######## voxel_grid_port_arbiter_flat ########
voxel_grid_port_arbiter_flat, selected gate families:
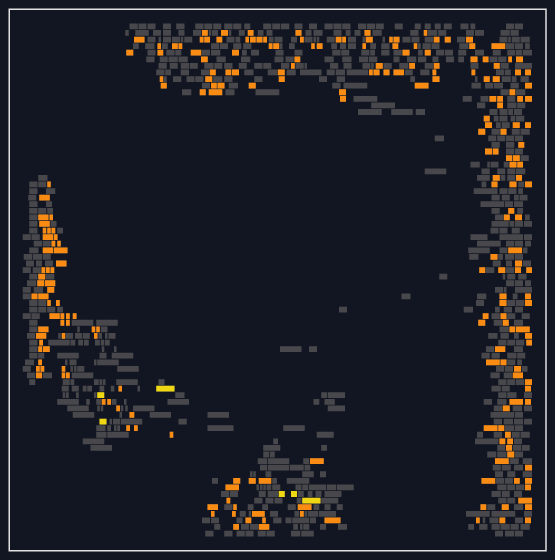

<file path="config.mk">
export PLATFORM = sky130hd
export DESIGN_NAME = voxel_grid_port_arbiter_flat
export DESIGN_NICKNAME = d
export VERILOG_FILES = /design/src/rtl/voxel_grid_port_arbiter_if.sv /design/src/rtl/voxel_grid_port_arbiter.sv /design/src/flat_wrapper.sv
export SDC_FILE = /design/constraint.sdc
export NUM_CORES = 1
export LEC_CHECK = 0
export CORE_AREA = 5 5 216 218
export DETAILED_ROUTE_END_ITERATION = 8
export DIE_AREA = 0 0 221 223
export GPL_TIMING_DRIVEN = 0
export REMOVE_ABC_BUFFERS = 1
export SLEW_MARGIN = 5
export SYNTH_ARGS = -nofsm -noshare
export SYNTH_HDL_FRONTEND = slang
export SYNTH_SLANG_ARGS = --single-unit
</file>
<file path="constraint.sdc">
create_clock -name clk -period 3.8 [get_ports clk]
set_input_delay 1.14 -clock clk [delete_from_list [all_inputs] [get_ports clk]]
set_output_delay 1.14 -clock clk [all_outputs]
set_load 0.02 [all_outputs]
</file>
<file path="src/rtl/voxel_grid_port_arbiter_if.sv">
// ---------------------------------------------------------------------------
// voxel_grid_port_arbiter_if
// Requester-side bus of the voxel grid port arbiter. The three requesters
// (bit0 creator, bit1 clustering, bit2 refiner) are packed side by side.
//   req_valid / req_we  : per-requester request and write enable
//   req_addr            : requester i at [i*ADDR_W +: ADDR_W]
//   req_wdata           : requester i at [i*DATA_W +: DATA_W]
//   req_grant           : one-hot, access accepted this cycle
//   rd_valid            : one-hot, rd_data belongs to that requester
//   rd_data             : shared read data
// master = requester side, slave = arbiter side.
// ---------------------------------------------------------------------------
interface voxel_grid_port_arbiter_if #(
  parameter int ADDR_W = 15,
  parameter int DATA_W = 80
);
  logic [2:0]          req_valid;
  logic [2:0]          req_we;
  logic [3*ADDR_W-1:0] req_addr;
  logic [3*DATA_W-1:0] req_wdata;
  logic [2:0]          req_grant;
  logic [2:0]          rd_valid;
  logic [DATA_W-1:0]   rd_data;

  modport master (
    output req_valid, req_we, req_addr, req_wdata,
    input  req_grant, rd_valid, rd_data
  );

  modport slave (
    input  req_valid, req_we, req_addr, req_wdata,
    output req_grant, rd_valid, rd_data
  );
endinterface

</file>
<file path="src/rtl/voxel_grid_port_arbiter.sv">
// ---------------------------------------------------------------------------
// voxel_grid_port_arbiter
// Shares one single-port voxel grid BRAM between three requesters with
// round-robin arbitration (one access per cycle) and zeroes the whole grid
// on clear_start.
// Ports:
//   clk, rst_n          clock, asynchronous active-low reset
//   clear_start         pulse: zero words 0..DEPTH-1
//   clear_busy          clear engine owns the port
//   clear_done          one-cycle pulse after the last clear write
//   bus                 requester bus (voxel_grid_port_arbiter_if.slave)
//   mem_en, mem_we      BRAM enable / write enable
//   mem_addr, mem_wdata BRAM address / write data
//   mem_rdata           BRAM read data, one cycle after mem_en
//
// state   | meaning
// --------+------------------------------------------------------------
// ST_ARB  | round-robin arbitration, grant and BRAM controls combinational
// ST_CLEAR| clear engine writes zero to address clr_cnt_q every cycle
// ---------------------------------------------------------------------------
module voxel_grid_port_arbiter #(
  parameter int ADDR_W = 15,
  parameter int DATA_W = 80,
  parameter int DEPTH  = 32768
) (
  input  logic                       clk,
  input  logic                       rst_n,
  input  logic                       clear_start,
  output logic                       clear_busy,
  output logic                       clear_done,
  voxel_grid_port_arbiter_if.slave   bus,
  output logic                       mem_en,
  output logic                       mem_we,
  output logic [ADDR_W-1:0]          mem_addr,
  output logic [DATA_W-1:0]          mem_wdata,
  input  logic [DATA_W-1:0]          mem_rdata
);

  typedef enum logic {ST_ARB, ST_CLEAR} state_t;

  localparam logic [ADDR_W-1:0] CLR_LAST = ADDR_W'(DEPTH - 1);

  state_t            state_q, state_d;
  logic [1:0]        rr_ptr_q, rr_ptr_d;
  logic [ADDR_W-1:0] clr_cnt_q, clr_cnt_d;
  logic [2:0]        rd_valid_q, rd_valid_d;
  logic              clear_done_q, clear_done_d;

  logic [1:0]        cand0, cand1, cand2;
  logic [1:0]        win_idx;
  logic              win_any;
  logic [2:0]        grant;

  // Search order starts one past the last winner and wraps modulo 3.
  always_comb begin
    cand0 = (rr_ptr_q >= 2'd2) ? 2'd0 : rr_ptr_q + 2'd1;
    cand1 = (cand0 == 2'd2) ? 2'd0 : cand0 + 2'd1;
    cand2 = (cand1 == 2'd2) ? 2'd0 : cand1 + 2'd1;
    win_any = 1'b1;
    win_idx = cand0;
    if (bus.req_valid[cand0]) begin
      win_idx = cand0;
    end else if (bus.req_valid[cand1]) begin
      win_idx = cand1;
    end else if (bus.req_valid[cand2]) begin
      win_idx = cand2;
    end else begin
      win_any = 1'b0;
    end
  end

  always_ff @(posedge clk or negedge rst_n) begin
    if (!rst_n) begin
      state_q      <= ST_ARB;
      rr_ptr_q     <= 2'd2;
      clr_cnt_q    <= '0;
      rd_valid_q   <= '0;
      clear_done_q <= 1'b0;
    end else begin
      state_q      <= state_d;
      rr_ptr_q     <= rr_ptr_d;
      clr_cnt_q    <= clr_cnt_d;
      rd_valid_q   <= rd_valid_d;
      clear_done_q <= clear_done_d;
    end
  end

  always_comb begin
    state_d      = state_q;
    rr_ptr_d     = rr_ptr_q;
    clr_cnt_d    = clr_cnt_q;
    rd_valid_d   = '0;
    clear_done_d = 1'b0;
    grant        = '0;
    mem_en       = 1'b0;
    mem_we       = 1'b0;
    mem_addr     = '0;
    mem_wdata    = '0;
    // The combinational port controls must also read as idle while reset is
    // held, not just after the registers have cleared.
    if (rst_n) begin
      unique case (state_q)
        ST_ARB: begin
          if (clear_start) begin
            state_d   = ST_CLEAR;
            clr_cnt_d = '0;
          end else if (win_any) begin
            grant     = 3'b001 << win_idx;
            mem_en    = 1'b1;
            mem_we    = bus.req_we[win_idx];
            mem_addr  = bus.req_addr[win_idx*ADDR_W +: ADDR_W];
            mem_wdata = bus.req_wdata[win_idx*DATA_W +: DATA_W];
            rr_ptr_d  = win_idx;
            if (!bus.req_we[win_idx]) begin
              rd_valid_d = grant;
            end
          end
        end
        ST_CLEAR: begin
          mem_en   = 1'b1;
          mem_we   = 1'b1;
          mem_addr = clr_cnt_q;
          if (clr_cnt_q == CLR_LAST) begin
            state_d      = ST_ARB;
            clr_cnt_d    = '0;
            clear_done_d = 1'b1;
          end else begin
            clr_cnt_d = clr_cnt_q + 1'b1;
          end
        end
        default: begin
          state_d = ST_ARB;
        end
      endcase
    end
  end

  assign bus.req_grant = grant;
  assign bus.rd_valid  = rd_valid_q;
  assign bus.rd_data   = mem_rdata;
  assign clear_busy    = (state_q == ST_CLEAR);
  assign clear_done    = clear_done_q;

endmodule

</file>
<file path="src/flat_wrapper.sv">
// flat-port wrapper written by rule: the top's interface ports become plain ports
module voxel_grid_port_arbiter_flat 
#(
  parameter int ADDR_W = 15,
  parameter int DATA_W = 80,
  parameter int DEPTH  = 32768
)
  (clk, rst_n, clear_start, clear_busy, clear_done, mem_en, mem_we, mem_addr, mem_wdata, mem_rdata, bus_req_valid, bus_req_we, bus_req_addr, bus_req_wdata, bus_req_grant, bus_rd_valid, bus_rd_data);
  voxel_grid_port_arbiter_if #(.ADDR_W(ADDR_W), .DATA_W(DATA_W)) bus_i ();
  input  logic clk;
  input  logic rst_n;
  input  logic clear_start;
  output logic clear_busy;
  output logic clear_done;
  output logic mem_en;
  output logic mem_we;
  output logic [ADDR_W-1:0] mem_addr;
  output logic [DATA_W-1:0] mem_wdata;
  input  logic [DATA_W-1:0] mem_rdata;
  input wire logic [$bits(bus_i.req_valid)-1:0] bus_req_valid;
  input wire logic [$bits(bus_i.req_we)-1:0] bus_req_we;
  input wire logic [$bits(bus_i.req_addr)-1:0] bus_req_addr;
  input wire logic [$bits(bus_i.req_wdata)-1:0] bus_req_wdata;
  output wire logic [$bits(bus_i.req_grant)-1:0] bus_req_grant;
  output wire logic [$bits(bus_i.rd_valid)-1:0] bus_rd_valid;
  output wire logic [$bits(bus_i.rd_data)-1:0] bus_rd_data;
  assign bus_i.req_valid = bus_req_valid;
  assign bus_i.req_we = bus_req_we;
  assign bus_i.req_addr = bus_req_addr;
  assign bus_i.req_wdata = bus_req_wdata;
  assign bus_req_grant = bus_i.req_grant;
  assign bus_rd_valid = bus_i.rd_valid;
  assign bus_rd_data = bus_i.rd_data;
  voxel_grid_port_arbiter #(.ADDR_W(ADDR_W), .DATA_W(DATA_W), .DEPTH(DEPTH)) u_core (.clk(clk), .rst_n(rst_n), .clear_start(clear_start), .clear_busy(clear_busy), .clear_done(clear_done), .bus(bus_i), .mem_en(mem_en), .mem_we(mem_we), .mem_addr(mem_addr), .mem_wdata(mem_wdata), .mem_rdata(mem_rdata));
endmodule
</file>
######## output_writeback ########
`src/rtl/output_writeback.sv`:
```
// Collects convolution results into PACK-lane words, queues them in a small FIFO,
// and writes them to the output SRAM. Optional counters: OUTPUT_WRITEBACK_STATS_EN.
module output_writeback #(
  parameter int DATA_WIDTH         = 16,
  parameter int FEATURE_MAP_WIDTH  = 128,
  parameter int FEATURE_MAP_HEIGHT = 128,
  parameter int OUTPUT_NB_CHANNELS = 64,
  parameter int PACK               = 4,
  parameter int FIFO_DEPTH         = 8,
  parameter int ADDR_WIDTH         = 20
) (
  input  logic                                    clk,
  input  logic                                    arst,
  input  logic                                    in_valid,
  input  logic signed [DATA_WIDTH-1:0]            in_data,
  input  logic [$clog2(FEATURE_MAP_WIDTH)-1:0]    in_x,
  input  logic [$clog2(FEATURE_MAP_HEIGHT)-1:0]   in_y,
  input  logic [$clog2(OUTPUT_NB_CHANNELS)-1:0]   in_ch,
  input  logic                                    start,
  input  logic                                    flush,
  output logic                                    mem_valid,
  input  logic                                    mem_ready,
  output logic [ADDR_WIDTH-1:0]                   mem_addr,
  output logic [PACK*DATA_WIDTH-1:0]              mem_wdata,
  output logic [PACK-1:0]                         mem_wmask,
  output logic                                    busy,
  output logic                                    overflow
`ifdef OUTPUT_WRITEBACK_STATS_EN
  ,
  output logic [31:0]                             stat_words,
  output logic [31:0]                             stat_partial
`endif
);

  localparam int LOG2P = $clog2(PACK);
  localparam int LW    = $clog2(FIFO_DEPTH);
  localparam int PW    = ADDR_WIDTH + LOG2P;
  localparam int WW    = PACK * DATA_WIDTH;

  // Collector; empty exactly when its mask is zero. Unset lanes are kept at zero.
  logic [ADDR_WIDTH-1:0] r_col_addr;
  logic [WW-1:0]         r_col_data;
  logic [PACK-1:0]       r_col_mask;
  logic                  r_flush_pend;

  logic [ADDR_WIDTH-1:0] r_fifo_addr [FIFO_DEPTH];
  logic [WW-1:0]         r_fifo_data [FIFO_DEPTH];
  logic [PACK-1:0]       r_fifo_mask [FIFO_DEPTH];
  logic [LW:0]           r_wp;
  logic [LW:0]           r_rp;
  logic                  r_overflow;

  logic [PW-1:0]         w_lin;
  logic [ADDR_WIDTH-1:0] w_waddr;
  logic [LOG2P-1:0]      w_lane;
  logic                  w_col_empty;
  logic                  w_flush_req;
  logic [WW-1:0]         w_samp_data;
  logic [PACK-1:0]       w_samp_mask;
  logic [WW-1:0]         w_merge_data;
  logic [PACK-1:0]       w_merge_mask;
  logic                  w_push;
  logic [ADDR_WIDTH-1:0] w_push_addr;
  logic [WW-1:0]         w_push_data;
  logic [PACK-1:0]       w_push_mask;
  logic [ADDR_WIDTH-1:0] w_col_addr_n;
  logic [WW-1:0]         w_col_data_n;
  logic [PACK-1:0]       w_col_mask_n;
  logic                  w_pend_n;
  logic                  w_empty;
  logic                  w_full;
  logic                  w_pop;
  logic                  w_wr;
  logic                  w_drop;

  assign w_lin = ((PW'(in_y) * PW'(FEATURE_MAP_WIDTH)) + PW'(in_x)) * PW'(OUTPUT_NB_CHANNELS)
                 + PW'(in_ch);
  assign w_waddr     = ADDR_WIDTH'(w_lin >> LOG2P);
  assign w_lane      = w_lin[LOG2P-1:0];
  assign w_col_empty = (r_col_mask == '0);
  assign w_flush_req = flush | r_flush_pend;

  always_comb begin
    w_samp_data  = '0;
    w_samp_mask  = '0;
    w_merge_data = w_col_empty ? '0 : r_col_data;
    w_merge_mask = w_col_empty ? '0 : r_col_mask;
    for (int k = 0; k < PACK; k++) begin
      if (w_lane == LOG2P'(k)) begin
        w_samp_data[k*DATA_WIDTH +: DATA_WIDTH]  = in_data;
        w_samp_mask[k]                           = 1'b1;
        w_merge_data[k*DATA_WIDTH +: DATA_WIDTH] = in_data;
        w_merge_mask[k]                          = 1'b1;
      end
    end
  end

  // One push per cycle: a word-change push defers a same-cycle flush by one cycle.
  always_comb begin
    w_push       = 1'b0;
    w_push_addr  = r_col_addr;
    w_push_data  = r_col_data;
    w_push_mask  = r_col_mask;
    w_col_addr_n = r_col_addr;
    w_col_data_n = r_col_data;
    w_col_mask_n = r_col_mask;
    w_pend_n     = 1'b0;
    if (in_valid) begin
      if (w_col_empty || (w_waddr == r_col_addr && !r_col_mask[w_lane])) begin
        if ((&w_merge_mask) || w_flush_req) begin
          w_push       = 1'b1;
          w_push_addr  = w_waddr;
          w_push_data  = w_merge_data;
          w_push_mask  = w_merge_mask;
          w_col_data_n = '0;
          w_col_mask_n = '0;
        end else begin
          w_col_addr_n = w_waddr;
          w_col_data_n = w_merge_data;
          w_col_mask_n = w_merge_mask;
        end
      end else begin
        w_push       = 1'b1;
        w_col_addr_n = w_waddr;
        w_col_data_n = w_samp_data;
        w_col_mask_n = w_samp_mask;
        w_pend_n     = w_flush_req;
      end
    end else if (w_flush_req && !w_col_empty) begin
      w_push       = 1'b1;
      w_col_data_n = '0;
      w_col_mask_n = '0;
    end
  end

  always_ff @(posedge clk or posedge arst) begin
    if (arst) begin
      r_col_addr   <= '0;
      r_col_data   <= '0;
      r_col_mask   <= '0;
      r_flush_pend <= 1'b0;
    end else begin
      r_col_addr   <= w_col_addr_n;
      r_col_data   <= w_col_data_n;
      r_col_mask   <= w_col_mask_n;
      r_flush_pend <= w_pend_n;
    end
  end

  // A same-cycle pop frees the slot for a push even when full.
  assign w_empty = (r_wp == r_rp);
  assign w_full  = (r_wp[LW] != r_rp[LW]) && (r_wp[LW-1:0] == r_rp[LW-1:0]);
  assign w_pop   = !w_empty && mem_ready;
  assign w_wr    = w_push && (!w_full || w_pop);
  assign w_drop  = w_push && w_full && !w_pop;

  always_ff @(posedge clk) begin
    if (w_wr) begin
      r_fifo_addr[r_wp[LW-1:0]] <= w_push_addr;
      r_fifo_data[r_wp[LW-1:0]] <= w_push_data;
      r_fifo_mask[r_wp[LW-1:0]] <= w_push_mask;
    end
  end

  always_ff @(posedge clk or posedge arst) begin
    if (arst) begin
      r_wp       <= '0;
      r_rp       <= '0;
      r_overflow <= 1'b0;
    end else begin
      if (w_wr)  r_wp <= r_wp + (LW+1)'(1);
      if (w_pop) r_rp <= r_rp + (LW+1)'(1);
      if (w_drop)      r_overflow <= 1'b1;
      else if (start)  r_overflow <= 1'b0;
    end
  end

  assign mem_valid = !w_empty;
  assign mem_addr  = w_empty ? '0 : r_fifo_addr[r_rp[LW-1:0]];
  assign mem_wdata = w_empty ? '0 : r_fifo_data[r_rp[LW-1:0]];
  assign mem_wmask = w_empty ? '0 : r_fifo_mask[r_rp[LW-1:0]];
  assign busy      = !w_col_empty || !w_empty || r_flush_pend;
  assign overflow  = r_overflow;

`ifdef OUTPUT_WRITEBACK_STATS_EN
  logic [31:0] r_stat_words;
  logic [31:0] r_stat_partial;

  always_ff @(posedge clk or posedge arst) begin
    if (arst) begin
      r_stat_words   <= '0;
      r_stat_partial <= '0;
    end else if (start) begin
      r_stat_words   <= '0;
      r_stat_partial <= '0;
    end else if (w_pop) begin
      if (r_stat_words != '1) r_stat_words <= r_stat_words + 32'd1;
      if (!(&mem_wmask) && r_stat_partial != '1) r_stat_partial <= r_stat_partial + 32'd1;
    end
  end

  assign stat_words   = r_stat_words;
  assign stat_partial = r_stat_partial;
`endif

endmodule

```
`config.mk`:
```
export PLATFORM = sky130hd
export DESIGN_NAME = output_writeback
export DESIGN_NICKNAME = d
export VERILOG_FILES = /design/src/rtl/output_writeback.sv
export SDC_FILE = /design/constraint.sdc
export NUM_CORES = 1
export LEC_CHECK = 0
export CORE_ASPECT_RATIO = 1.2
export CORE_UTILIZATION = 25
export CTS_CLUSTER_DIAMETER = 120
export DETAILED_ROUTE_END_ITERATION = 6
export PLACE_DENSITY = 0.47
export SYNTH_ARGS = -nofsm -noshare
export SYNTH_HDL_FRONTEND = slang
export SYNTH_SLANG_ARGS = --single-unit
```
`constraint.sdc`:
```
create_clock -name clk -period 12 [get_ports clk]
set_input_delay 1.8 -clock clk [delete_from_list [all_inputs] [get_ports clk]]
set_output_delay 1.8 -clock clk [all_outputs]
set_load 0.02 [all_outputs]
```
voxel_grid_port_arbiter_flat, routed metal, one colour a layer:
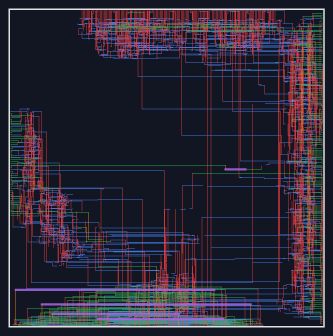
[metal 5] purple | wire length: 478 um
[metal 3] green | wire length: 5610 um
[metal 2] red | wire length: 16300 um
[metal 4] orange | wire length: 558 um
[metal 1] blue | wire length: 14500 um

Notes on 'selected gate families' of voxel_grid_port_arbiter_flat above:
[inverting AOI/OAI gates] orange | cells: 230 | where: all over the die
[AND-OR and OR-AND gates] yellow | cells: 6
multi-input combinational area share: 0.332
final std cells w/o fill: 1475
most frequent logic cell in the layout: clkdlybuf4s50_1

==> results.cfg, voxel_grid_port_arbiter_flat <==
; generated from flow reports
[status]
run_status = finished with violations
violations = setup timing

[timing]
setup_slack_ps = -249
setup_viol = 96
finalSetupTns_ps = -10510
hold-worst-slack_ps = 547
fmax_mhz = 247
tightestPinTransition_ps = 966

[floorplan]
fp-row-count = 78
taps = 600

[place]
place_area_mm2 = 0.00767
io_buffers = 398
dp_hpwl_um = 25100

[critical_path]
crit_arrival_ps = 2910
crit_start = bus_req_valid[0]
r2r_slack_ps = 1340
slowest_stage = and3b_4
crit_type = input port to primary output
crit_path_end = mem_wdata[37]
worst-path-stages = 10

[yosys]
synthTopCellsByCount = a21oi_1, a22oi_1, nand2_1, buf_4, clkbuf_1
postSynthSeqShare = 0.151
synth-simple-area-share = 0.165
syn_avg_cell_area_um2 = 6.68
yosysUniqueCellTypes = 41
synth_flops = 22
yosysTopAreaCell = a22oi_1
ff_type = dfrtp_1
topCellsByArea = a22oi_1, buf_4, a21oi_1

[routing]
wl_per_cell_um = 25.4
firstDrtPassIters = 5
routed_wl_um = 37400

[clock_network]
cts_resized = 610
numClockSinks = 22
cts_tree = yes

[power_and_ir_drop]
peakVddDrop_uv = 153

[global_route]
antenna_found_initial = 1
grt_overflow = 0

[finish]
layout_top_cells = clkdlybuf4s50_1, a22oi_1, buf_4
mi_logic_area_mm2 = 0.00311
antenna_cells = 0
[voxel_grid_port_arbiter_flat: worst register-to-register path, cell delays in order (launching register included)]
cell and delay [ps]:
dfrtp_1 980, o21ai_1 390, nor4_1 560, nand3_1 170, xor2_1 160, nor2_1 50
[voxel_grid_port_arbiter_flat: where the power goes]
group,total [W],switching [W],internal (W)
Clock,0.000304,0.0000949,0.000210
Combinational,0.00172,0.000851,0.000874
Sequential,0.000316,0.0000488,0.000268
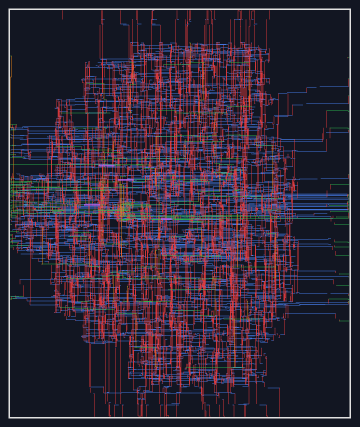
output_writeback: routed metal, one colour a layer
[metal 5] purple | wire length: 49.7 um
[metal 1] blue | wire length: 35.1 mm
[metal 2] red | wire length: 38.8 mm
[metal 3] green | wire length: 3990 um
[metal 4] orange | wire length: 1300 um
GRT Total Usage: 0.126
Routed WL: 79200 um

==> results.cfg, output_writeback <==
; generated from flow reports
[status]
run_status = finished clean

[yosys]
async_flop_share = 0.122
synthTopCellsByCount = edfxtp_1, mux4_2, a22o_1, dfrtp_1, nor2_1
yosys_warnings = 0
topCellsByArea = edfxtp_1, mux4_2, dfrtp_1

[critical_path]
required_ps = 10200
r2r_cells = 7
worst-path-stages = 7
r2r_end = r_fifo_data[7][0]$_DFFE_PP_
crit_start = r_rp[1]$_DFFE_PP0P_
worstPathMaxFanout = 66

[global_route]
globalRouteMet1Util = 0.167

[place]
dp_hpwl_um = 45000

[floorplan]
fp-row-count = 141
core_area_mm2 = 0.123
die_w_um = 324

[routing]
vias = 15300

[finish]
finish.instance_area_mm2 = 0.0371
final_cells = 3397
final_nets = 1726
syn2layout_area_growth_pct = 19.5

[timing]
drv_slew = 0
min_period_ps = 6260

[min_path]
hold_path.class = flop to flop
==> output_writeback: cells by family after synthesis <==
kind of cell	synth area share
flip-flops	0.742
buffers and inverters	0.0159
AND/OR/NAND/NOR	0.0227
XOR/XNOR	0.00789
multiplexers	0.167
adder cells (fa/ha/maj)	0.000805
other	0.000121
AND-OR/OR-AND	0.0432
==> output_writeback: final cells by class <==
cell class                 instances  share of cell area
antenna                            4            0.000270
clock buffer                     103              0.0599
clock inverter                    48              0.0156
inverter                           8            0.000876
multi-input combinational        641               0.204
sequential                       784               0.622
tap                             1644              0.0554
timing repair buffer             165              0.0421

==> layout pictures side by side <==
Clock network drawn from the DEF.
picture 1
Scale bar: 100 um.
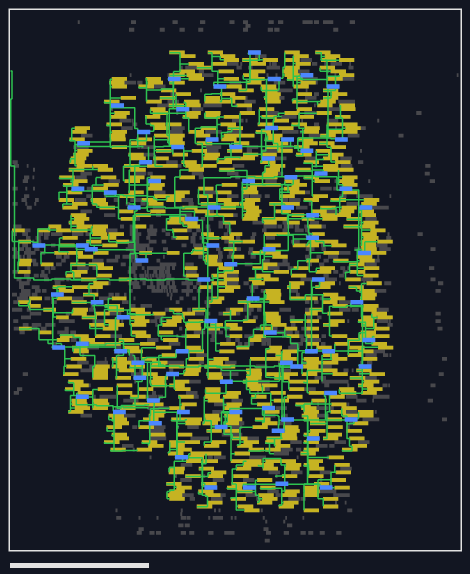
picture 2
Scale bar: 50 um.
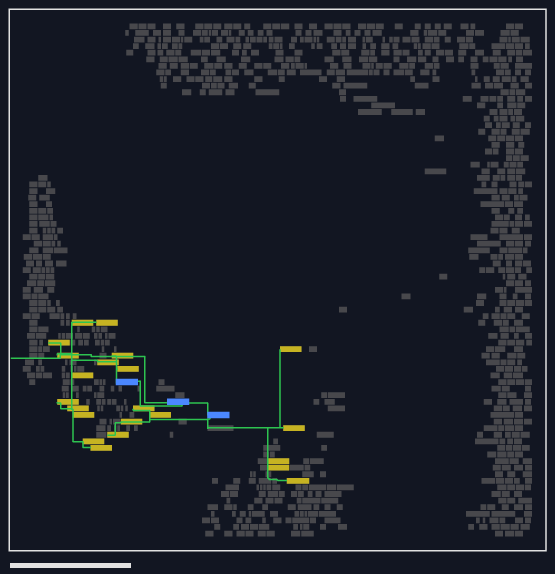
The one with the largest die is picture 1.
The one with the most sequential cells is picture 1.
voxel_grid_port_arbiter_flat: picture 2
output_writeback: picture 1


######## clkmux_switch_ctrl ########
clkmux_switch_ctrl, selected gate families:
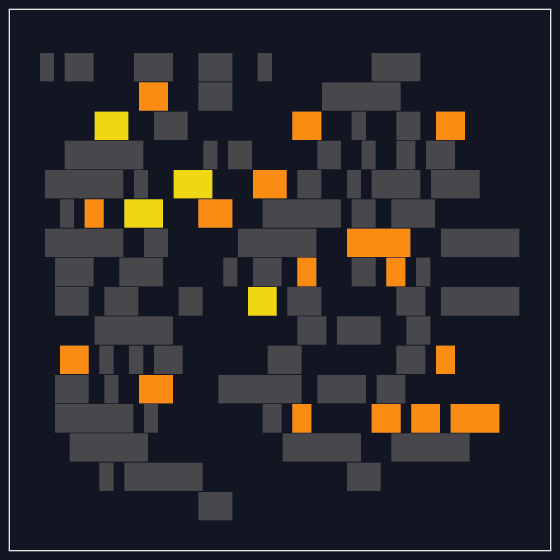

$ cat src/rtl/clksw_pkg.sv
// Shared definitions for the clock-mux switch controller: state encoding and
// a parameter-legality check evaluated at elaboration.
package clksw_pkg;

  localparam logic [1:0] StIdleEnc   = 2'd0;
  localparam logic [1:0] StSettleEnc = 2'd1;
  localparam logic [1:0] StAbortEnc  = 2'd2;
  localparam logic [1:0] StDoneEnc   = 2'd3;

  typedef enum logic [1:0] {
    StIdle   = StIdleEnc,
    StSettle = StSettleEnc,
    StAbort  = StAbortEnc,
    StDone   = StDoneEnc
  } clksw_state_e;

  // The down-counter must be able to hold both load values.
  function automatic bit clksw_params_ok(int unsigned settle, int unsigned wdog,
                                         int unsigned cnt_w);
    longint unsigned cnt_lim;
    if (cnt_w < 1 || cnt_w > 32) return 1'b0;
    cnt_lim = 64'd1 << cnt_w;
    return (settle >= 1) && (wdog > settle) && (64'(settle) < cnt_lim) &&
           (64'(wdog) < cnt_lim);
  endfunction

endpackage

$ cat src/rtl/sync_tgl_det.sv
// Two-flop synchroniser for an asynchronous divide-by-2 toggle, followed by
// a transition detector: edge_o pulses once per toggle of tgl_i.
module sync_tgl_det (
  input  logic clk,
  input  logic reset_n,
  input  logic tgl_i,
  output logic edge_o
);

  logic meta_q, sync_q, prev_q;

  always_ff @(posedge clk) begin
    if (!reset_n) begin
      meta_q <= 1'b0;
      sync_q <= 1'b0;
      prev_q <= 1'b0;
    end else begin
      meta_q <= tgl_i;
      sync_q <= meta_q;
      prev_q <= sync_q;
    end
  end

  // Either transition of the toggle corresponds to one source-clock edge.
  assign edge_o = sync_q ^ prev_q;

endmodule

$ cat src/rtl/clkmux_switch_ctrl.sv
// Request/settle controller driving the select input of a glitch-free clock mux.
// Define CLKMUX_SWITCH_CLKMON_EN to enable target-clock monitoring with watchdog abort.
module clkmux_switch_ctrl
  import clksw_pkg::*;
#(
  parameter int unsigned SETTLE_CYCLES = 16,
  parameter int unsigned WDOG_CYCLES   = 64,
  parameter int unsigned CNT_W         = 8
) (
  input  logic clk,
  input  logic reset_n,
  input  logic req_valid_i,
  input  logic req_sel_i,
  output logic req_ready_o,
  output logic select_o,
  output logic cur_sel_o,
  output logic busy_o,
  output logic done_o,
  output logic err_o,
  input  logic err_clr_i,
  input  logic clk0_tgl_i,
  input  logic clk1_tgl_i
);

  localparam bit ParamsOk = clksw_params_ok(SETTLE_CYCLES, WDOG_CYCLES, CNT_W);

  if (!ParamsOk) begin : g_param_check
    $error("clkmux_switch_ctrl: illegal SETTLE_CYCLES/WDOG_CYCLES/CNT_W");
  end

  localparam logic [CNT_W-1:0] SettleLoad = CNT_W'(SETTLE_CYCLES - 1);

  clksw_state_e     state_q;
  logic [CNT_W-1:0] cnt_q;
  logic             select_q, cur_sel_q, busy_q, done_q, ready_q;
  logic             accept, cnt_zero, settle_ok;

  assign accept   = req_valid_i & ready_q;
  assign cnt_zero = (cnt_q == '0);

`ifdef CLKMUX_SWITCH_CLKMON_EN
  localparam logic [CNT_W-1:0] WdogLoad = CNT_W'(WDOG_CYCLES - 1);

  logic [CNT_W-1:0] wdog_q;
  logic             seen_q, err_q;
  logic             edge0, edge1, tgt_edge, seen, wdog_expired, abort_go;

  sync_tgl_det u_det0 (
    .clk     (clk),
    .reset_n (reset_n),
    .tgl_i   (clk0_tgl_i),
    .edge_o  (edge0)
  );

  sync_tgl_det u_det1 (
    .clk     (clk),
    .reset_n (reset_n),
    .tgl_i   (clk1_tgl_i),
    .edge_o  (edge1)
  );

  // select_q already holds the target source while in SETTLE.
  assign tgt_edge     = select_q ? edge1 : edge0;
  assign seen         = seen_q | tgt_edge;
  assign settle_ok    = cnt_zero & seen;
  assign wdog_expired = (wdog_q == '0) & ~seen;
  assign abort_go     = (state_q == StSettle) & ~settle_ok & wdog_expired;

  always_ff @(posedge clk) begin
    if (!reset_n) begin
      wdog_q <= '0;
      seen_q <= 1'b0;
      err_q  <= 1'b0;
    end else begin
      if (wdog_q != '0) wdog_q <= wdog_q - CNT_W'(1);
      if (state_q == StSettle && tgt_edge) seen_q <= 1'b1;
      if (accept) begin
        wdog_q <= WdogLoad;
        seen_q <= 1'b0;
      end
      if (err_clr_i) err_q <= 1'b0;
      if (abort_go) err_q <= 1'b1;
    end
  end

  assign err_o = err_q;
`else
  logic unused_inputs;
  assign unused_inputs = ^{clk0_tgl_i, clk1_tgl_i, err_clr_i};
  assign settle_ok     = cnt_zero;
  assign err_o         = 1'b0;
`endif

  always_ff @(posedge clk) begin
    if (!reset_n) begin
      state_q   <= StIdle;
      cnt_q     <= '0;
      select_q  <= 1'b0;
      cur_sel_q <= 1'b0;
      busy_q    <= 1'b0;
      done_q    <= 1'b0;
      ready_q   <= 1'b1;
    end else begin
      done_q <= 1'b0;
      if (!cnt_zero) cnt_q <= cnt_q - CNT_W'(1);
      unique case (state_q)
        StIdle: begin
          if (accept) begin
            busy_q  <= 1'b1;
            ready_q <= 1'b0;
            if (req_sel_i == cur_sel_q) begin
              state_q <= StDone;
              done_q  <= 1'b1;
            end else begin
              state_q  <= StSettle;
              select_q <= req_sel_i;
              cnt_q    <= SettleLoad;
            end
          end
        end
        StSettle: begin
          if (settle_ok) begin
            cur_sel_q <= select_q;
            state_q   <= StDone;
            done_q    <= 1'b1;
          end
`ifdef CLKMUX_SWITCH_CLKMON_EN
          else if (wdog_expired) begin
            // Fall back to the last good source and let the mux settle again.
            state_q  <= StAbort;
            select_q <= cur_sel_q;
            cnt_q    <= SettleLoad;
          end
`endif
        end
`ifdef CLKMUX_SWITCH_CLKMON_EN
        StAbort: begin
          if (cnt_zero) begin
            state_q <= StDone;
            done_q  <= 1'b1;
          end
        end
`endif
        StDone: begin
          state_q <= StIdle;
          busy_q  <= 1'b0;
          ready_q <= 1'b1;
        end
        default: begin
          state_q <= StIdle;
          busy_q  <= 1'b0;
          ready_q <= 1'b1;
        end
      endcase
    end
  end

  assign req_ready_o = ready_q;
  assign select_o    = select_q;
  assign cur_sel_o   = cur_sel_q;
  assign busy_o      = busy_q;
  assign done_o      = done_q;

endmodule

$ cat config.mk
export PLATFORM = sky130hd
export DESIGN_NAME = clkmux_switch_ctrl
export DESIGN_NICKNAME = d
export VERILOG_FILES = /design/src/rtl/clksw_pkg.sv /design/src/rtl/sync_tgl_det.sv /design/src/rtl/clkmux_switch_ctrl.sv
export SDC_FILE = /design/constraint.sdc
export NUM_CORES = 1
export LEC_CHECK = 0
export CAP_MARGIN = 20
export CELL_PAD_IN_SITES_DETAIL_PLACEMENT = 1
export CELL_PAD_IN_SITES_GLOBAL_PLACEMENT = 1
export CORE_MARGIN = 2
export CORE_UTILIZATION = 33
export CTS_CLUSTER_DIAMETER = 200
export CTS_CLUSTER_SIZE = 20
export DETAILED_ROUTE_END_ITERATION = 10
export GPL_TIMING_DRIVEN = 0
export HOLD_SLACK_MARGIN = 0.1
export PLACE_DENSITY = 0.7
export SYNTH_ARGS = -nofsm -noshare
export SYNTH_HDL_FRONTEND = slang
export SYNTH_SLANG_ARGS = --single-unit
$ cat constraint.sdc
create_clock -name clk -period 1.57 [get_ports clk]
set_input_delay 0.2355 -clock clk [delete_from_list [all_inputs] [get_ports clk]]
set_output_delay 0.2355 -clock clk [all_outputs]
set_load 0.05 [all_outputs]
######## uart_baud_switch_ctrl ########
## config.mk

```make
export PLATFORM = sky130hd
export DESIGN_NAME = uart_baud_switch_ctrl
export DESIGN_NICKNAME = d
export VERILOG_FILES = /design/src/rtl/uart_baud_switch_ctrl.sv
export SDC_FILE = /design/constraint.sdc
export NUM_CORES = 1
export LEC_CHECK = 0
export CAP_MARGIN = 10
export CORE_UTILIZATION = 55
export DETAILED_ROUTE_END_ITERATION = 10
export GPL_TIMING_DRIVEN = 0
export PLACE_DENSITY_LB_ADDON = 0.1
export SLEW_MARGIN = 25
export SYNTH_ARGS = -nofsm -noshare
export SYNTH_HDL_FRONTEND = slang
export SYNTH_SLANG_ARGS = --single-unit
```

## constraint.sdc

```tcl
create_clock -name clock -period 2.2 [get_ports clock]
set_input_delay 0.44 -clock clock [delete_from_list [all_inputs] [get_ports clock]]
set_output_delay 0.44 -clock clock [all_outputs]
set_load 0.05 [all_outputs]
```

## src/rtl/uart_baud_switch_ctrl.sv

```systemverilog
// Run-time baud-rate switch sequencer: quiesces the TX/RX engines, waits for them to drain,
// updates baudrate_sel, then lets the generator settle for a fixed number of uart_clock ticks.
module uart_baud_switch_ctrl #(
    parameter int unsigned SETTLE_TICKS   = 16,
    parameter int unsigned TIMEOUT_CYCLES = 1000000,
    parameter logic [1:0]  DEFAULT_SEL    = 2'd0
) (
    input  logic       clock,
    input  logic       reset_n,
    input  logic       req_valid,
    input  logic [1:0] req_sel,
    output logic       req_ready,
    output logic       done,
    output logic       error,
    input  logic       tx_busy,
    input  logic       rx_busy,
    input  logic       uart_clock,
    output logic       quiesce,
    output logic [1:0] baudrate_sel
);

    localparam int TO_W = $clog2(TIMEOUT_CYCLES + 1);
    localparam int ST_W = $clog2(SETTLE_TICKS + 1);
    localparam logic [TO_W-1:0] TO_LAST   = TO_W'(TIMEOUT_CYCLES - 1);
    localparam logic [TO_W-1:0] TO_MAX    = '1;
    localparam logic [ST_W-1:0] ST_TARGET = ST_W'(SETTLE_TICKS);
    localparam logic [ST_W-1:0] ST_MAX    = '1;

    typedef enum logic [2:0] {
        S_IDLE,
        S_DRAIN,
        S_SWITCH,
        S_SETTLE,
        S_DONE
    } state_t;

    state_t          state_q, state_d;
    logic [1:0]      sel_q, sel_d;
    logic [1:0]      baud_sel_q, baud_sel_d;
    logic [TO_W-1:0] timeout_q, timeout_d;
    logic [1:0]      idle_q, idle_d;
    logic [ST_W-1:0] settle_q, settle_d;
    logic [ST_W-1:0] settle_inc;
    logic            uart_clock_q, uart_clock_d;
    logic            done_q, done_d;
    logic            error_q, error_d;

    logic accept;
    logic tick;
    logic engines_idle;

    assign req_ready    = (state_q == S_IDLE);
    assign accept       = req_valid && req_ready;
    assign tick         = uart_clock && !uart_clock_q;
    assign engines_idle = !tx_busy && !rx_busy;
    assign settle_inc   = (settle_q == ST_MAX) ? settle_q : settle_q + ST_W'(1);

    assign quiesce      = (state_q == S_DRAIN) || (state_q == S_SWITCH) || (state_q == S_SETTLE);
    assign done         = done_q;
    assign error        = error_q;
    assign baudrate_sel = baud_sel_q;

    always_comb begin
        state_d      = state_q;
        sel_d        = sel_q;
        baud_sel_d   = baud_sel_q;
        timeout_d    = timeout_q;
        idle_d       = idle_q;
        settle_d     = settle_q;
        uart_clock_d = uart_clock;
        done_d       = 1'b0;
        error_d      = 1'b0;

        case (state_q)
            S_IDLE: begin
                if (accept) begin
                    sel_d = req_sel;
                    if (req_sel == baud_sel_q) begin
                        done_d = 1'b1;
                    end else begin
                        state_d   = S_DRAIN;
                        timeout_d = '0;
                        idle_d    = '0;
                    end
                end
            end
            S_DRAIN: begin
                timeout_d = (timeout_q == TO_MAX) ? timeout_q : timeout_q + TO_W'(1);
                if (engines_idle) begin
                    idle_d = (idle_q == 2'd3) ? idle_q : idle_q + 2'd1;
                end else begin
                    idle_d = '0;
                end
                // Second consecutive idle cycle switches, even if the timeout expires on the same cycle.
                if (engines_idle && (idle_q != 2'd0)) begin
                    state_d = S_SWITCH;
                end else if (timeout_q == TO_LAST) begin
                    state_d = S_IDLE;
                    error_d = 1'b1;
                end
            end
            S_SWITCH: begin
                baud_sel_d = sel_q;
                settle_d   = '0;
                state_d    = S_SETTLE;
            end
            S_SETTLE: begin
                if (tick) begin
                    settle_d = settle_inc;
                    if (settle_inc == ST_TARGET) begin
                        state_d = S_DONE;
                        done_d  = 1'b1;
                    end
                end
            end
            S_DONE: begin
                state_d = S_IDLE;
            end
            default: begin
                state_d = S_IDLE;
            end
        endcase
    end

    always_ff @(posedge clock or negedge reset_n) begin
        if (!reset_n) begin
            state_q      <= S_IDLE;
            sel_q        <= '0;
            baud_sel_q   <= DEFAULT_SEL;
            timeout_q    <= '0;
            idle_q       <= '0;
            settle_q     <= '0;
            uart_clock_q <= 1'b0;
            done_q       <= 1'b0;
            error_q      <= 1'b0;
        end else begin
            state_q      <= state_d;
            sel_q        <= sel_d;
            baud_sel_q   <= baud_sel_d;
            timeout_q    <= timeout_d;
            idle_q       <= idle_d;
            settle_q     <= settle_d;
            uart_clock_q <= uart_clock_d;
            done_q       <= done_d;
            error_q      <= error_d;
        end
    end

endmodule

```

clkmux_switch_ctrl, the clock network:
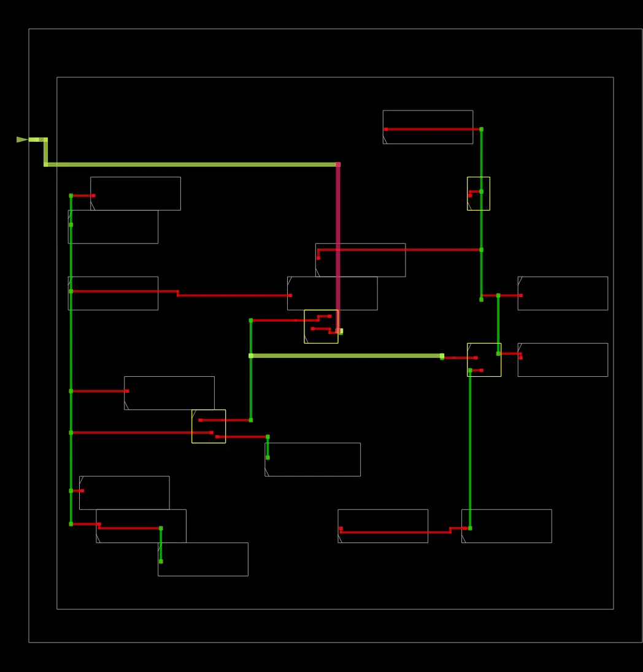
Clock Skew: 5.25 ps
cts bufs inserted: 3
CTS sink count: 15
clkbuf count: 3

About 'selected gate families' of clkmux_switch_ctrl:
[AND-OR and OR-AND gates] yellow | cells: 4
[inverting AOI/OAI gates] orange | cells: 16
most frequent logic cell in the layout: dfxtp_1
multi-input combinational area share: 0.463
final std cells w/o fill: 115

==> results.cfg, clkmux_switch_ctrl <==
; generated from flow reports
[place]
finalWeightedCongestion = 0.736
dp_hpwl_um = 1130
io_buffers = 7

[power_and_ir_drop]
p_int_w = 0.00102
comb_power_w = 0.000906

[clock_network]
clk_latency_ps = 290
cts_setup_buffers = 0

[timing]
setup_viol = 0

[status]
run_status = finished clean

[routing]
met2_length_um = 773
vias = 590

[critical_path]
worst-path-stages = 3
r2r_start = cnt_q[5]$_SDFF_PN0_
crit_path_end_kind = flop
worstPathMaxFanout = 5

[min_path]
hold_path_end = cnt_q[2]$_SDFF_PN0_

[yosys]
xor_share = 0.0497

[global_route]
top_usage_layer = met2
clkmux_switch_ctrl: state kept, by name, summed over array words and instances, names as in the netlist:
name and cells:
busy_o 1, cnt_q 8, cur_sel_o 1, done_o 1, req_ready_o 1, select_o 1
state_q 2
clkmux_switch_ctrl: final cells by class:
cell class	instances	area (um2)	share of cell area
Buffer	2	11.3	0.0129
Clock buffer	3	22.5	0.0259
Clock inverter	1	5.00	0.00575
Inverter	6	22.5	0.0259
Multi-Input combinational cell	53	403	0.463
Sequential cell	15	302	0.346
Tap cell	27	33.8	0.0388
Timing Repair Buffer	8	71.3	0.0819
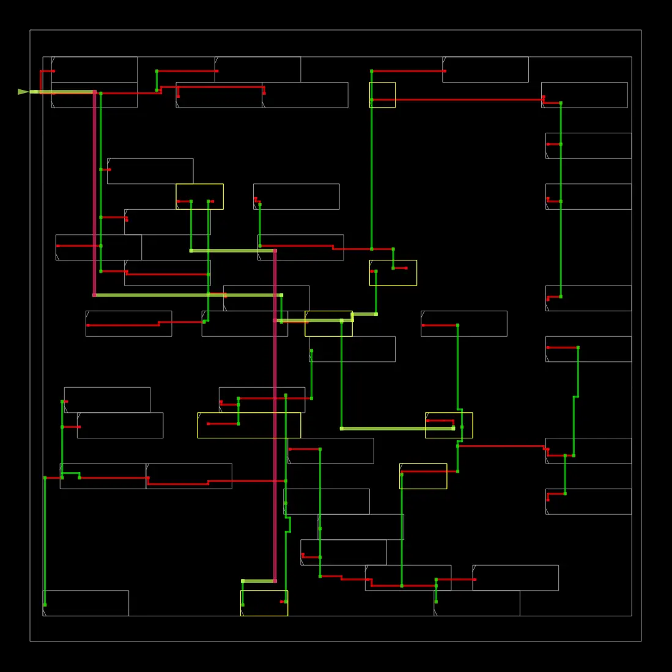
uart_baud_switch_ctrl: the clock network
CTS sink count: 37
FF+latch count: 37
cts bufs inserted: 5

==> results.cfg, uart_baud_switch_ctrl <==
; generated from flow reports
[yosys]
ys_sh_aoi = 0.174
synth_flops = 37
ys_cells = 239
mux_area_frac = 0.0350
ff_type = dfrtp_1
synth.most_common_cell = dfrtp_1
postSynthSeqShare = 0.418
synth-simple-area-share = 0.307

[floorplan]
die_w_um = 65.4

[finish]
clock_area_frac = 0.0474
largest-register = timeout_q
mi_logic_area_mm2 = 0.00121
comb_area_frac = 0.477
nFillCells = 310
drive_gt1_frac = 0.130

[power_and_ir_drop]
pwr-share-seq = 0.414
combPwrFrac = 0.369

[clock_network]
clkTransAtPathRegs_ps = 80
cts_setup_buffers = 0

[timing]
setup_viol = 0
tightestPinTransition_ps = 539

[critical_path]
path_cells = clkdlybuf4s50_1 -> xnor2_1 -> a211oi_2 -> nor2_2 -> nor4_2 -> mux2_4
slowest_stage = clkdlybuf4s50_1
r2r_end = timeout_q[2]$_DFFE_PN0P_

[place]
finalWeightedCongestion = 0.850

[status]
run_status = finished clean

[global_route]
grt_usage = 0.253
-- uart_baud_switch_ctrl: per-stage QoR --
| step | instance area, um2 | setup WS (ps) | instances | hold slack [ps] |
|---|---|---|---|---|
| 6_report | 2540 | 72.4 | 309 | 62.2 |
| 3_5_place_dp | 2430 | -210 | 301 | 394 |
| 4_1_cts | 2540 | 19.3 | 309 | 72.3 |
| 5_1_grt | 2540 | 25.3 | 309 | 91.0 |
| 3_3_place_gp | 2400 | -201 | 300 | 466 |
| 2_1_floorplan | 2210 | 102 | 239 | 144 |

######## glb_strm_f2g_source ########
glb_strm_f2g_source, I/O nets highlighted:
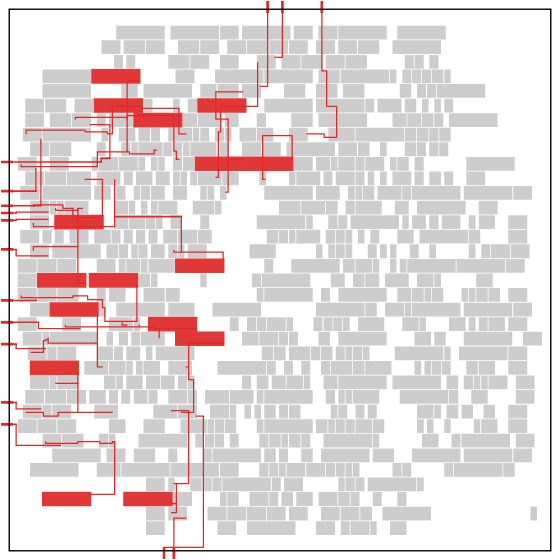

--- src/rtl/glb_strm_f2g_source.sv ---
// glb_strm_f2g_source: fabric-side f2g stream transmitter that emits an arithmetic word sequence.
// Define GLB_F2G_TIMEOUT_EN to bound the wait for the GLB completion interrupt.
module glb_strm_f2g_source #(
    parameter int CGRA_DATA_WIDTH = 16,
    parameter int CNT_WIDTH       = 16,
    parameter int GAP_WIDTH       = 8
) (
    input  logic                       clk,
    input  logic                       reset,
    input  logic [CNT_WIDTH-1:0]       cfg_num_words,
    input  logic [CGRA_DATA_WIDTH-1:0] cfg_start_value,
    input  logic [CGRA_DATA_WIDTH-1:0] cfg_stride,
    input  logic [GAP_WIDTH-1:0]       cfg_gap,
    input  logic [CNT_WIDTH-1:0]       cfg_timeout,
    input  logic                       strm_start_pulse,
    input  logic                       cgra_stall,
    input  logic                       strm_f2g_interrupt_pulse,
    output logic [CGRA_DATA_WIDTH-1:0] stream_data_f2g,
    output logic                       stream_data_valid_f2g,
    output logic                       busy,
    output logic                       done_pulse,
    output logic [CNT_WIDTH-1:0]       word_cnt,
    output logic                       timeout_err
);

    typedef enum logic [1:0] {
        IDLE     = 2'd0,
        SEND     = 2'd1,
        GAP      = 2'd2,
        WAIT_IRQ = 2'd3
    } state_t;

    state_t                     state_reg, state_next;
    logic [CGRA_DATA_WIDTH-1:0] cur_reg, cur_next;
    logic [CGRA_DATA_WIDTH-1:0] stride_reg, stride_next;
    logic [CNT_WIDTH-1:0]       remaining_reg, remaining_next;
    logic [CNT_WIDTH-1:0]       word_cnt_reg, word_cnt_next;
    logic [GAP_WIDTH-1:0]       gap_reg, gap_next;
    logic [GAP_WIDTH-1:0]       gap_cnt_reg, gap_cnt_next;
    logic                       irq_early_reg, irq_early_next;
    logic                       done_reg, done_next;
    logic                       timeout_err_reg, timeout_err_next;

`ifdef GLB_F2G_TIMEOUT_EN
    logic [CNT_WIDTH-1:0]       tmo_cfg_reg, tmo_cfg_next;
    logic [CNT_WIDTH-1:0]       tmo_cnt_reg, tmo_cnt_next;
`else
    logic                       unused_cfg_timeout;
    assign unused_cfg_timeout = ^cfg_timeout;
`endif

    // State register
    always_ff @(posedge clk or posedge reset) begin
        if (reset) begin
            state_reg <= IDLE;
        end else begin
            state_reg <= state_next;
        end
    end

    // Datapath and latched configuration
    always_ff @(posedge clk or posedge reset) begin
        if (reset) begin
            cur_reg         <= '0;
            stride_reg      <= '0;
            remaining_reg   <= '0;
            word_cnt_reg    <= '0;
            gap_reg         <= '0;
            gap_cnt_reg     <= '0;
            irq_early_reg   <= 1'b0;
            done_reg        <= 1'b0;
            timeout_err_reg <= 1'b0;
`ifdef GLB_F2G_TIMEOUT_EN
            tmo_cfg_reg     <= '0;
            tmo_cnt_reg     <= '0;
`endif
        end else begin
            cur_reg         <= cur_next;
            stride_reg      <= stride_next;
            remaining_reg   <= remaining_next;
            word_cnt_reg    <= word_cnt_next;
            gap_reg         <= gap_next;
            gap_cnt_reg     <= gap_cnt_next;
            irq_early_reg   <= irq_early_next;
            done_reg        <= done_next;
            timeout_err_reg <= timeout_err_next;
`ifdef GLB_F2G_TIMEOUT_EN
            tmo_cfg_reg     <= tmo_cfg_next;
            tmo_cnt_reg     <= tmo_cnt_next;
`endif
        end
    end

    always_comb begin
        state_next       = state_reg;
        cur_next         = cur_reg;
        stride_next      = stride_reg;
        remaining_next   = remaining_reg;
        word_cnt_next    = word_cnt_reg;
        gap_next         = gap_reg;
        gap_cnt_next     = gap_cnt_reg;
        irq_early_next   = irq_early_reg;
        done_next        = 1'b0;
        timeout_err_next = timeout_err_reg;
`ifdef GLB_F2G_TIMEOUT_EN
        tmo_cfg_next     = tmo_cfg_reg;
        tmo_cnt_next     = tmo_cnt_reg;
`endif

        case (state_reg)
            IDLE: begin
                if (strm_start_pulse) begin
                    cur_next         = cfg_start_value;
                    stride_next      = cfg_stride;
                    remaining_next   = cfg_num_words;
                    gap_next         = cfg_gap;
                    word_cnt_next    = '0;
                    irq_early_next   = 1'b0;
                    timeout_err_next = 1'b0;
`ifdef GLB_F2G_TIMEOUT_EN
                    tmo_cfg_next     = cfg_timeout;
`endif
                    // An empty transfer completes without ever leaving IDLE.
                    if (cfg_num_words == '0) begin
                        done_next = 1'b1;
                    end else begin
                        state_next = SEND;
                    end
                end
            end

            SEND: begin
                if (strm_f2g_interrupt_pulse) begin
                    irq_early_next = 1'b1;
                end
                if (!cgra_stall) begin
                    cur_next       = cur_reg + stride_reg;
                    remaining_next = remaining_reg - CNT_WIDTH'(1);
                    word_cnt_next  = word_cnt_reg + CNT_WIDTH'(1);
                    if (remaining_reg == CNT_WIDTH'(1)) begin
                        state_next = WAIT_IRQ;
`ifdef GLB_F2G_TIMEOUT_EN
                        tmo_cnt_next = tmo_cfg_reg;
`endif
                    end else if (gap_reg != '0) begin
                        state_next   = GAP;
                        gap_cnt_next = gap_reg;
                    end
                end
            end

            GAP: begin
                if (strm_f2g_interrupt_pulse) begin
                    irq_early_next = 1'b1;
                end
                // The counter starts at gap, so gap idle cycles separate two words.
                if (!cgra_stall) begin
                    gap_cnt_next = gap_cnt_reg - GAP_WIDTH'(1);
                    if (gap_cnt_reg == GAP_WIDTH'(1)) begin
                        state_next = SEND;
                    end
                end
            end

            WAIT_IRQ: begin
                // A real interrupt takes priority over an expiring timeout.
                if (strm_f2g_interrupt_pulse || irq_early_reg) begin
                    state_next     = IDLE;
                    done_next      = 1'b1;
                    irq_early_next = 1'b0;
                end
`ifdef GLB_F2G_TIMEOUT_EN
                else if (tmo_cnt_reg == '0) begin
                    state_next       = IDLE;
                    done_next        = 1'b1;
                    timeout_err_next = 1'b1;
                end else begin
                    tmo_cnt_next = tmo_cnt_reg - CNT_WIDTH'(1);
                end
`endif
            end

            default: begin
                state_next = IDLE;
            end
        endcase
    end

    assign stream_data_f2g       = cur_reg;
    assign stream_data_valid_f2g = (state_reg == SEND) && !cgra_stall;
    assign busy                  = (state_reg != IDLE);
    assign done_pulse            = done_reg;
    assign word_cnt              = word_cnt_reg;
`ifdef GLB_F2G_TIMEOUT_EN
    assign timeout_err           = timeout_err_reg;
`else
    assign timeout_err           = 1'b0;
`endif

endmodule

--- config.mk ---
export PLATFORM = sky130hd
export DESIGN_NAME = glb_strm_f2g_source
export DESIGN_NICKNAME = d
export VERILOG_FILES = /design/src/rtl/glb_strm_f2g_source.sv
export SDC_FILE = /design/constraint.sdc
export NUM_CORES = 1
export LEC_CHECK = 0
export CORE_UTILIZATION = 51
export DETAILED_ROUTE_END_ITERATION = 10
export PLACE_DENSITY = 0.83
export RECOVER_POWER = 100
export SYNTH_ARGS = -nofsm -noshare
export SYNTH_HDL_FRONTEND = slang
export SYNTH_SLANG_ARGS = --single-unit
--- constraint.sdc ---
create_clock -name clk -period 3.4 [get_ports clk]
set_clock_uncertainty 0.1 [all_clocks]
set_input_delay 0.34 -clock clk [delete_from_list [all_inputs] [get_ports clk]]
set_output_delay 0.34 -clock clk [all_outputs]
set_load 0.02 [all_outputs]
######## fixed_mult_pipe ########
## src/rtl/fixed_pkg.sv

```systemverilog
// Shared fixed-point constants: rounding mode selectors and default Q24.8 widths.
package fixed_pkg;

  localparam int ROUND_TRUNC   = 0;
  localparam int ROUND_HALF_UP = 1;

  localparam int Q_DATA_W = 32;
  localparam int Q_FRAC_W = 8;

endpackage

```

## src/rtl/fixed_round_sat.sv

```systemverilog
// Combinational post-processing of a full-width signed product: optional rounding,
// arithmetic shift by FRAC_W, then saturate or wrap into OUT_W bits with an overflow flag.
module fixed_round_sat
  import fixed_pkg::*;
#(
  parameter int IN_W       = 2 * Q_DATA_W,
  parameter int FRAC_W     = Q_FRAC_W,
  parameter int OUT_W      = Q_DATA_W,
  parameter int ROUND_MODE = ROUND_TRUNC,
  parameter int SATURATE   = 1
) (
  input  logic signed [IN_W-1:0]  prod,
  output logic        [OUT_W-1:0] p_out,
  output logic                    ovf
);

  // One extra bit keeps the rounding carry from overflowing the sum.
  localparam int SH_W    = IN_W - FRAC_W + 1;
  localparam int RND_POS = (FRAC_W > 0) ? FRAC_W - 1 : 0;
  localparam logic [IN_W:0] RND =
    (ROUND_MODE == ROUND_HALF_UP && FRAC_W > 0) ? ((IN_W + 1)'(1) << RND_POS) : '0;

  logic signed [IN_W:0]        ext;
  logic signed [IN_W:0]        rounded;
  logic        [SH_W-1:0]      shifted;
  logic        [SH_W-OUT_W:0]  upper;
  logic                        in_range;

  // Value fits when every bit above the output sign bit matches it.
  always_comb begin
    ext      = {prod[IN_W-1], prod};
    rounded  = ext + $signed(RND);
    shifted  = SH_W'(rounded >>> FRAC_W);
    upper    = shifted[SH_W-1:OUT_W-1];
    in_range = (&upper) || !(|upper);
    p_out    = shifted[OUT_W-1:0];
    ovf      = !in_range;
    if (SATURATE != 0 && !in_range) begin
      p_out = shifted[SH_W-1] ? {1'b1, {(OUT_W-1){1'b0}}} : {1'b0, {(OUT_W-1){1'b1}}};
    end
  end

endmodule

```

## src/rtl/fixed_mult_pipe.sv

```systemverilog
// Three-stage handshaked signed fixed-point multiplier with a sticky count of
// delivered results that overflowed.
module fixed_mult_pipe
  import fixed_pkg::*;
#(
  parameter int DATA_W     = Q_DATA_W,
  parameter int FRAC_W     = Q_FRAC_W,
  parameter int OUT_W      = 32,
  parameter int ROUND_MODE = ROUND_TRUNC,
  parameter int SATURATE   = 1,
  parameter int CNT_W      = 16
) (
  input  logic              clk,
  input  logic              rst_n,
  input  logic              in_valid,
  output logic              in_ready,
  input  logic [DATA_W-1:0] a_in,
  input  logic [DATA_W-1:0] b_in,
  output logic              out_valid,
  input  logic              out_ready,
  output logic [OUT_W-1:0]  p_out,
  output logic              ovf,
  input  logic              clr_stats,
  output logic [CNT_W-1:0]  sat_count
);

  logic                       advance;
  logic                       v1, v2;
  logic        [DATA_W-1:0]   a_q, b_q;
  logic        [2*DATA_W-1:0] prod_full;
  logic signed [2*DATA_W-1:0] prod_q;
  logic        [OUT_W-1:0]    p_next;
  logic                       ovf_next;

  // The whole pipe freezes only when a finished result is refused downstream.
  assign advance  = !(out_valid && !out_ready);
  assign in_ready = advance;

  // Sign-extend both operands so the low 2*DATA_W bits are the signed product.
  assign prod_full = {{DATA_W{a_q[DATA_W-1]}}, a_q} * {{DATA_W{b_q[DATA_W-1]}}, b_q};

  fixed_round_sat #(
    .IN_W      (2 * DATA_W),
    .FRAC_W    (FRAC_W),
    .OUT_W     (OUT_W),
    .ROUND_MODE(ROUND_MODE),
    .SATURATE  (SATURATE)
  ) u_round_sat (
    .prod (prod_q),
    .p_out(p_next),
    .ovf  (ovf_next)
  );

  always_ff @(posedge clk or negedge rst_n) begin
    if (!rst_n) begin
      v1        <= 1'b0;
      v2        <= 1'b0;
      out_valid <= 1'b0;
      a_q       <= '0;
      b_q       <= '0;
      prod_q    <= '0;
      p_out     <= '0;
      ovf       <= 1'b0;
    end else if (advance) begin
      v1        <= in_valid;
      a_q       <= a_in;
      b_q       <= b_in;
      v2        <= v1;
      prod_q    <= $signed(prod_full);
      out_valid <= v2;
      p_out     <= p_next;
      ovf       <= ovf_next;
    end
  end

  // Clear takes priority over a coincident overflow delivery.
  always_ff @(posedge clk or negedge rst_n) begin
    if (!rst_n) begin
      sat_count <= '0;
    end else if (clr_stats) begin
      sat_count <= '0;
    end else if (out_valid && out_ready && ovf && (sat_count != {CNT_W{1'b1}})) begin
      sat_count <= sat_count + 1'b1;
    end
  end

endmodule

```

## config.mk

```make
export PLATFORM = sky130hd
export DESIGN_NAME = fixed_mult_pipe
export DESIGN_NICKNAME = d
export VERILOG_FILES = /design/src/rtl/fixed_pkg.sv /design/src/rtl/fixed_round_sat.sv /design/src/rtl/fixed_mult_pipe.sv
export SDC_FILE = /design/constraint.sdc
export NUM_CORES = 2
export LEC_CHECK = 0
export ABC_AREA = 1
export CAP_MARGIN = 10
export CORE_UTILIZATION = 52
export DETAILED_ROUTE_END_ITERATION = 8
export PLACE_DENSITY = 0.78
export SLEW_MARGIN = 15
export SYNTH_ARGS = -nofsm -noshare
export SYNTH_HDL_FRONTEND = slang
export SYNTH_SLANG_ARGS = --single-unit
```

## constraint.sdc

```tcl
create_clock -name clk -period 10.21 [get_ports clk]
set_input_delay 2.042 -clock clk [delete_from_list [all_inputs] [get_ports clk]]
set_output_delay 2.042 -clock clk [all_outputs]
set_load 0.01 [all_outputs]
```

######## fd_pipe_reg ########
### config.mk
export PLATFORM = sky130hd
export DESIGN_NAME = fd_pipe_reg
export DESIGN_NICKNAME = d
export VERILOG_FILES = /design/src/rtl/fd_pipe_reg.sv
export SDC_FILE = /design/constraint.sdc
export NUM_CORES = 1
export LEC_CHECK = 0
export CORE_ASPECT_RATIO = 1.2
export CORE_MARGIN = 3
export CORE_UTILIZATION = 30
export DETAILED_ROUTE_END_ITERATION = 8
export PLACE_DENSITY = 0.52
export SLEW_MARGIN = 10
export SYNTH_ARGS = -nofsm -noshare
export SYNTH_HDL_FRONTEND = slang
export SYNTH_SLANG_ARGS = --single-unit
### constraint.sdc
create_clock -name clk -period 2.8 [get_ports clk]
set_input_delay 0.56 -clock clk [delete_from_list [all_inputs] [get_ports clk]]
set_output_delay 0.56 -clock clk [all_outputs]
set_load 0.01 [all_outputs]
### src/rtl/fd_pipe_reg.sv
`default_nettype none
// ============================================================================
// Module   : fd_pipe_reg
// Brief    : Fetch-to-decode pipeline register with a one-entry skid buffer,
//            stale-response discard after flush and delay-slot tracking.
// Revision : 1.0
// ============================================================================
module fd_pipe_reg #(
    parameter int DW = 32
) (
    input  logic          clk,
    input  logic          reset,
    input  logic          f_valid,
    input  logic [DW-1:0] f_pcplus4,
    input  logic          f_exception_instr,
    input  logic [DW-1:0] imem_rdata,
    input  logic          imem_data_ok,
    input  logic          stall,
    input  logic          flush,
    input  logic          d_is_branch,
    output logic          f_stall_req,
    output logic          in_delay_slot,
    output logic          d_valid,
    output logic [DW-1:0] d_instr,
    output logic [DW-1:0] d_pcplus4,
    output logic          d_exception_instr,
    output logic          d_in_delay_slot
);

    typedef enum logic [1:0] {
        RUN  = 2'd0,
        SKID = 2'd1,
        DROP = 2'd2
    } state_t;

    state_t        state_q, state_d;

    logic          d_valid_q, d_valid_d;
    logic [DW-1:0] d_instr_q, d_instr_d;
    logic [DW-1:0] d_pc_q, d_pc_d;
    logic          d_exc_q, d_exc_d;
    logic          d_ds_q, d_ds_d;

    logic [DW-1:0] skid_instr_q, skid_instr_d;
    logic [DW-1:0] skid_pc_q, skid_pc_d;
    logic          skid_ds_q, skid_ds_d;

    logic          pending_ds_q, pending_ds_d;

    logic          w_f_ready;
    logic [DW-1:0] w_instr;
    logic          w_in_ds;
    logic          w_outstanding;
    logic          w_stall_req;

    // An address-error PC never reaches memory, so it is ready at once as a nop.
    assign w_f_ready     = f_valid & (f_exception_instr | imem_data_ok);
    assign w_instr       = f_exception_instr ? '0 : imem_rdata;
    assign w_in_ds       = (d_valid_q & d_is_branch) | pending_ds_q;
    assign w_outstanding = f_valid & ~f_exception_instr & ~imem_data_ok;

    always_comb begin
        w_stall_req = 1'b1;
        if (state_q == RUN) begin
            w_stall_req = (f_valid & ~w_f_ready) | stall;
        end
    end

    assign f_stall_req   = reset ? 1'b0 : w_stall_req;
    assign in_delay_slot = reset ? 1'b0 : w_in_ds;

    always_comb begin
        state_d      = state_q;
        d_valid_d    = d_valid_q;
        d_instr_d    = d_instr_q;
        d_pc_d       = d_pc_q;
        d_exc_d      = d_exc_q;
        d_ds_d       = d_ds_q;
        skid_instr_d = skid_instr_q;
        skid_pc_d    = skid_pc_q;
        skid_ds_d    = skid_ds_q;
        pending_ds_d = pending_ds_q;

        if (flush) begin
            d_valid_d    = 1'b0;
            pending_ds_d = 1'b0;
            // A response still owed from before an earlier flush keeps us in DROP.
            if (((state_q == DROP) & ~imem_data_ok) | w_outstanding) begin
                state_d = DROP;
            end else begin
                state_d = RUN;
            end
        end else begin
            case (state_q)
                RUN: begin
                    if (!stall) begin
                        d_valid_d = w_f_ready;
                        d_instr_d = w_instr;
                        d_pc_d    = f_pcplus4;
                        d_exc_d   = f_exception_instr;
                        d_ds_d    = w_in_ds;
                        if (w_f_ready) begin
                            pending_ds_d = 1'b0;
                        end else if (d_valid_q & d_is_branch) begin
                            pending_ds_d = 1'b1;
                        end
                    end else if (w_f_ready & ~f_exception_instr) begin
                        skid_instr_d = imem_rdata;
                        skid_pc_d    = f_pcplus4;
                        skid_ds_d    = w_in_ds;
                        state_d      = SKID;
                    end
                end
                SKID: begin
                    if (!stall) begin
                        d_valid_d    = 1'b1;
                        d_instr_d    = skid_instr_q;
                        d_pc_d       = skid_pc_q;
                        d_exc_d      = 1'b0;
                        d_ds_d       = skid_ds_q;
                        pending_ds_d = 1'b0;
                        state_d      = RUN;
                    end
                end
                DROP: begin
                    d_valid_d = 1'b0;
                    if (imem_data_ok) begin
                        state_d = RUN;
                    end
                end
                default: begin
                    state_d = RUN;
                end
            endcase
        end
    end

    always_ff @(posedge clk) begin
        if (reset) begin
            state_q      <= RUN;
            d_valid_q    <= 1'b0;
            d_instr_q    <= '0;
            d_pc_q       <= '0;
            d_exc_q      <= 1'b0;
            d_ds_q       <= 1'b0;
            skid_instr_q <= '0;
            skid_pc_q    <= '0;
            skid_ds_q    <= 1'b0;
            pending_ds_q <= 1'b0;
        end else begin
            state_q      <= state_d;
            d_valid_q    <= d_valid_d;
            d_instr_q    <= d_instr_d;
            d_pc_q       <= d_pc_d;
            d_exc_q      <= d_exc_d;
            d_ds_q       <= d_ds_d;
            skid_instr_q <= skid_instr_d;
            skid_pc_q    <= skid_pc_d;
            skid_ds_q    <= skid_ds_d;
            pending_ds_q <= pending_ds_d;
        end
    end

    assign d_valid           = d_valid_q;
    assign d_instr           = d_instr_q;
    assign d_pcplus4         = d_pc_q;
    assign d_exception_instr = d_exc_q;
    assign d_in_delay_slot   = d_ds_q;

endmodule
`default_nettype wire


==> gallery <==
Selected gate families.
shot_01.png
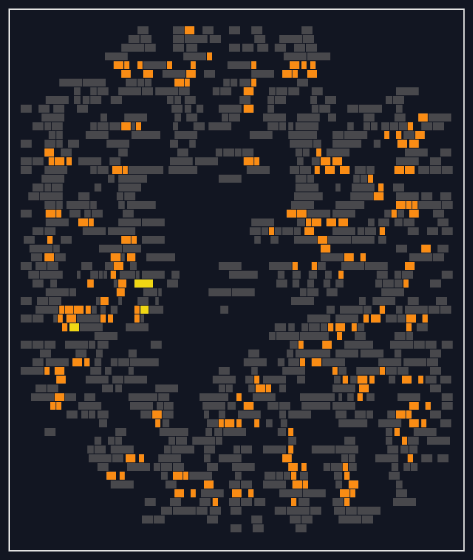
shot_02.png
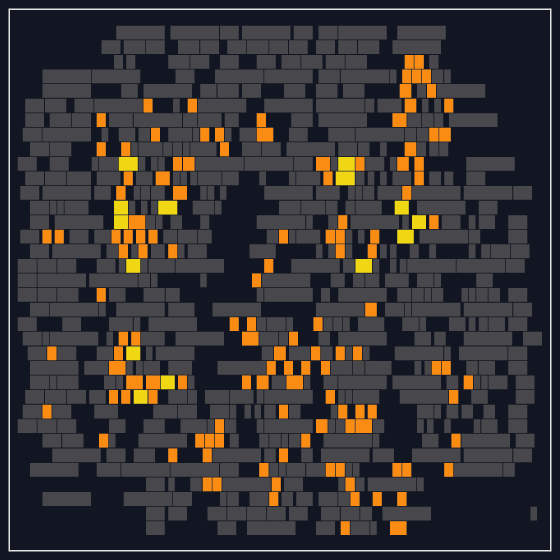
shot_03.png
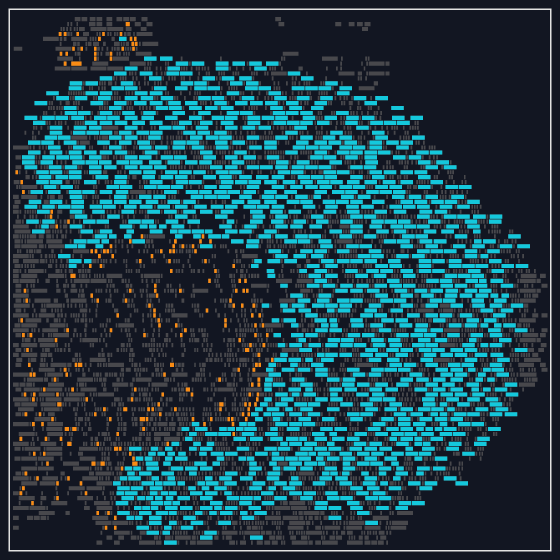
Of these, most cells: shot_03.png
Of these, fewest cells: shot_02.png
For fd_pipe_reg, see shot_01.png.
For glb_strm_f2g_source, see shot_02.png.
For fixed_mult_pipe, see shot_03.png.

fd_pipe_reg, I/O nets highlighted:
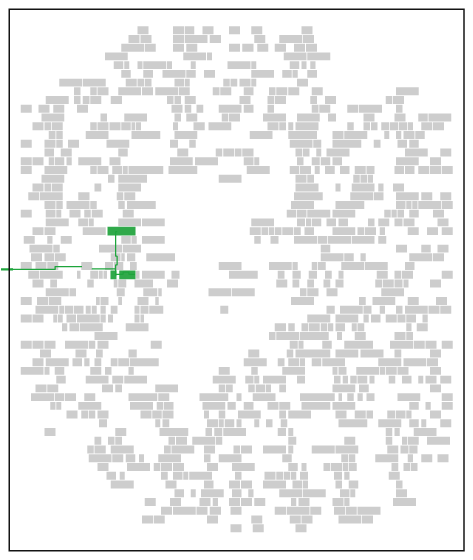
[f_valid] green | direction: input | edge: west | end cells: 3 | buffers: 1 | wire: 52.7 um
# IOs: 141
Buffers on Ports: 140

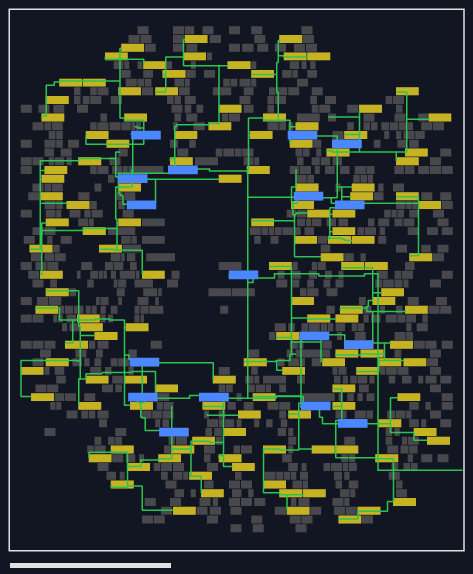
fd_pipe_reg: clock network drawn from the DEF
Scale bar: 50 um.
[clock drivers] blue | count: 17
[flip-flops] yellow | count: 135
[clock wires] green | length: 2040 um
flops lie: all over the die
routed clock nets: 18

==> results.cfg, fd_pipe_reg <==
; generated from flow reports
[status]
run_status = finished clean

[routing]
vias = 5382
wl_met3_um = 874
first_iter_violations = 293
drtAntennaViolNets = 0

[yosys]
synth.most_common_cell = dfxtp_1
topCellsByArea = dfxtp_1, mux2i_1, nand2b_1
mux_area_frac = 0.149
postSynthSeqShare = 0.411

[floorplan]
core_area_mm2 = 0.0213

[place]
dp_hpwl_um = 11000

[timing]
maxSlewHeadroom = 0.646
tightestPinTransition_ps = 531

[global_route]
top_usage_layer = met2

[critical_path]
r2r_end = d_pcplus4[25]$_SDFFE_PP0P_
crit_path_max_incr_delay_ps = 570
slowest_stage = clkdlybuf4s50_1
r2r_cells = 6
cp_num_buf_inv = 2
r2r_start = state_q[1]$_SDFFE_PP0P_

[clock_network]
numClockSinks = 135

[finish]
drive_gt1_frac = 0.0777
dominant_cells = combinational gates

[run]
log.warning_count = 31

[min_path]
hold_path_end = skid_pc_q[17]$_SDFFE_PP0P_
-- fd_pipe_reg: state kept, by name, indices dropped and copies added, names as in the netlist --
signal,flops
d_pcplus4,32
skid_instr_q,32
pending_ds_q,1
d_in_delay_slot,1
d_instr,32
d_valid,1
skid_pc_q,32
state_q,2
skid_ds_q,1
d_exception_instr,1
-- fd_pipe_reg: metrics by stage --
step | worst slack (ps)
finish | 87.0
global route | 24.4
CTS | 33.0
detailed placement | 59.1
global placement | 35.5
floorplan | 908
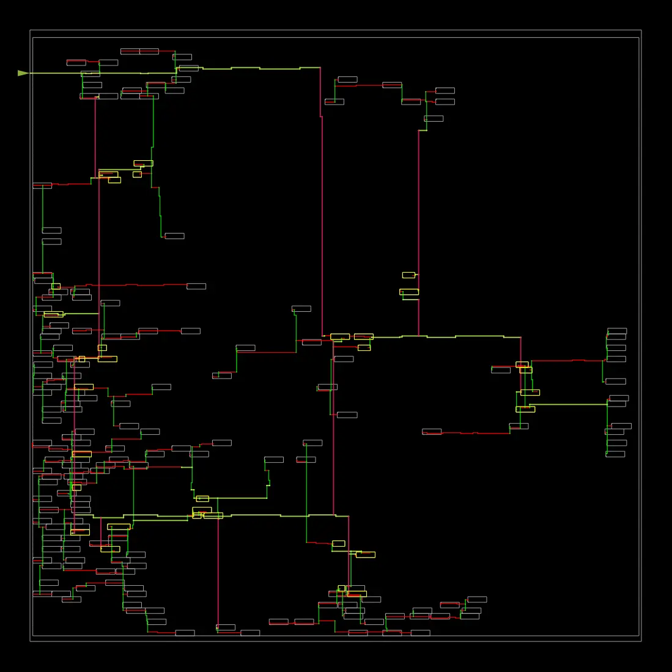
fixed_mult_pipe: the clock network
cts bufs inserted: 17
CTS sink count: 172
clkbuf count: 17

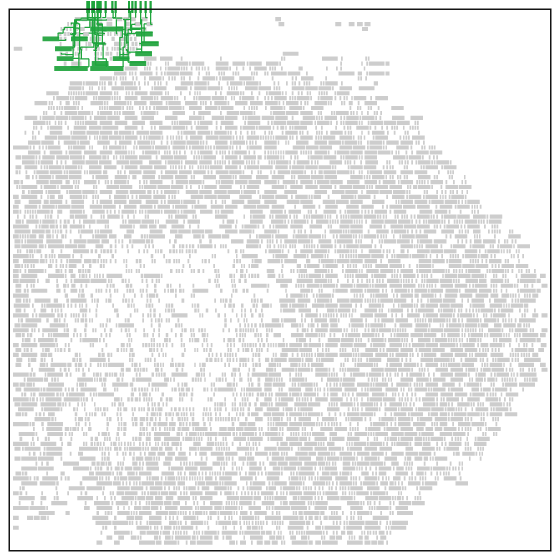
fixed_mult_pipe: I/O nets highlighted
[sat_count] green | direction: output | edge: north | end cells: 16 | buffers: 16 | wire: 670 um
# IOs: 120
Buffers on Ports: 119

==> results.cfg, fixed_mult_pipe <==
; generated from flow reports
[floorplan]
die_h_um = 297
fp.dieArea_mm2 = 0.0885
core_area_mm2 = 0.0858

[routing]
wl_met3_um = 12500
top_layer = met4
routed_wl_um = 125000
first_iter_violations = 2839

[finish]
mi_logic_area_mm2 = 0.0337
final_cells = 6856
nFlopsAndLatches = 172
layout_top_cells = nand2_1, inv_1, fa_1
n_all_buffers = 190

[critical_path]
required_ps = 10600
crit_type = flop to flop
critical_path.startpoint_type = flop

[status]
run_status = finished clean

[yosys]
edf_count = 0
synth.most_common_cell = nand2_1
logic_family = adder cells
yosys_warnings = 0

[timing]
setup_viol = 0
setup_slack_ps = 1960
min_period_ps = 8250
fmax_mhz = 121
-- fixed_mult_pipe: state kept, by name (all words and copies together) (netlist names) --
register   cells
a_q           32
b_q           32
out_valid      1
ovf            1
p_out         32
prod_q        56
sat_count     16
v1             1
v2             1
-- fixed_mult_pipe: worst register-to-register path, delay by kind of cell (launching register included) --
family	cells	cell delay (ps)
adders and majority gates	9	4720
buffers and inverters	9	1620
DFF	1	430
and+or+nand+nor	11	1370
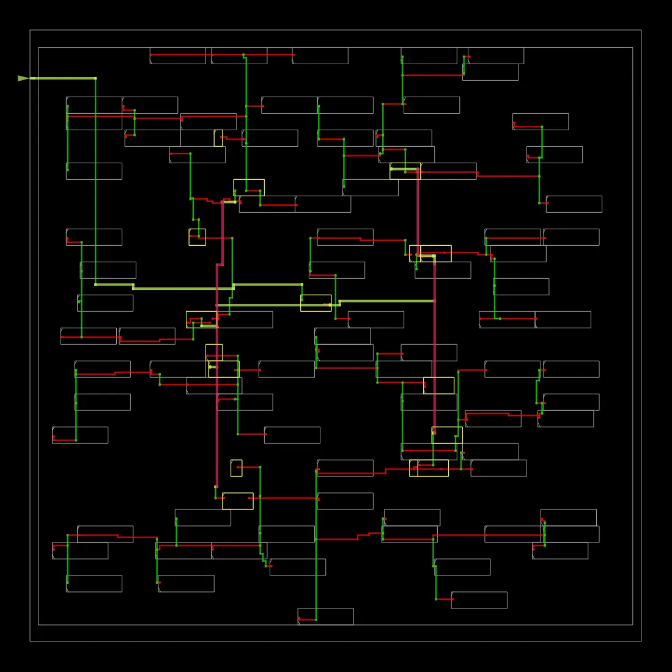
glb_strm_f2g_source: the clock network
clkbuf count: 12
clock latency (worst-skew pair): 360 ps
CTS sink count: 84
FF+latch count: 84

Notes on 'I/O nets highlighted' of glb_strm_f2g_source above:
[stream_data_f2g] red | direction: output | edge: 11 west, 3 north, 2 south | end cells: 16 | buffers: 16 | wire: 722 um
# IOs: 113
Buffers on Ports: 95

==> results.cfg, glb_strm_f2g_source <==
; generated from flow reports
[clock_network]
cts_tree = yes
cts_resized = 0
clkTransAtPathRegs_ps = 80
cts_buffer_depth = 2
cts_inserted_buffers = 9
htreeDepth = 3

[status]
run_status = finished with violations
violations = capacitance limit, slew limit

[min_path]
hold_path_end = stride_reg[8]$_DFFE_PP0P_
min_from = stride_reg[8]$_DFFE_PP0P_

[timing]
drv_slew = 68
period_used_share = 0.861
rsz0062_at_grt = false
fmax_mhz = 341

[critical_path]
r2r_slack_ps = 530
r2r_start = state_reg[1]$_DFFE_PP0P_
crit_path_end = stream_data_valid_f2g
r2r_end = stream_data_f2g[9]$_DFFE_PP0P_
critical_path.startpoint_type = flop

[floorplan]
fp.dieArea_mm2 = 0.0102
core_area_mm2 = 0.00933

[global_route]
globalRouteMet1Util = 0.321
antenna_found_initial = 0

[yosys]
yosysUniqueCellTypes = 55
fp_nets = 641
synth-simple-area-share = 0.184
ys_sh_aoi = 0.161
ff_type = dfrtp_1

[routing]
drc_errors = 0
wl_met3_um = 592
met2_length_um = 6260

[finish]
regArea_mm2 = 0.00210
layout_top_cell = dfrtp_1

[run]
drv_cap = 2

[place]
finalWeightedCongestion = 0.834
pre_cts_slack_ps = 663
[glb_strm_f2g_source: through the flow]
stage	utilization	instances	hold WS, ps
2_1_floorplan	-	539	379
3_3_place_gp	0.650	745	391
3_5_place_dp	0.650	745	401
4_1_cts	0.668	761	317
5_1_grt	0.664	761	440
6_report	0.664	761	420
[glb_strm_f2g_source: cell type report]
class                      instances  share of cell area
inverter                          18              0.0111
multi-input combinational        411               0.436
clock buffer                      12              0.0234
sequential                        84               0.340
timing repair buffer             103               0.160
clock inverter                     4             0.00404
tap                              129              0.0261

######## alu_issue_ctrl ########
alu_issue_ctrl, the clock network:
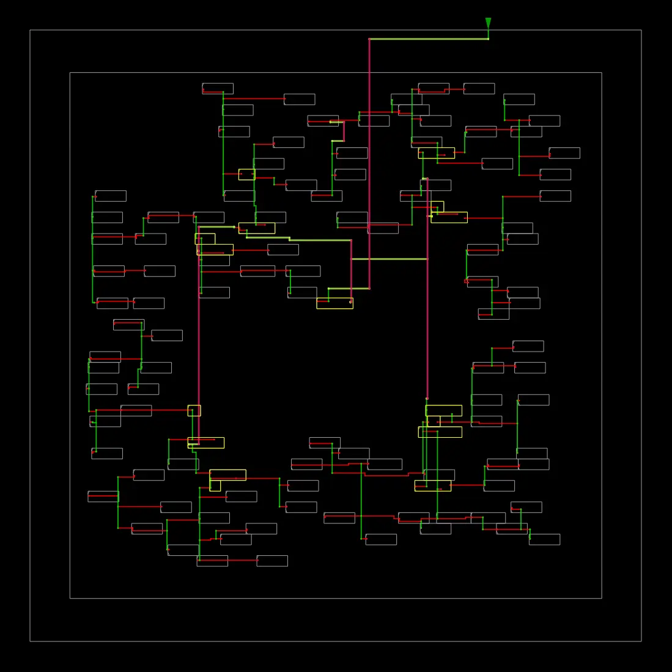

===== src/rtl/alu_pkg.sv =====
// Shared types and decode constants for the ALU issue path.
package alu_pkg;

  typedef enum logic [3:0] {
    AND     = 4'b0000,
    OR      = 4'b0001,
    ADD     = 4'b0010,
    XOR     = 4'b0011,
    ILLEGAL = 4'b1111
  } alu_oper_e;

  localparam logic [2:0] F3_ADD  = 3'b000;
  localparam logic [2:0] F3_XOR  = 3'b100;
  localparam logic [2:0] F3_OR   = 3'b110;
  localparam logic [2:0] F3_AND  = 3'b111;
  localparam logic [6:0] F7_BASE = 7'b0000000;

  typedef enum logic [1:0] {
    S_IDLE,
    S_EXEC,
    S_RESP
  } issue_state_e;

endpackage


===== src/rtl/alu_oper_dec.sv =====
// Combinational funct3/funct7 decode to ALU oper code; also used by the decode stage.
module alu_oper_dec
  import alu_pkg::*;
(
  input  logic [2:0] funct3_i,
  input  logic [6:0] funct7_i,
  input  logic       is_imm_i,
  output alu_oper_e  oper_o,
  output logic       illegal_o
);

  logic f7_ok;

  always_comb begin
    // I-type has no funct7; R-type only accepts the base encoding
    f7_ok  = is_imm_i || (funct7_i == F7_BASE);
    oper_o = ILLEGAL;
    case (funct3_i)
      F3_ADD:  if (f7_ok) oper_o = ADD;
      F3_XOR:  if (f7_ok) oper_o = XOR;
      F3_OR:   if (f7_ok) oper_o = OR;
      F3_AND:  if (f7_ok) oper_o = AND;
      default: oper_o = ILLEGAL;
    endcase
    illegal_o = (oper_o == ILLEGAL);
  end

endmodule


===== src/rtl/alu_issue_ctrl.sv =====
// Valid/ready issue front-end for the combinational ALU.
// Optional zero flag on the response is enabled with `define ALU_ZERO_FLAG_EN.
module alu_issue_ctrl
  import alu_pkg::*;
#(
  parameter int unsigned WIDTH        = 32,
  parameter logic [3:0]  ILLEGAL_OPER = 4'b1111
) (
  input  logic             clk,
  input  logic             rst,
  input  logic             req_valid,
  output logic             req_ready,
  input  logic [2:0]       req_funct3,
  input  logic [6:0]       req_funct7,
  input  logic             req_is_imm,
  input  logic [WIDTH-1:0] req_rs1,
  input  logic [WIDTH-1:0] req_rs2,
  input  logic [WIDTH-1:0] req_imm,
  output logic [3:0]       alu_oper,
  output logic [WIDTH-1:0] alu_rs1,
  output logic [WIDTH-1:0] alu_rs2,
  input  logic [WIDTH-1:0] alu_result,
  output logic             rsp_valid,
  input  logic             rsp_ready,
  output logic [WIDTH-1:0] rsp_data,
  output logic             rsp_illegal,
  output logic             rsp_zero
);

  issue_state_e     state_q, state_d;
  alu_oper_e        dec_oper;
  logic             dec_illegal;
  logic             accept;
  logic [3:0]       oper_q;
  logic [WIDTH-1:0] rs1_q, rs2_q, data_q;
  logic             ill_q, rsp_ill_q;

  alu_oper_dec u_dec (
    .funct3_i  (req_funct3),
    .funct7_i  (req_funct7),
    .is_imm_i  (req_is_imm),
    .oper_o    (dec_oper),
    .illegal_o (dec_illegal)
  );

  always_ff @(posedge clk) begin
    if (rst) state_q <= S_IDLE;
    else     state_q <= state_d;
  end

  always_comb begin
    state_d   = state_q;
    req_ready = 1'b0;
    rsp_valid = 1'b0;
    case (state_q)
      S_IDLE: begin
        req_ready = 1'b1;
        if (req_valid) state_d = S_EXEC;
      end
      S_EXEC: state_d = S_RESP;
      S_RESP: begin
        rsp_valid = 1'b1;
        req_ready = rsp_ready;
        if (rsp_ready) state_d = req_valid ? S_EXEC : S_IDLE;
      end
      default: state_d = S_IDLE;
    endcase
    if (rst) req_ready = 1'b0;
  end

  assign accept = req_valid && req_ready;

  // A separate illegal bit keeps forcing correct even if ILLEGAL_OPER is overridden
  always_ff @(posedge clk) begin
    if (rst) begin
      oper_q    <= ILLEGAL_OPER;
      rs1_q     <= '0;
      rs2_q     <= '0;
      ill_q     <= 1'b0;
      data_q    <= '0;
      rsp_ill_q <= 1'b0;
    end else begin
      if (accept) begin
        oper_q <= dec_illegal ? ILLEGAL_OPER : dec_oper;
        rs1_q  <= req_rs1;
        rs2_q  <= req_is_imm ? req_imm : req_rs2;
        ill_q  <= dec_illegal;
      end
      if (state_q == S_EXEC) begin
        data_q    <= ill_q ? '0 : alu_result;
        rsp_ill_q <= ill_q;
      end
    end
  end

`ifdef ALU_ZERO_FLAG_EN
  logic zero_q;
  always_ff @(posedge clk) begin
    if (rst)                     zero_q <= 1'b0;
    else if (state_q == S_EXEC)  zero_q <= !ill_q && (alu_result == '0);
  end
  assign rsp_zero = zero_q;
`else
  assign rsp_zero = 1'b0;
`endif

  assign alu_oper    = oper_q;
  assign alu_rs1     = rs1_q;
  assign alu_rs2     = rs2_q;
  assign rsp_data    = data_q;
  assign rsp_illegal = rsp_ill_q;

endmodule


===== config.mk =====
export PLATFORM = sky130hd
export DESIGN_NAME = alu_issue_ctrl
export DESIGN_NICKNAME = d
export VERILOG_FILES = /design/src/rtl/alu_pkg.sv /design/src/rtl/alu_oper_dec.sv /design/src/rtl/alu_issue_ctrl.sv
export SDC_FILE = /design/constraint.sdc
export NUM_CORES = 1
export LEC_CHECK = 0
export CORE_MARGIN = 10
export CORE_UTILIZATION = 25
export CTS_CLUSTER_DIAMETER = 50
export DETAILED_ROUTE_END_ITERATION = 16
export GPL_TIMING_DRIVEN = 1
export MAX_ROUTING_LAYER = met4
export PLACE_DENSITY = 0.64
export SLEW_MARGIN = 20
export SYNTH_ARGS = -nofsm -noshare
export SYNTH_HDL_FRONTEND = slang
export SYNTH_SLANG_ARGS = --single-unit

===== constraint.sdc =====
create_clock -name clk -period 1 [get_ports clk]
set_input_delay 0.25 -clock clk [delete_from_list [all_inputs] [get_ports clk]]
set_output_delay 0.25 -clock clk [all_outputs]
set_load 0.02 [all_outputs]

######## seven_seg_capture ########
## src/rtl/stopwatch_pkg.sv

```systemverilog
// Shared 7-segment definitions for the stopwatch display encoder and the capture block.
// Patterns are "lit" (active-high) with bit0 = segment a .. bit6 = segment g.
package stopwatch_pkg;

  localparam logic [6:0] SEG_HEX_LUT [16] = '{
    7'h3F, 7'h06, 7'h5B, 7'h4F, 7'h66, 7'h6D, 7'h7D, 7'h07,
    7'h7F, 7'h6F, 7'h77, 7'h7C, 7'h39, 7'h5E, 7'h79, 7'h71
  };

  localparam logic [6:0] SEG_BLANK = 7'h00;
  localparam logic       SEL_LSB   = 1'b1;

  typedef enum logic {
    PAIR_IDLE = 1'b0,
    PAIR_HALF = 1'b1
  } pair_state_e;

endpackage

```

## src/rtl/seven_seg_decode.sv

```systemverilog
// Combinational 7-segment decoder: lit pattern -> hex nibble, with hex/blank classification.
module seven_seg_decode (
  input  logic [6:0] i_lit,
  output logic [3:0] o_nibble,
  output logic       o_is_hex,
  output logic       o_is_blank
);
  import stopwatch_pkg::*;

  always_comb begin
    o_nibble = '0;
    o_is_hex = 1'b0;
    for (int i = 0; i < 16; i++) begin
      if (i_lit == SEG_HEX_LUT[i]) begin
        o_nibble = 4'(i);
        o_is_hex = 1'b1;
      end
    end
  end

  assign o_is_blank = (i_lit == SEG_BLANK);

endmodule

```

## src/rtl/seven_seg_capture.sv

```systemverilog
// Receive side of the multiplexed 7-segment bus: sync, glitch filter, digit pairing, link timeout.
//
//   state     | meaning
//   PAIR_IDLE | no digit pending; next accepted digit starts a pair
//   PAIR_HALF | one half captured (see msb/lsb fresh flags); waiting for the other half
module seven_seg_capture #(
  parameter int SYNC_STAGES    = 2,
  parameter int STABLE_CYCLES  = 16,
  parameter int TIMEOUT_CYCLES = 4096
) (
  input  logic       clk,
  input  logic       rst_n,
  input  logic [7:0] seg_in,
  output logic [7:0] value,
  output logic       value_valid,
  output logic       value_update,
  output logic       digit_err,
  output logic [7:0] err_count
);
  import stopwatch_pkg::*;

  localparam int SW = $clog2(STABLE_CYCLES);
  localparam int TW = $clog2(TIMEOUT_CYCLES + 1);
  localparam logic [SW-1:0] STAB_MAX = SW'(STABLE_CYCLES - 1);
  localparam logic [SW-1:0] STAB_PRE = SW'(STABLE_CYCLES - 2);
  localparam logic [TW-1:0] TO_MAX   = TW'(TIMEOUT_CYCLES);
  localparam logic [TW-1:0] TO_PRE   = TW'(TIMEOUT_CYCLES - 1);

  logic [SYNC_STAGES-1:0][7:0] r_sync;
  logic [7:0]    r_last;
  logic [SW-1:0] r_stab_cnt;
  logic          r_accept;
  logic [TW-1:0] r_to_cnt;

  pair_state_e   r_state;
  logic          r_msb_fresh;
  logic          r_lsb_fresh;
  logic [3:0]    r_msb_nib;
  logic [3:0]    r_lsb_nib;
  logic [7:0]    r_value;
  logic          r_value_valid;
  logic          r_value_update;
  logic          r_digit_err;
  logic [7:0]    r_err_count;

  logic [7:0] w_synced;
  logic [6:0] w_lit;
  logic [3:0] w_nibble;
  logic       w_is_hex;
  logic       w_is_blank;
  logic       w_sel_lsb;
  logic       w_same_half;

  // Reset to blank with MSB select so no digit is seen coming out of reset.
  always_ff @(posedge clk or negedge rst_n) begin
    if (!rst_n) begin
      r_sync <= {SYNC_STAGES{8'h7F}};
    end else begin
      r_sync <= {r_sync[SYNC_STAGES-2:0], seg_in};
    end
  end

  assign w_synced = r_sync[SYNC_STAGES-1];

  // Accept is registered, so it lines up with the cycle the count reaches its maximum.
  always_ff @(posedge clk or negedge rst_n) begin
    if (!rst_n) begin
      r_last     <= 8'h7F;
      r_stab_cnt <= '0;
      r_accept   <= 1'b0;
    end else if (w_synced != r_last) begin
      r_last     <= w_synced;
      r_stab_cnt <= '0;
      r_accept   <= 1'b0;
    end else if (r_stab_cnt != STAB_MAX) begin
      r_stab_cnt <= r_stab_cnt + 1'b1;
      r_accept   <= (r_stab_cnt == STAB_PRE);
    end else begin
      r_accept   <= 1'b0;
    end
  end

  assign w_lit       = ~r_last[6:0];
  assign w_sel_lsb   = (r_last[7] == SEL_LSB);
  assign w_same_half = w_sel_lsb ? r_lsb_fresh : r_msb_fresh;

  seven_seg_decode u_decode (
    .i_lit      (w_lit),
    .o_nibble   (w_nibble),
    .o_is_hex   (w_is_hex),
    .o_is_blank (w_is_blank)
  );

  always_ff @(posedge clk or negedge rst_n) begin
    if (!rst_n) begin
      r_state        <= PAIR_IDLE;
      r_msb_fresh    <= 1'b0;
      r_lsb_fresh    <= 1'b0;
      r_msb_nib      <= '0;
      r_lsb_nib      <= '0;
      r_value        <= 8'h00;
      r_value_valid  <= 1'b0;
      r_value_update <= 1'b0;
      r_digit_err    <= 1'b0;
      r_err_count    <= 8'h00;
      r_to_cnt       <= '0;
    end else begin
      r_value_update <= 1'b0;
      r_digit_err    <= 1'b0;
      // An accept in the same cycle as the timeout wins.
      if (r_accept) begin
        r_to_cnt <= '0;
        if (w_is_hex) begin
          if (r_state == PAIR_IDLE || w_same_half) begin
            if (w_sel_lsb) begin
              r_lsb_nib   <= w_nibble;
              r_lsb_fresh <= 1'b1;
            end else begin
              r_msb_nib   <= w_nibble;
              r_msb_fresh <= 1'b1;
            end
            r_state <= PAIR_HALF;
          end else begin
            r_value        <= w_sel_lsb ? {r_msb_nib, w_nibble} : {w_nibble, r_lsb_nib};
            r_value_valid  <= 1'b1;
            r_value_update <= 1'b1;
            r_msb_fresh    <= 1'b0;
            r_lsb_fresh    <= 1'b0;
            r_state        <= PAIR_IDLE;
          end
        end else if (!w_is_blank) begin
          r_digit_err <= 1'b1;
          if (r_err_count != 8'hFF) r_err_count <= r_err_count + 8'd1;
          r_msb_fresh <= 1'b0;
          r_lsb_fresh <= 1'b0;
          r_state     <= PAIR_IDLE;
        end
      end else if (r_to_cnt != TO_MAX) begin
        r_to_cnt <= r_to_cnt + 1'b1;
        if (r_to_cnt == TO_PRE) begin
          r_value_valid <= 1'b0;
          r_msb_fresh   <= 1'b0;
          r_lsb_fresh   <= 1'b0;
          r_state       <= PAIR_IDLE;
        end
      end
    end
  end

  assign value        = r_value;
  assign value_valid  = r_value_valid;
  assign value_update = r_value_update;
  assign digit_err    = r_digit_err;
  assign err_count    = r_err_count;

endmodule

```

## config.mk

```make
export PLATFORM = sky130hd
export DESIGN_NAME = seven_seg_capture
export DESIGN_NICKNAME = d
export VERILOG_FILES = /design/src/rtl/stopwatch_pkg.sv /design/src/rtl/seven_seg_decode.sv /design/src/rtl/seven_seg_capture.sv
export SDC_FILE = /design/constraint.sdc
export NUM_CORES = 1
export LEC_CHECK = 0
export ABC_AREA = 0
export CORE_MARGIN = 1.5
export CORE_UTILIZATION = 41
export CTS_CLUSTER_SIZE = 40
export DETAILED_ROUTE_END_ITERATION = 8
export GPL_TIMING_DRIVEN = 0
export SYNTH_ARGS = -nofsm -noshare
export SYNTH_HDL_FRONTEND = slang
export SYNTH_SLANG_ARGS = --single-unit
```

## constraint.sdc

```tcl
create_clock -name clk -period 6.6 [get_ports clk]
set_clock_uncertainty 0.15 [all_clocks]
set_input_delay 0.66 -clock clk [delete_from_list [all_inputs] [get_ports clk]]
set_output_delay 0.66 -clock clk [all_outputs]
set_load 0.05 [all_outputs]
```

######## led_pwm_driver ########
[src/rtl/led_pwm_driver.sv]
// Three-channel LED PWM driver. Each channel fades one STEP per PWM period
// toward full-on or full-off, as selected by the registered colour code.
module led_pwm_driver #(
  parameter int PWM_BITS = 8,
  parameter int STEP     = 16
) (
  input  logic       clk,
  input  logic       rst,
  input  logic [2:0] colour,
  input  logic       enable,
  output logic       led_r,
  output logic       led_g,
  output logic       led_b,
  output logic       busy
);

  localparam int NUM_CH = 3;
  localparam logic [PWM_BITS-1:0] MAX    = '1;
  localparam logic [PWM_BITS:0]   MAX_W  = {1'b0, MAX};
  localparam logic [PWM_BITS:0]   STEP_W = (PWM_BITS + 1)'(STEP);

  typedef enum logic {
    IDLE,
    FADING
  } state_t;

  state_t state, state_next;

  logic [2:0]                       colour_q;
  logic [PWM_BITS-1:0]              cnt;
  logic                             period_end;
  logic [NUM_CH-1:0][PWM_BITS-1:0]  duty;
  logic [NUM_CH-1:0][PWM_BITS-1:0]  duty_next;
  logic [NUM_CH-1:0][PWM_BITS-1:0]  target;
  logic [NUM_CH-1:0][PWM_BITS:0]    duty_up;
  logic [NUM_CH-1:0]                mismatch;
  logic [NUM_CH-1:0]                pwm;

  assign period_end = (cnt == MAX);

  // Per-channel target, saturating step and PWM comparison.
  // Arithmetic is one bit wider than the duty so neither direction can wrap.
  always_comb begin
    // NOTE: every always_comb output gets a default first so no path can infer a latch.
    target    = '0;
    duty_up   = '0;
    duty_next = duty;
    mismatch  = '0;
    pwm       = '0;
    for (int ch = 0; ch < NUM_CH; ch++) begin
      target[ch]   = colour_q[ch] ? MAX : '0;
      mismatch[ch] = (duty[ch] != target[ch]);
      duty_up[ch]  = {1'b0, duty[ch]} + STEP_W;
      if (duty[ch] < target[ch]) begin
        duty_next[ch] = (duty_up[ch] > MAX_W) ? MAX : duty_up[ch][PWM_BITS-1:0];
      end else if (duty[ch] > target[ch]) begin
        duty_next[ch] = ({1'b0, duty[ch]} < STEP_W) ? '0
                      : PWM_BITS'({1'b0, duty[ch]} - STEP_W);
      end
      pwm[ch] = (duty[ch] == MAX) || (cnt < duty[ch]);
    end
  end

  always_ff @(posedge clk or posedge rst) begin
    // NOTE: sequential state uses non-blocking assignments so all registers update together.
    if (rst) begin
      cnt      <= '0;
      colour_q <= '0;
      duty     <= '0;
      led_r    <= 1'b0;
      led_g    <= 1'b0;
      led_b    <= 1'b0;
    end else begin
      cnt      <= cnt + PWM_BITS'(1);
      colour_q <= colour;
      if (period_end) begin
        duty <= duty_next;
      end
      // Enable only gates the drive; counter and fading keep running.
      led_r <= pwm[0] & enable;
      led_g <= pwm[1] & enable;
      led_b <= pwm[2] & enable;
    end
  end

  always_ff @(posedge clk or posedge rst) begin
    if (rst) begin
      state <= IDLE;
    end else begin
      state <= state_next;
    end
  end

  always_comb begin
    state_next = state;
    case (state)
      IDLE:    if (|mismatch)  state_next = FADING;
      FADING:  if (!(|mismatch)) state_next = IDLE;
      default: state_next = IDLE;
    endcase
  end

  assign busy = (state == FADING);

endmodule
[config.mk]
export PLATFORM = sky130hd
export DESIGN_NAME = led_pwm_driver
export DESIGN_NICKNAME = d
export VERILOG_FILES = /design/src/rtl/led_pwm_driver.sv
export SDC_FILE = /design/constraint.sdc
export NUM_CORES = 1
export LEC_CHECK = 0
export CAP_MARGIN = 20
export CORE_MARGIN = 5
export CORE_UTILIZATION = 63
export DETAILED_ROUTE_END_ITERATION = 16
export PLACE_DENSITY = 0.82
export REMOVE_ABC_BUFFERS = 1
export SLEW_MARGIN = 40
export SYNTH_ARGS = -nofsm -noshare
export SYNTH_HDL_FRONTEND = slang
export SYNTH_SLANG_ARGS = --single-unit
[constraint.sdc]
create_clock -name clk -period 5.9 [get_ports clk]
set_input_delay 0.59 -clock clk [delete_from_list [all_inputs] [get_ports clk]]
set_output_delay 0.59 -clock clk [all_outputs]
set_load 0.02 [all_outputs]
######## wam_game_engine ########
## config.mk

```make
export PLATFORM = sky130hd
export DESIGN_NAME = wam_game_engine
export DESIGN_NICKNAME = d
export VERILOG_FILES = /design/src/rtl/wam_game_engine.sv
export SDC_FILE = /design/constraint.sdc
export NUM_CORES = 1
export LEC_CHECK = 0
export CAP_MARGIN = 20
export CORE_MARGIN = 5
export CORE_UTILIZATION = 38
export DETAILED_ROUTE_END_ITERATION = 8
export GPL_ROUTABILITY_DRIVEN = 0
export GPL_TIMING_DRIVEN = 1
export MAX_ROUTING_LAYER = met4
export PLACE_DENSITY = 0.61
export SYNTH_ARGS = -nofsm -noshare
export SYNTH_HDL_FRONTEND = slang
export SYNTH_SLANG_ARGS = --single-unit
```

## constraint.sdc

```tcl
create_clock -name CLOCK_50 -period 5.22 [get_ports CLOCK_50]
set_input_delay 1.044 -clock CLOCK_50 [delete_from_list [all_inputs] [get_ports CLOCK_50]]
set_output_delay 1.044 -clock CLOCK_50 [all_outputs]
set_load 0.005 [all_outputs]
```

## src/rtl/wam_game_engine.sv

```systemverilog
// Whack-a-mole game sequencer: mole selection, gap/on timing per level,
// hit judging, hit/miss/flick counters and four game modes.
module wam_game_engine #(
  parameter int unsigned NUM_MOLES       = 9,
  parameter int unsigned TICKS_PER_UNIT  = 12_500_000,
  parameter int unsigned NORMAL_FLICKS   = 25,
  parameter int unsigned EXTENDED_FLICKS = 50,
  parameter int unsigned TIMED_UNITS     = 240,
  parameter int unsigned LEVEL_UP_HITS   = 5,
  parameter int unsigned CNT_W           = 7
) (
  input  logic                 CLOCK_50,
  input  logic                 reset,
  input  logic                 start,
  input  logic [3:0]           difficulty,
  input  logic [3:0]           gamemode,
  input  logic                 extended,
  input  logic [15:0]          seed,
  input  logic                 hit_valid,
  input  logic [3:0]           hit_idx,
  output logic [NUM_MOLES-1:0] moles,
  output logic [CNT_W-1:0]     hits,
  output logic [CNT_W-1:0]     misses,
  output logic [CNT_W-1:0]     flicks,
  output logic [1:0]           level,
  output logic                 game_over,
  output logic                 win,
  output logic                 busy
);

  localparam longint unsigned MAX_TICKS  = 64'd8 * 64'(TICKS_PER_UNIT);
  localparam longint unsigned GAME_TICKS = 64'(TIMED_UNITS) * 64'(TICKS_PER_UNIT);
  localparam int unsigned TW = (MAX_TICKS > 1) ? $clog2(MAX_TICKS) : 1;
  localparam int unsigned GW = (GAME_TICKS > 1) ? $clog2(GAME_TICKS) : 1;
  localparam int unsigned LW = (LEVEL_UP_HITS > 1) ? $clog2(LEVEL_UP_HITS + 1) : 1;
  localparam logic [NUM_MOLES-1:0] ONE_MOLE = NUM_MOLES'(1);

  typedef enum logic [1:0] {IDLE, GAP, ON, DONE} state_t;
  typedef enum logic [1:0] {M_NORMAL, M_TIMED, M_DEATH, M_CONT} mode_t;

  state_t               state, state_n;
  mode_t                mode, mode_n;
  logic                 ext, ext_n;
  logic [TW-1:0]        tcnt, tcnt_n;
  logic [GW-1:0]        gtimer, gtimer_n;
  logic [15:0]          lfsr;
  logic [3:0]           lit_idx, lit_idx_n;
  logic [LW-1:0]        lvl_hits, lvl_hits_n;
  logic [NUM_MOLES-1:0] moles_n;
  logic [CNT_W-1:0]     hits_n, misses_n, flicks_n;
  logic [1:0]           level_n;
  logic                 win_n;

  logic [TW-1:0]        gap_lim, on_lim;
  logic [3:0]           pick;
  logic [CNT_W-1:0]     flick_limit;
  logic                 timed, game_end, correct, wrong, timeout, resolve;

  function automatic logic [1:0] decode_level(input logic [3:0] d);
    case (d)
      4'b0001: return 2'd0;
      4'b0010: return 2'd1;
      4'b0100: return 2'd2;
      4'b1000: return 2'd3;
      default: return 2'd1;
    endcase
  endfunction

  function automatic mode_t decode_mode(input logic [3:0] m);
    case (m)
      4'b0010: return M_TIMED;
      4'b0100: return M_DEATH;
      4'b1000: return M_CONT;
      default: return M_NORMAL;
    endcase
  endfunction

  function automatic logic [TW-1:0] ticks(input logic [3:0] units);
    return TW'(64'(units) * 64'(TICKS_PER_UNIT) - 64'd1);
  endfunction

  function automatic logic [CNT_W-1:0] sat_inc(input logic [CNT_W-1:0] x);
    return (x == '1) ? x : x + 1'b1;
  endfunction

  always_comb begin
    gap_lim = '0;
    on_lim  = '0;
    unique case (level)
      2'd0: begin gap_lim = ticks(4'd8); on_lim = ticks(4'd8); end
      2'd1: begin gap_lim = ticks(4'd4); on_lim = ticks(4'd4); end
      2'd2: begin gap_lim = ticks(4'd2); on_lim = ticks(4'd4); end
      2'd3: begin gap_lim = ticks(4'd1); on_lim = ticks(4'd2); end
    endcase
  end

  assign busy      = (state == GAP) || (state == ON);
  assign game_over = (state == DONE);

  always_comb begin
    state_n     = state;
    mode_n      = mode;
    ext_n       = ext;
    tcnt_n      = '0;
    gtimer_n    = gtimer;
    lit_idx_n   = lit_idx;
    lvl_hits_n  = lvl_hits;
    moles_n     = moles;
    hits_n      = hits;
    misses_n    = misses;
    flicks_n    = flicks;
    level_n     = level;
    win_n       = win;
    resolve     = 1'b0;
    pick        = 4'(lfsr[7:0] % 8'(NUM_MOLES));
    flick_limit = CNT_W'(ext ? EXTENDED_FLICKS : NORMAL_FLICKS);
    timed       = (mode == M_TIMED);
    game_end    = timed && (gtimer == '0);
    correct     = hit_valid && (hit_idx == lit_idx);
    wrong       = hit_valid && !correct;
    timeout     = (tcnt == on_lim);

    if (timed && (gtimer != '0) && busy)
      gtimer_n = gtimer - 1'b1;

    if (start) begin
      mode_n     = decode_mode(gamemode);
      ext_n      = extended;
      hits_n     = '0;
      misses_n   = '0;
      flicks_n   = '0;
      lvl_hits_n = '0;
      win_n      = 1'b0;
      moles_n    = '0;
      level_n    = (decode_mode(gamemode) == M_CONT) ? 2'd0 : decode_level(difficulty);
      gtimer_n   = GW'(GAME_TICKS - 64'd1);
      state_n    = GAP;
    end else begin
      unique case (state)
        IDLE: moles_n = '0;
        GAP: begin
          if (game_end) begin
            state_n = DONE;
            win_n   = {hits, 1'b0} >= {1'b0, flicks};
          end else if (tcnt == gap_lim) begin
            state_n   = ON;
            lit_idx_n = pick;
            moles_n   = ONE_MOLE << pick;
            flicks_n  = sat_inc(flicks);
          end else begin
            tcnt_n = tcnt + 1'b1;
          end
        end
        ON: begin
          // Timed-game expiry outranks any hit or timeout in the same cycle.
          if (game_end) begin
            state_n = DONE;
            moles_n = '0;
            win_n   = {hits, 1'b0} >= {1'b0, flicks};
          end else if (correct) begin
            hits_n  = sat_inc(hits);
            moles_n = '0;
            resolve = 1'b1;
            if (mode == M_CONT) begin
              if (lvl_hits == LW'(LEVEL_UP_HITS - 1)) begin
                lvl_hits_n = '0;
                if (level != 2'd3) level_n = level + 2'd1;
              end else begin
                lvl_hits_n = lvl_hits + 1'b1;
              end
            end
          end else begin
            if (wrong)   misses_n = sat_inc(misses_n);
            if (timeout) misses_n = sat_inc(misses_n);
            if ((wrong || timeout) && (mode == M_DEATH)) begin
              state_n = DONE;
              moles_n = '0;
              win_n   = 1'b0;
            end else if (timeout) begin
              moles_n = '0;
              resolve = 1'b1;
            end else begin
              tcnt_n = tcnt + 1'b1;
            end
          end
        end
        DONE: ;
      endcase
    end

    // Flick count was already bumped when the mole lit, so compare it directly.
    if (resolve) begin
      if (!timed && (flicks == flick_limit)) begin
        state_n = DONE;
        if (mode == M_DEATH) win_n = (misses_n == '0);
        else                 win_n = {hits_n, 1'b0} >= {1'b0, flicks};
      end else begin
        state_n = GAP;
      end
    end
  end

  always_ff @(posedge CLOCK_50) begin
    if (reset) begin
      state    <= IDLE;
      mode     <= M_NORMAL;
      ext      <= 1'b0;
      tcnt     <= '0;
      gtimer   <= '0;
      lit_idx  <= '0;
      lvl_hits <= '0;
      moles    <= '0;
      hits     <= '0;
      misses   <= '0;
      flicks   <= '0;
      level    <= decode_level(difficulty);
      win      <= 1'b0;
      lfsr     <= (seed == '0) ? 16'h0001 : seed;
    end else begin
      state    <= state_n;
      mode     <= mode_n;
      ext      <= ext_n;
      tcnt     <= tcnt_n;
      gtimer   <= gtimer_n;
      lit_idx  <= lit_idx_n;
      lvl_hits <= lvl_hits_n;
      moles    <= moles_n;
      hits     <= hits_n;
      misses   <= misses_n;
      flicks   <= flicks_n;
      level    <= level_n;
      win      <= win_n;
      lfsr     <= {lfsr[14:0], lfsr[15] ^ lfsr[13] ^ lfsr[12] ^ lfsr[10]};
    end
  end

endmodule

```

led_pwm_driver, clock network drawn from the DEF:
Scale bar: 20 um.
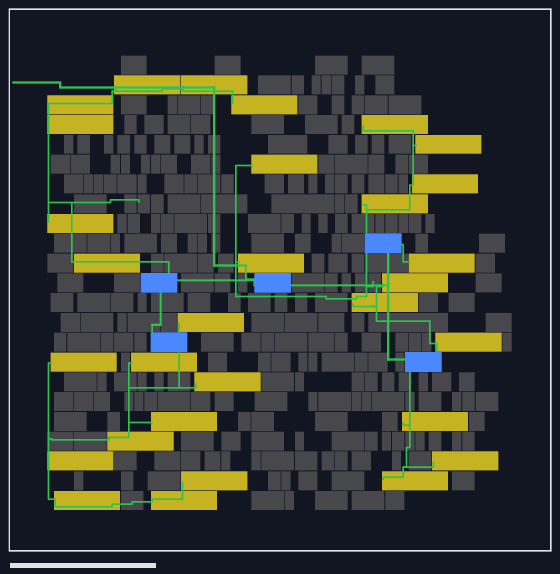
[clock wires] green | length: 443 um
[flip-flops] yellow | count: 30
[clock drivers] blue | count: 5
flops lie: all over the die
Clock Skew: 6.54 ps
clock share of power: 0.476
clock latency (worst-skew pair): 280 ps
P_clk: 0.000208 W

==> results.cfg, led_pwm_driver <==
; generated from flow reports
[clock_network]
cts_setup_buffers = 0
cts_tree = yes

[yosys]
topCellsByArea = dfrtp_1, ha_1, a21oi_1
fa_ha_area_frac = 0.221

[status]
run_status = finished clean

[critical_path]
path_cells = ha_1 -> a21oi_1 -> a21oi_1 -> a211o_1 -> a21oi_4 -> o21ai_0 -> a22o_1
r2r_slack_ps = 3720
crit_path_max_incr_delay_ps = 470
required_ps = 6080
cpMostUsedCell = a21oi_1

[floorplan]
die_h_um = 74.2
fp-row-count = 23
fp.dieArea_mm2 = 0.00551

[finish]
nFillCells = 301
finish.instance_area_mm2 = 0.00283
layout_top_cells = ha_1, dfrtp_1, nand2_1
final_cells = 355

[timing]
fmax_mhz = 459
min_period_ps = 2180

[routing]
drc_errors = 0
drtAntennaViolNets = 0
wl_met3_um = 253

[global_route]
grt_pass1_wl_um = 10300
grt_pass1_vias = 2304
met3_usage = 0.0459

[power_and_ir_drop]
comb_power_w = 0.0000212
## led_pwm_driver: flip-flops by register name, indices dropped and copies added (netlist names)
name	count
led_r	1
cnt	8
led_g	1
duty	15
busy	1
led_b	1
colour_q	3
## led_pwm_driver: area by class of cell
| class | count | area, um2 | share of cell area |
|---|---|---|---|
| multi-input cells | 233 | 1720 | 0.608 |
| well taps | 50 | 62.6 | 0.0221 |
| clock buffers | 5 | 68.8 | 0.0243 |
| inverters | 24 | 90.1 | 0.0318 |
| flip-flops and latches | 30 | 751 | 0.265 |
| repair buffers | 10 | 97.6 | 0.0345 |
| clock inverters | 3 | 40.0 | 0.0142 |
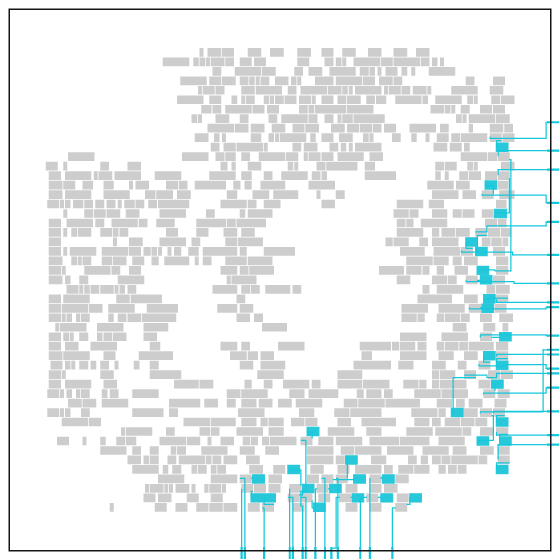
alu_issue_ctrl: I/O nets highlighted
[req_rs2] cyan | direction: input | edge: 18 east, 14 south | end cells: 32 | buffers: 32 | wire: 826 um
# IOs: 247
Buffers on Ports: 245

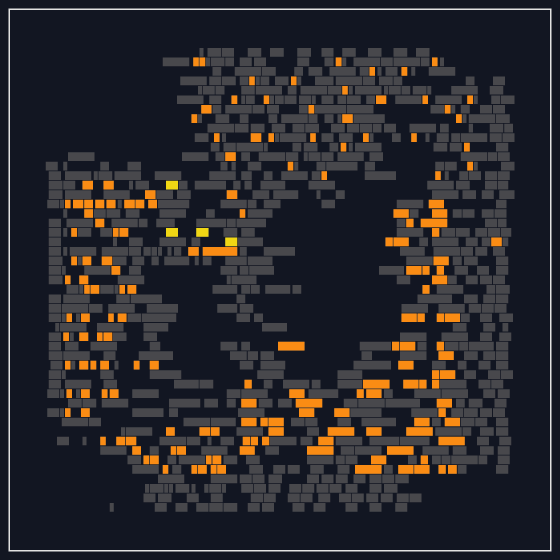
alu_issue_ctrl: selected gate families
[inverting AOI/OAI gates] orange | cells: 166 | where: all over the die
[AND-OR and OR-AND gates] yellow | cells: 4

## Picture notes: 'the clock network' of alu_issue_ctrl
CTS sink count: 103
clkbuf count: 10
P_clk: 0.00376 W
Clock Skew: 7.35 ps
FF+latch count: 103

==> results.cfg, alu_issue_ctrl <==
; generated from flow reports
[run]
log.warning_count = 29

[timing]
hold-worst-slack_ps = 426
setup_viol = 204
finalSetupTns_ps = -26500
setup_slack_ps = -338

[clock_network]
cts_inserted_buffers = 9
cts_resized = 778
cts_tree = yes
cts_buffer_depth = 2
clk_latency_ps = 350

[yosys]
xor_share = 0
topCellsByArea = dfxtp_1, a211oi_2, mux2i_1
syn_avg_cell_area_um2 = 9.51
yosys_warnings = 0
ff_type = dfxtp_1
fa_ha_area_frac = 0

[power_and_ir_drop]
p_per_area_mw_per_mm2 = 1270

[finish]
nFillCells = 1671

[floorplan]
core_area_mm2 = 0.0180

[place]
dp.cells = 954
finalWeightedCongestion = 0.738
place_area_mm2 = 0.00761
dp_hpwl_um = 12600

[routing]
drtAntennaViolNets = 0
routed_wl_um = 18200

[critical_path]
crit_path_max_incr_delay_ps = 340
crit_arrival_ps = 1090
r2r_cells = 7
crit_type = flop to primary output

[global_route]
grt_usage = 0.142
grt_pass1_wl_um = 26600
grt_overflow = 0

[status]
run_status = finished with violations
violations = setup timing

[min_path]
hold_depth = 3
-- alu_issue_ctrl: per-layer routing --
metal | GRT usage | vias to the layer above | wire length (um)
met5 | - | - | 0
met4 | 0.0477 | 0 | 279
met3 | 0.0460 | 22 | 1370
met2 | 0.228 | 150 | 8910
met1 | 0.163 | 2188 | 7630
li1 | - | 2315 | -
-- alu_issue_ctrl: area by class of cell --
type                    instances  area share
well taps                     229      0.0318
repair buffers                338       0.415
diodes                          1    0.000278
clock inverters                 6     0.00834
inverters                      34      0.0150
flip-flops and latches        103       0.245
multi-input cells             288       0.258
clock buffers                  10      0.0265
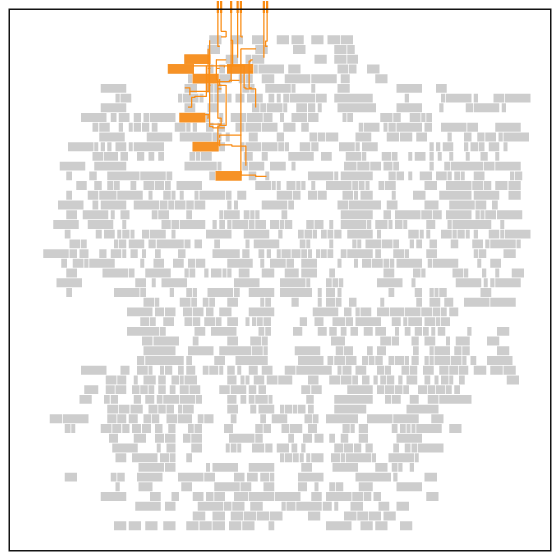
wam_game_engine: I/O nets highlighted
[flicks] orange | direction: output | edge: north | end cells: 7 | buffers: 7 | wire: 327 um
# IOs: 68
Buffers on Ports: 67

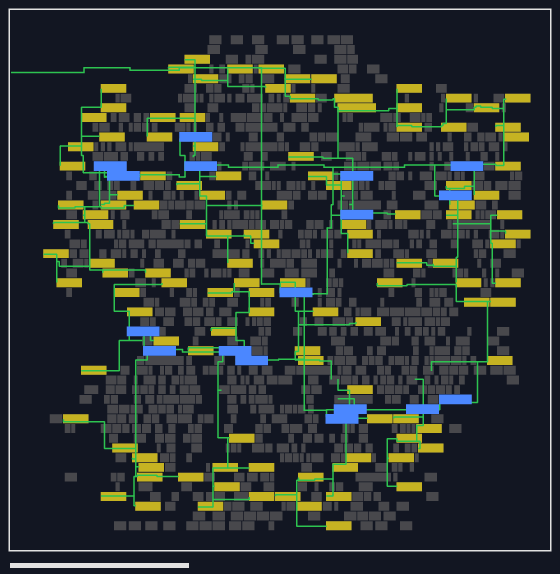
wam_game_engine: clock network drawn from the DEF
Scale bar: 50 um.
[clock drivers] blue | count: 17
[flip-flops] yellow | count: 120
[clock wires] green | length: 1770 um
flops lie: all over the die
routed clock nets: 18
P_clk: 0.00124 W
clock latency (worst-skew pair): 410 ps
Clock Skew: 9.90 ps
clock share of power: 0.459

==> results.cfg, wam_game_engine <==
; generated from flow reports
[timing]
hold_violations = 0
maxSlewHeadroom = 0.394
hold-worst-slack_ps = 449
setup_slack_ps = 572

[finish]
comb_area_frac = 0.532
logic_gates = 731
finish.instance_area_mm2 = 0.00914
layout_top_cell = dfxtp_1
final_cells = 1263
inv_count = 36

[routing]
via_per_inst = 5.50
drtAntennaViolNets = 0
met2_length_um = 9190

[global_route]
globalRouteMet1Util = 0.230

[yosys]
synth_flops = 120
async_flop_share = 0
topCellsByArea = dfxtp_1, nor2_1, ha_1
synth-simple-area-share = 0.286
top_cell_area_share = 0.312
synth.most_common_cell = dfxtp_1
yosys_warnings = 0
fp_nets = 985

[clock_network]
clkTransAtPathRegs_ps = 60
cts_inserted_buffers = 17
cts_root_buf = clkbuf_16

[critical_path]
slowest_stage = a41oi_1
r2r_end = moles[8]$_SDFFE_PN0P_
worstPathMaxFanout = 14
critical_path.startpoint_type = flop
path_cells = nor2b_1 -> a21oi_1 -> o22ai_2 -> a21oi_1 -> ha_1 -> a311o_1 -> o21a_1 -> o21ai_0 -> nand3_1 -> ha_1 -> nand2b_1 -> a2111o_1 -> a21o_1 -> a41oi_1 -> nor3b_1 -> a22o_1
crit_arrival_ps = 5000

[place]
dp.cells = 1231
place_area_mm2 = 0.00850
pre_cts_slack_ps = 543
dp_hpwl_um = 14600

[floorplan]
core_area_mm2 = 0.0195
fp-row-count = 51

[status]
run_status = finished clean

[power_and_ir_drop]
fin_total_pwr_w = 0.00271
p_per_area_mw_per_mm2 = 296
[wam_game_engine: state kept, by name, indices dropped and copies added, names as in the netlist]
register  count
ext           1
win           1
lit_idx       4
gtimer       32
lvl_hits      3
tcnt         27
hits          7
mode          2
moles         9
state         2
flicks        7
misses        7
lfsr         16
level         2
[wam_game_engine: report_power, final]
group / switching, W / internal [W] / total (W)
logic: 0.000275 / 0.000206 / 0.000481
registers: 0.0000362 / 0.000949 / 0.000985
clock network: 0.000447 / 0.000796 / 0.00124
total: 0.000758 / 0.00195 / 0.00271
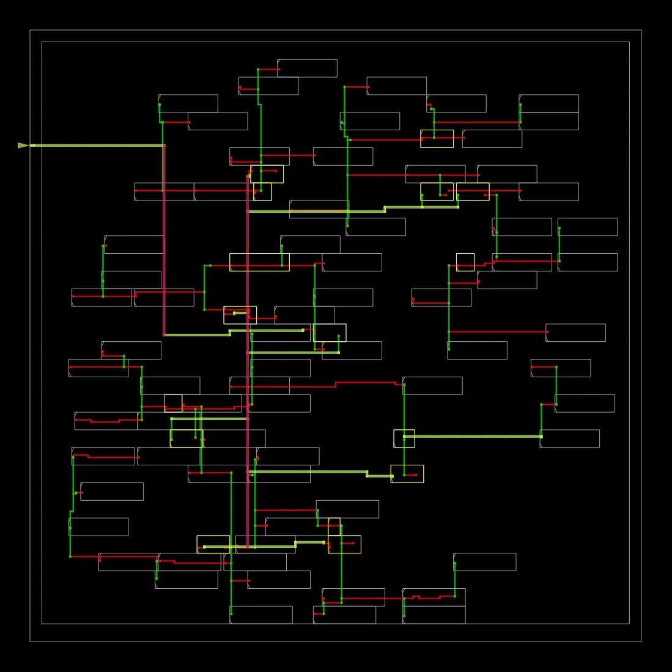
seven_seg_capture: the clock network
FF+latch count: 72
CTS sink count: 72

==> results.cfg, seven_seg_capture <==
; generated from flow reports
[floorplan]
io_pins = 29
die_w_um = 94.3
fp_util = 0.420
fp.dieArea_mm2 = 0.00889
die_h_um = 94.3

[finish]
nClkBuffers = 11
layout_top_cell = dfrtp_1
syn2layout_area_growth_pct = 17.8
antenna_cells = 0
n_all_buffers = 49
layout_top_cells = dfrtp_1, nor2_1, clkdlybuf4s50_1
logic_gates = 194
regArea_mm2 = 0.00183
seq_area_frac = 0.454

[run]
log.warning_count = 28
drv_cap = 0

[yosys]
ys_sh_aoi = 0.0963
edf_count = 0
async_flop_share = 1.00
ys_cells = 296
xor_share = 0.0769
logic_family = simple AND/OR/NAND/NOR gates

[routing]
drtAntennaViolNets = 0
wl_met3_um = 274
wl_per_cell_um = 13.8
wl_met1_um = 3140

[global_route]
grt_overflow = 0
antenna_found_initial = 0
grtUsageMet2 = 0.213
grt_pass1_vias = 2203

[power_and_ir_drop]
p_per_area_mw_per_mm2 = 210
combPwrFrac = 0.056

[clock_network]
htreeDepth = 3
cts_hold_buf = 0
cts_root_buf = clkbuf_8
cts_buffer_depth = 2

[place]
finalWeightedCongestion = 0.810

[min_path]
hold_path_end = w_synced[6]$_DFF_PN1_
hold_path.class = flop to flop

[status]
run_status = finished clean

[timing]
rsz0062_at_grt = false
maxSlewHeadroom = 0.404
hold_violations = 0

[critical_path]
crit_type = flop to flop
r2r_cells = 6
-- seven_seg_capture: metrics by stage --
step	utilization	hold WS [ps]	instance area, um2	power, W	instances
floorplan	-	181	3420	0.000493	296
global placement	0.471	197	3830	0.000514	429
detailed placement	0.471	197	3830	0.000514	429
CTS	0.495	208	4030	0.000861	445
global route	0.495	213	4030	0.000888	445
finish	0.495	207	4030	0.000846	445
-- seven_seg_capture: worst max-delay path, cell delays in order (launching register included) --
cell,delay (ps)
dfstp_2,560
buf_2,230
nand4_1,250
o21ai_1,630
o31ai_4,150
nor2_8,220
mux2_1,360


## Gallery

The clock network.
image #1
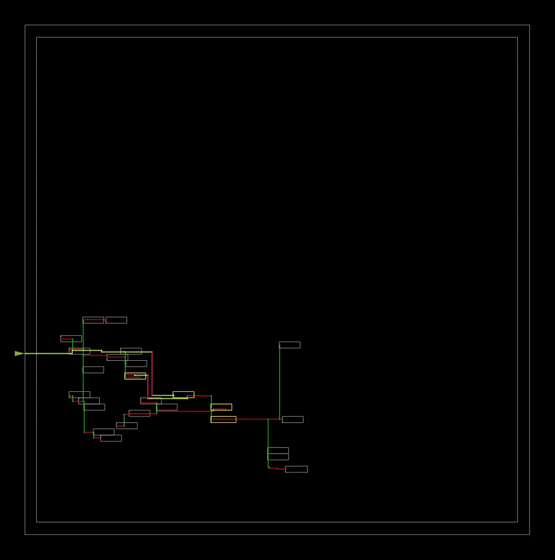
image #2
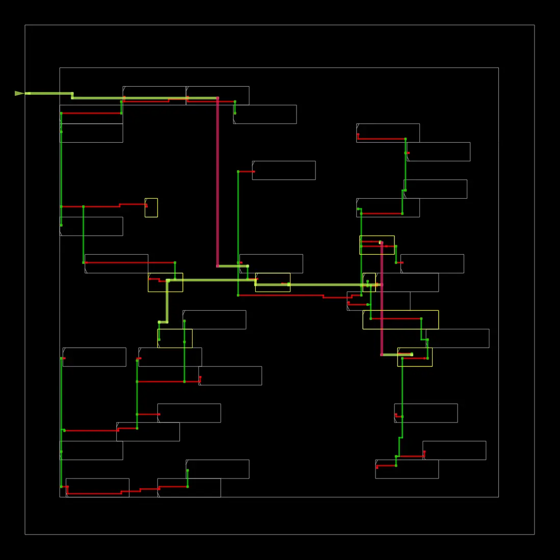
image #3
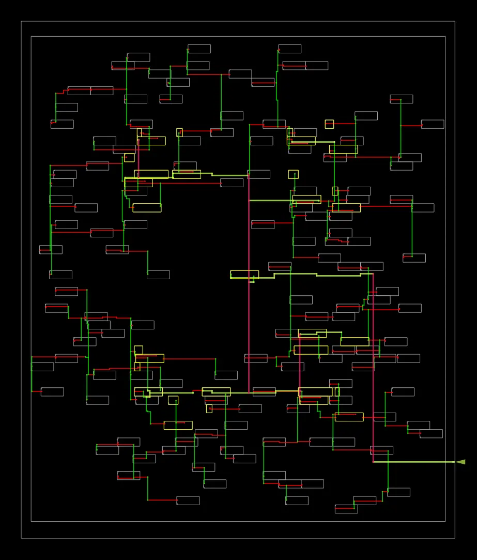
image #4
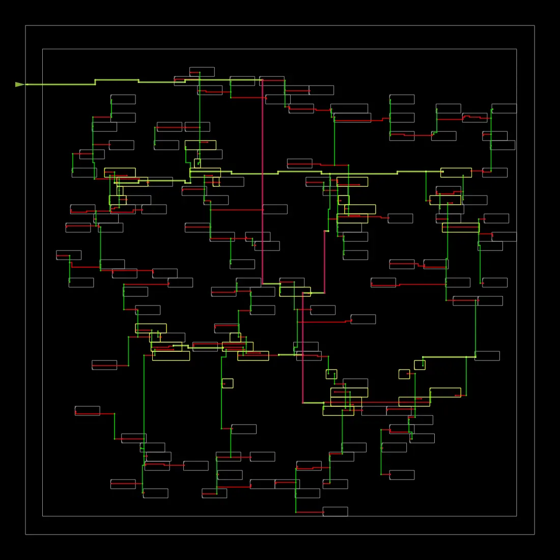
image #5
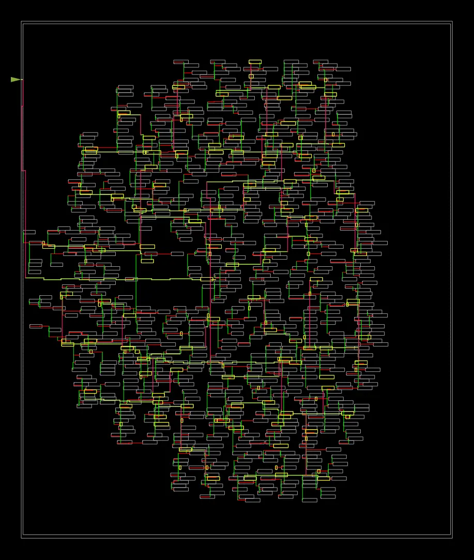
image #1 -> voxel_grid_port_arbiter_flat
image #4 -> wam_game_engine
image #2 -> led_pwm_driver
image #5 -> output_writeback
image #3 -> fd_pipe_reg
Of these, most clock buffers: image #5
Of these, fewest sequential cells: image #1


## Gallery

I/O nets highlighted.
panel A
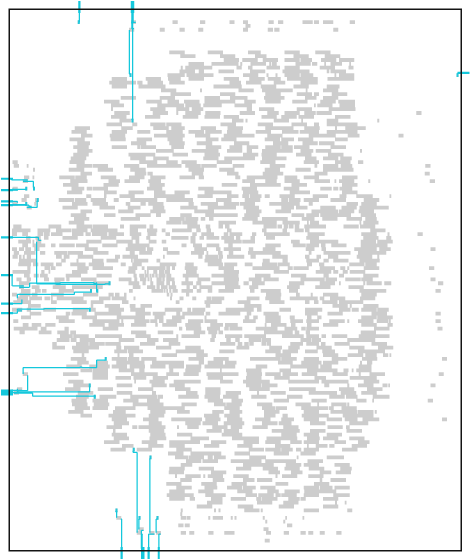
panel B
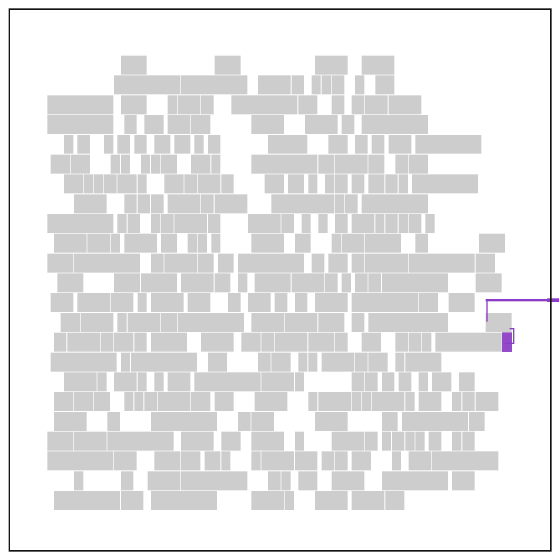
panel C
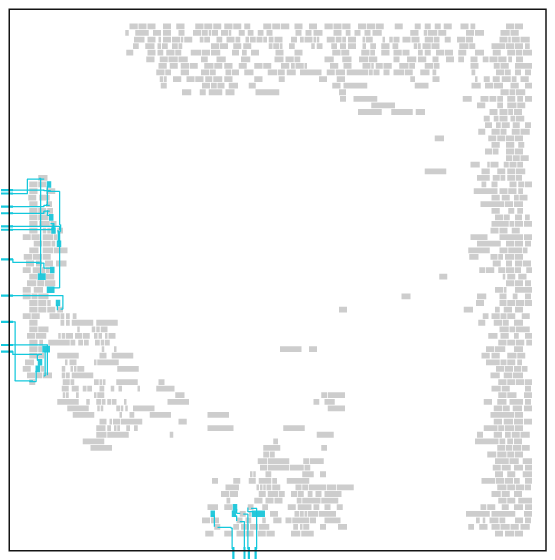
panel D
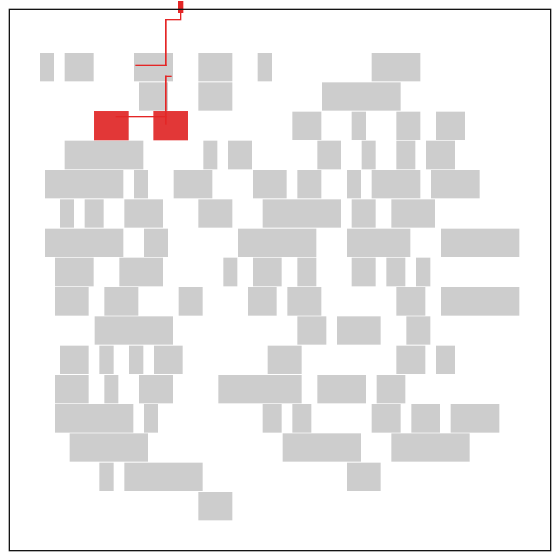
panel E
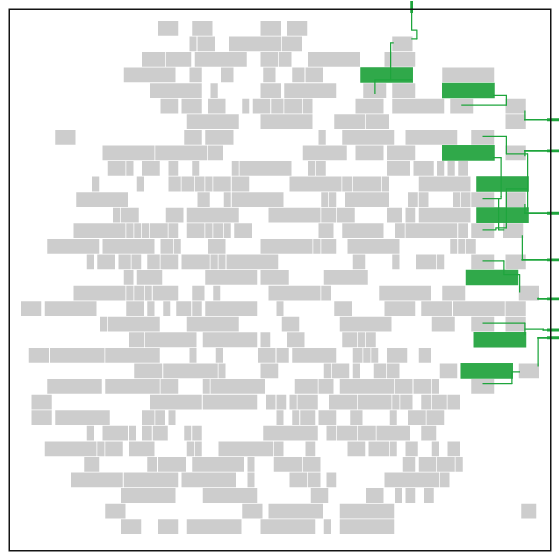
panel F
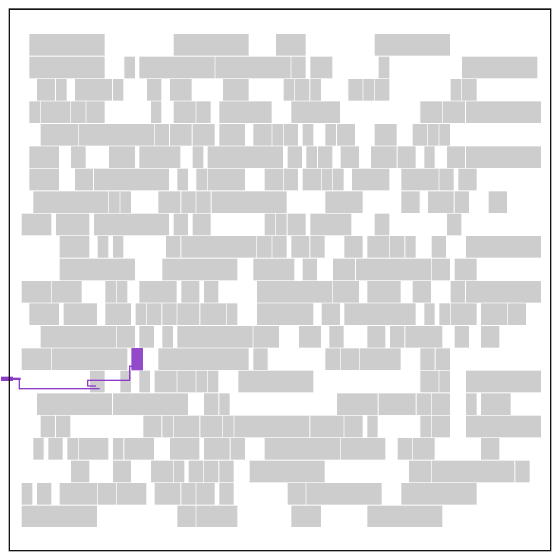
- fewest cells: panel D
- most cells: panel A
panel F -> uart_baud_switch_ctrl
panel D -> clkmux_switch_ctrl
panel B -> led_pwm_driver
panel A -> output_writeback
panel E -> seven_seg_capture
panel C -> voxel_grid_port_arbiter_flat

Key to panel E:
[value] green | direction: output | edge: 7 east, 1 north | end cells: 8 | buffers: 8 | wire: 155 um

Power is estimated from default activity; no workload was simulated.
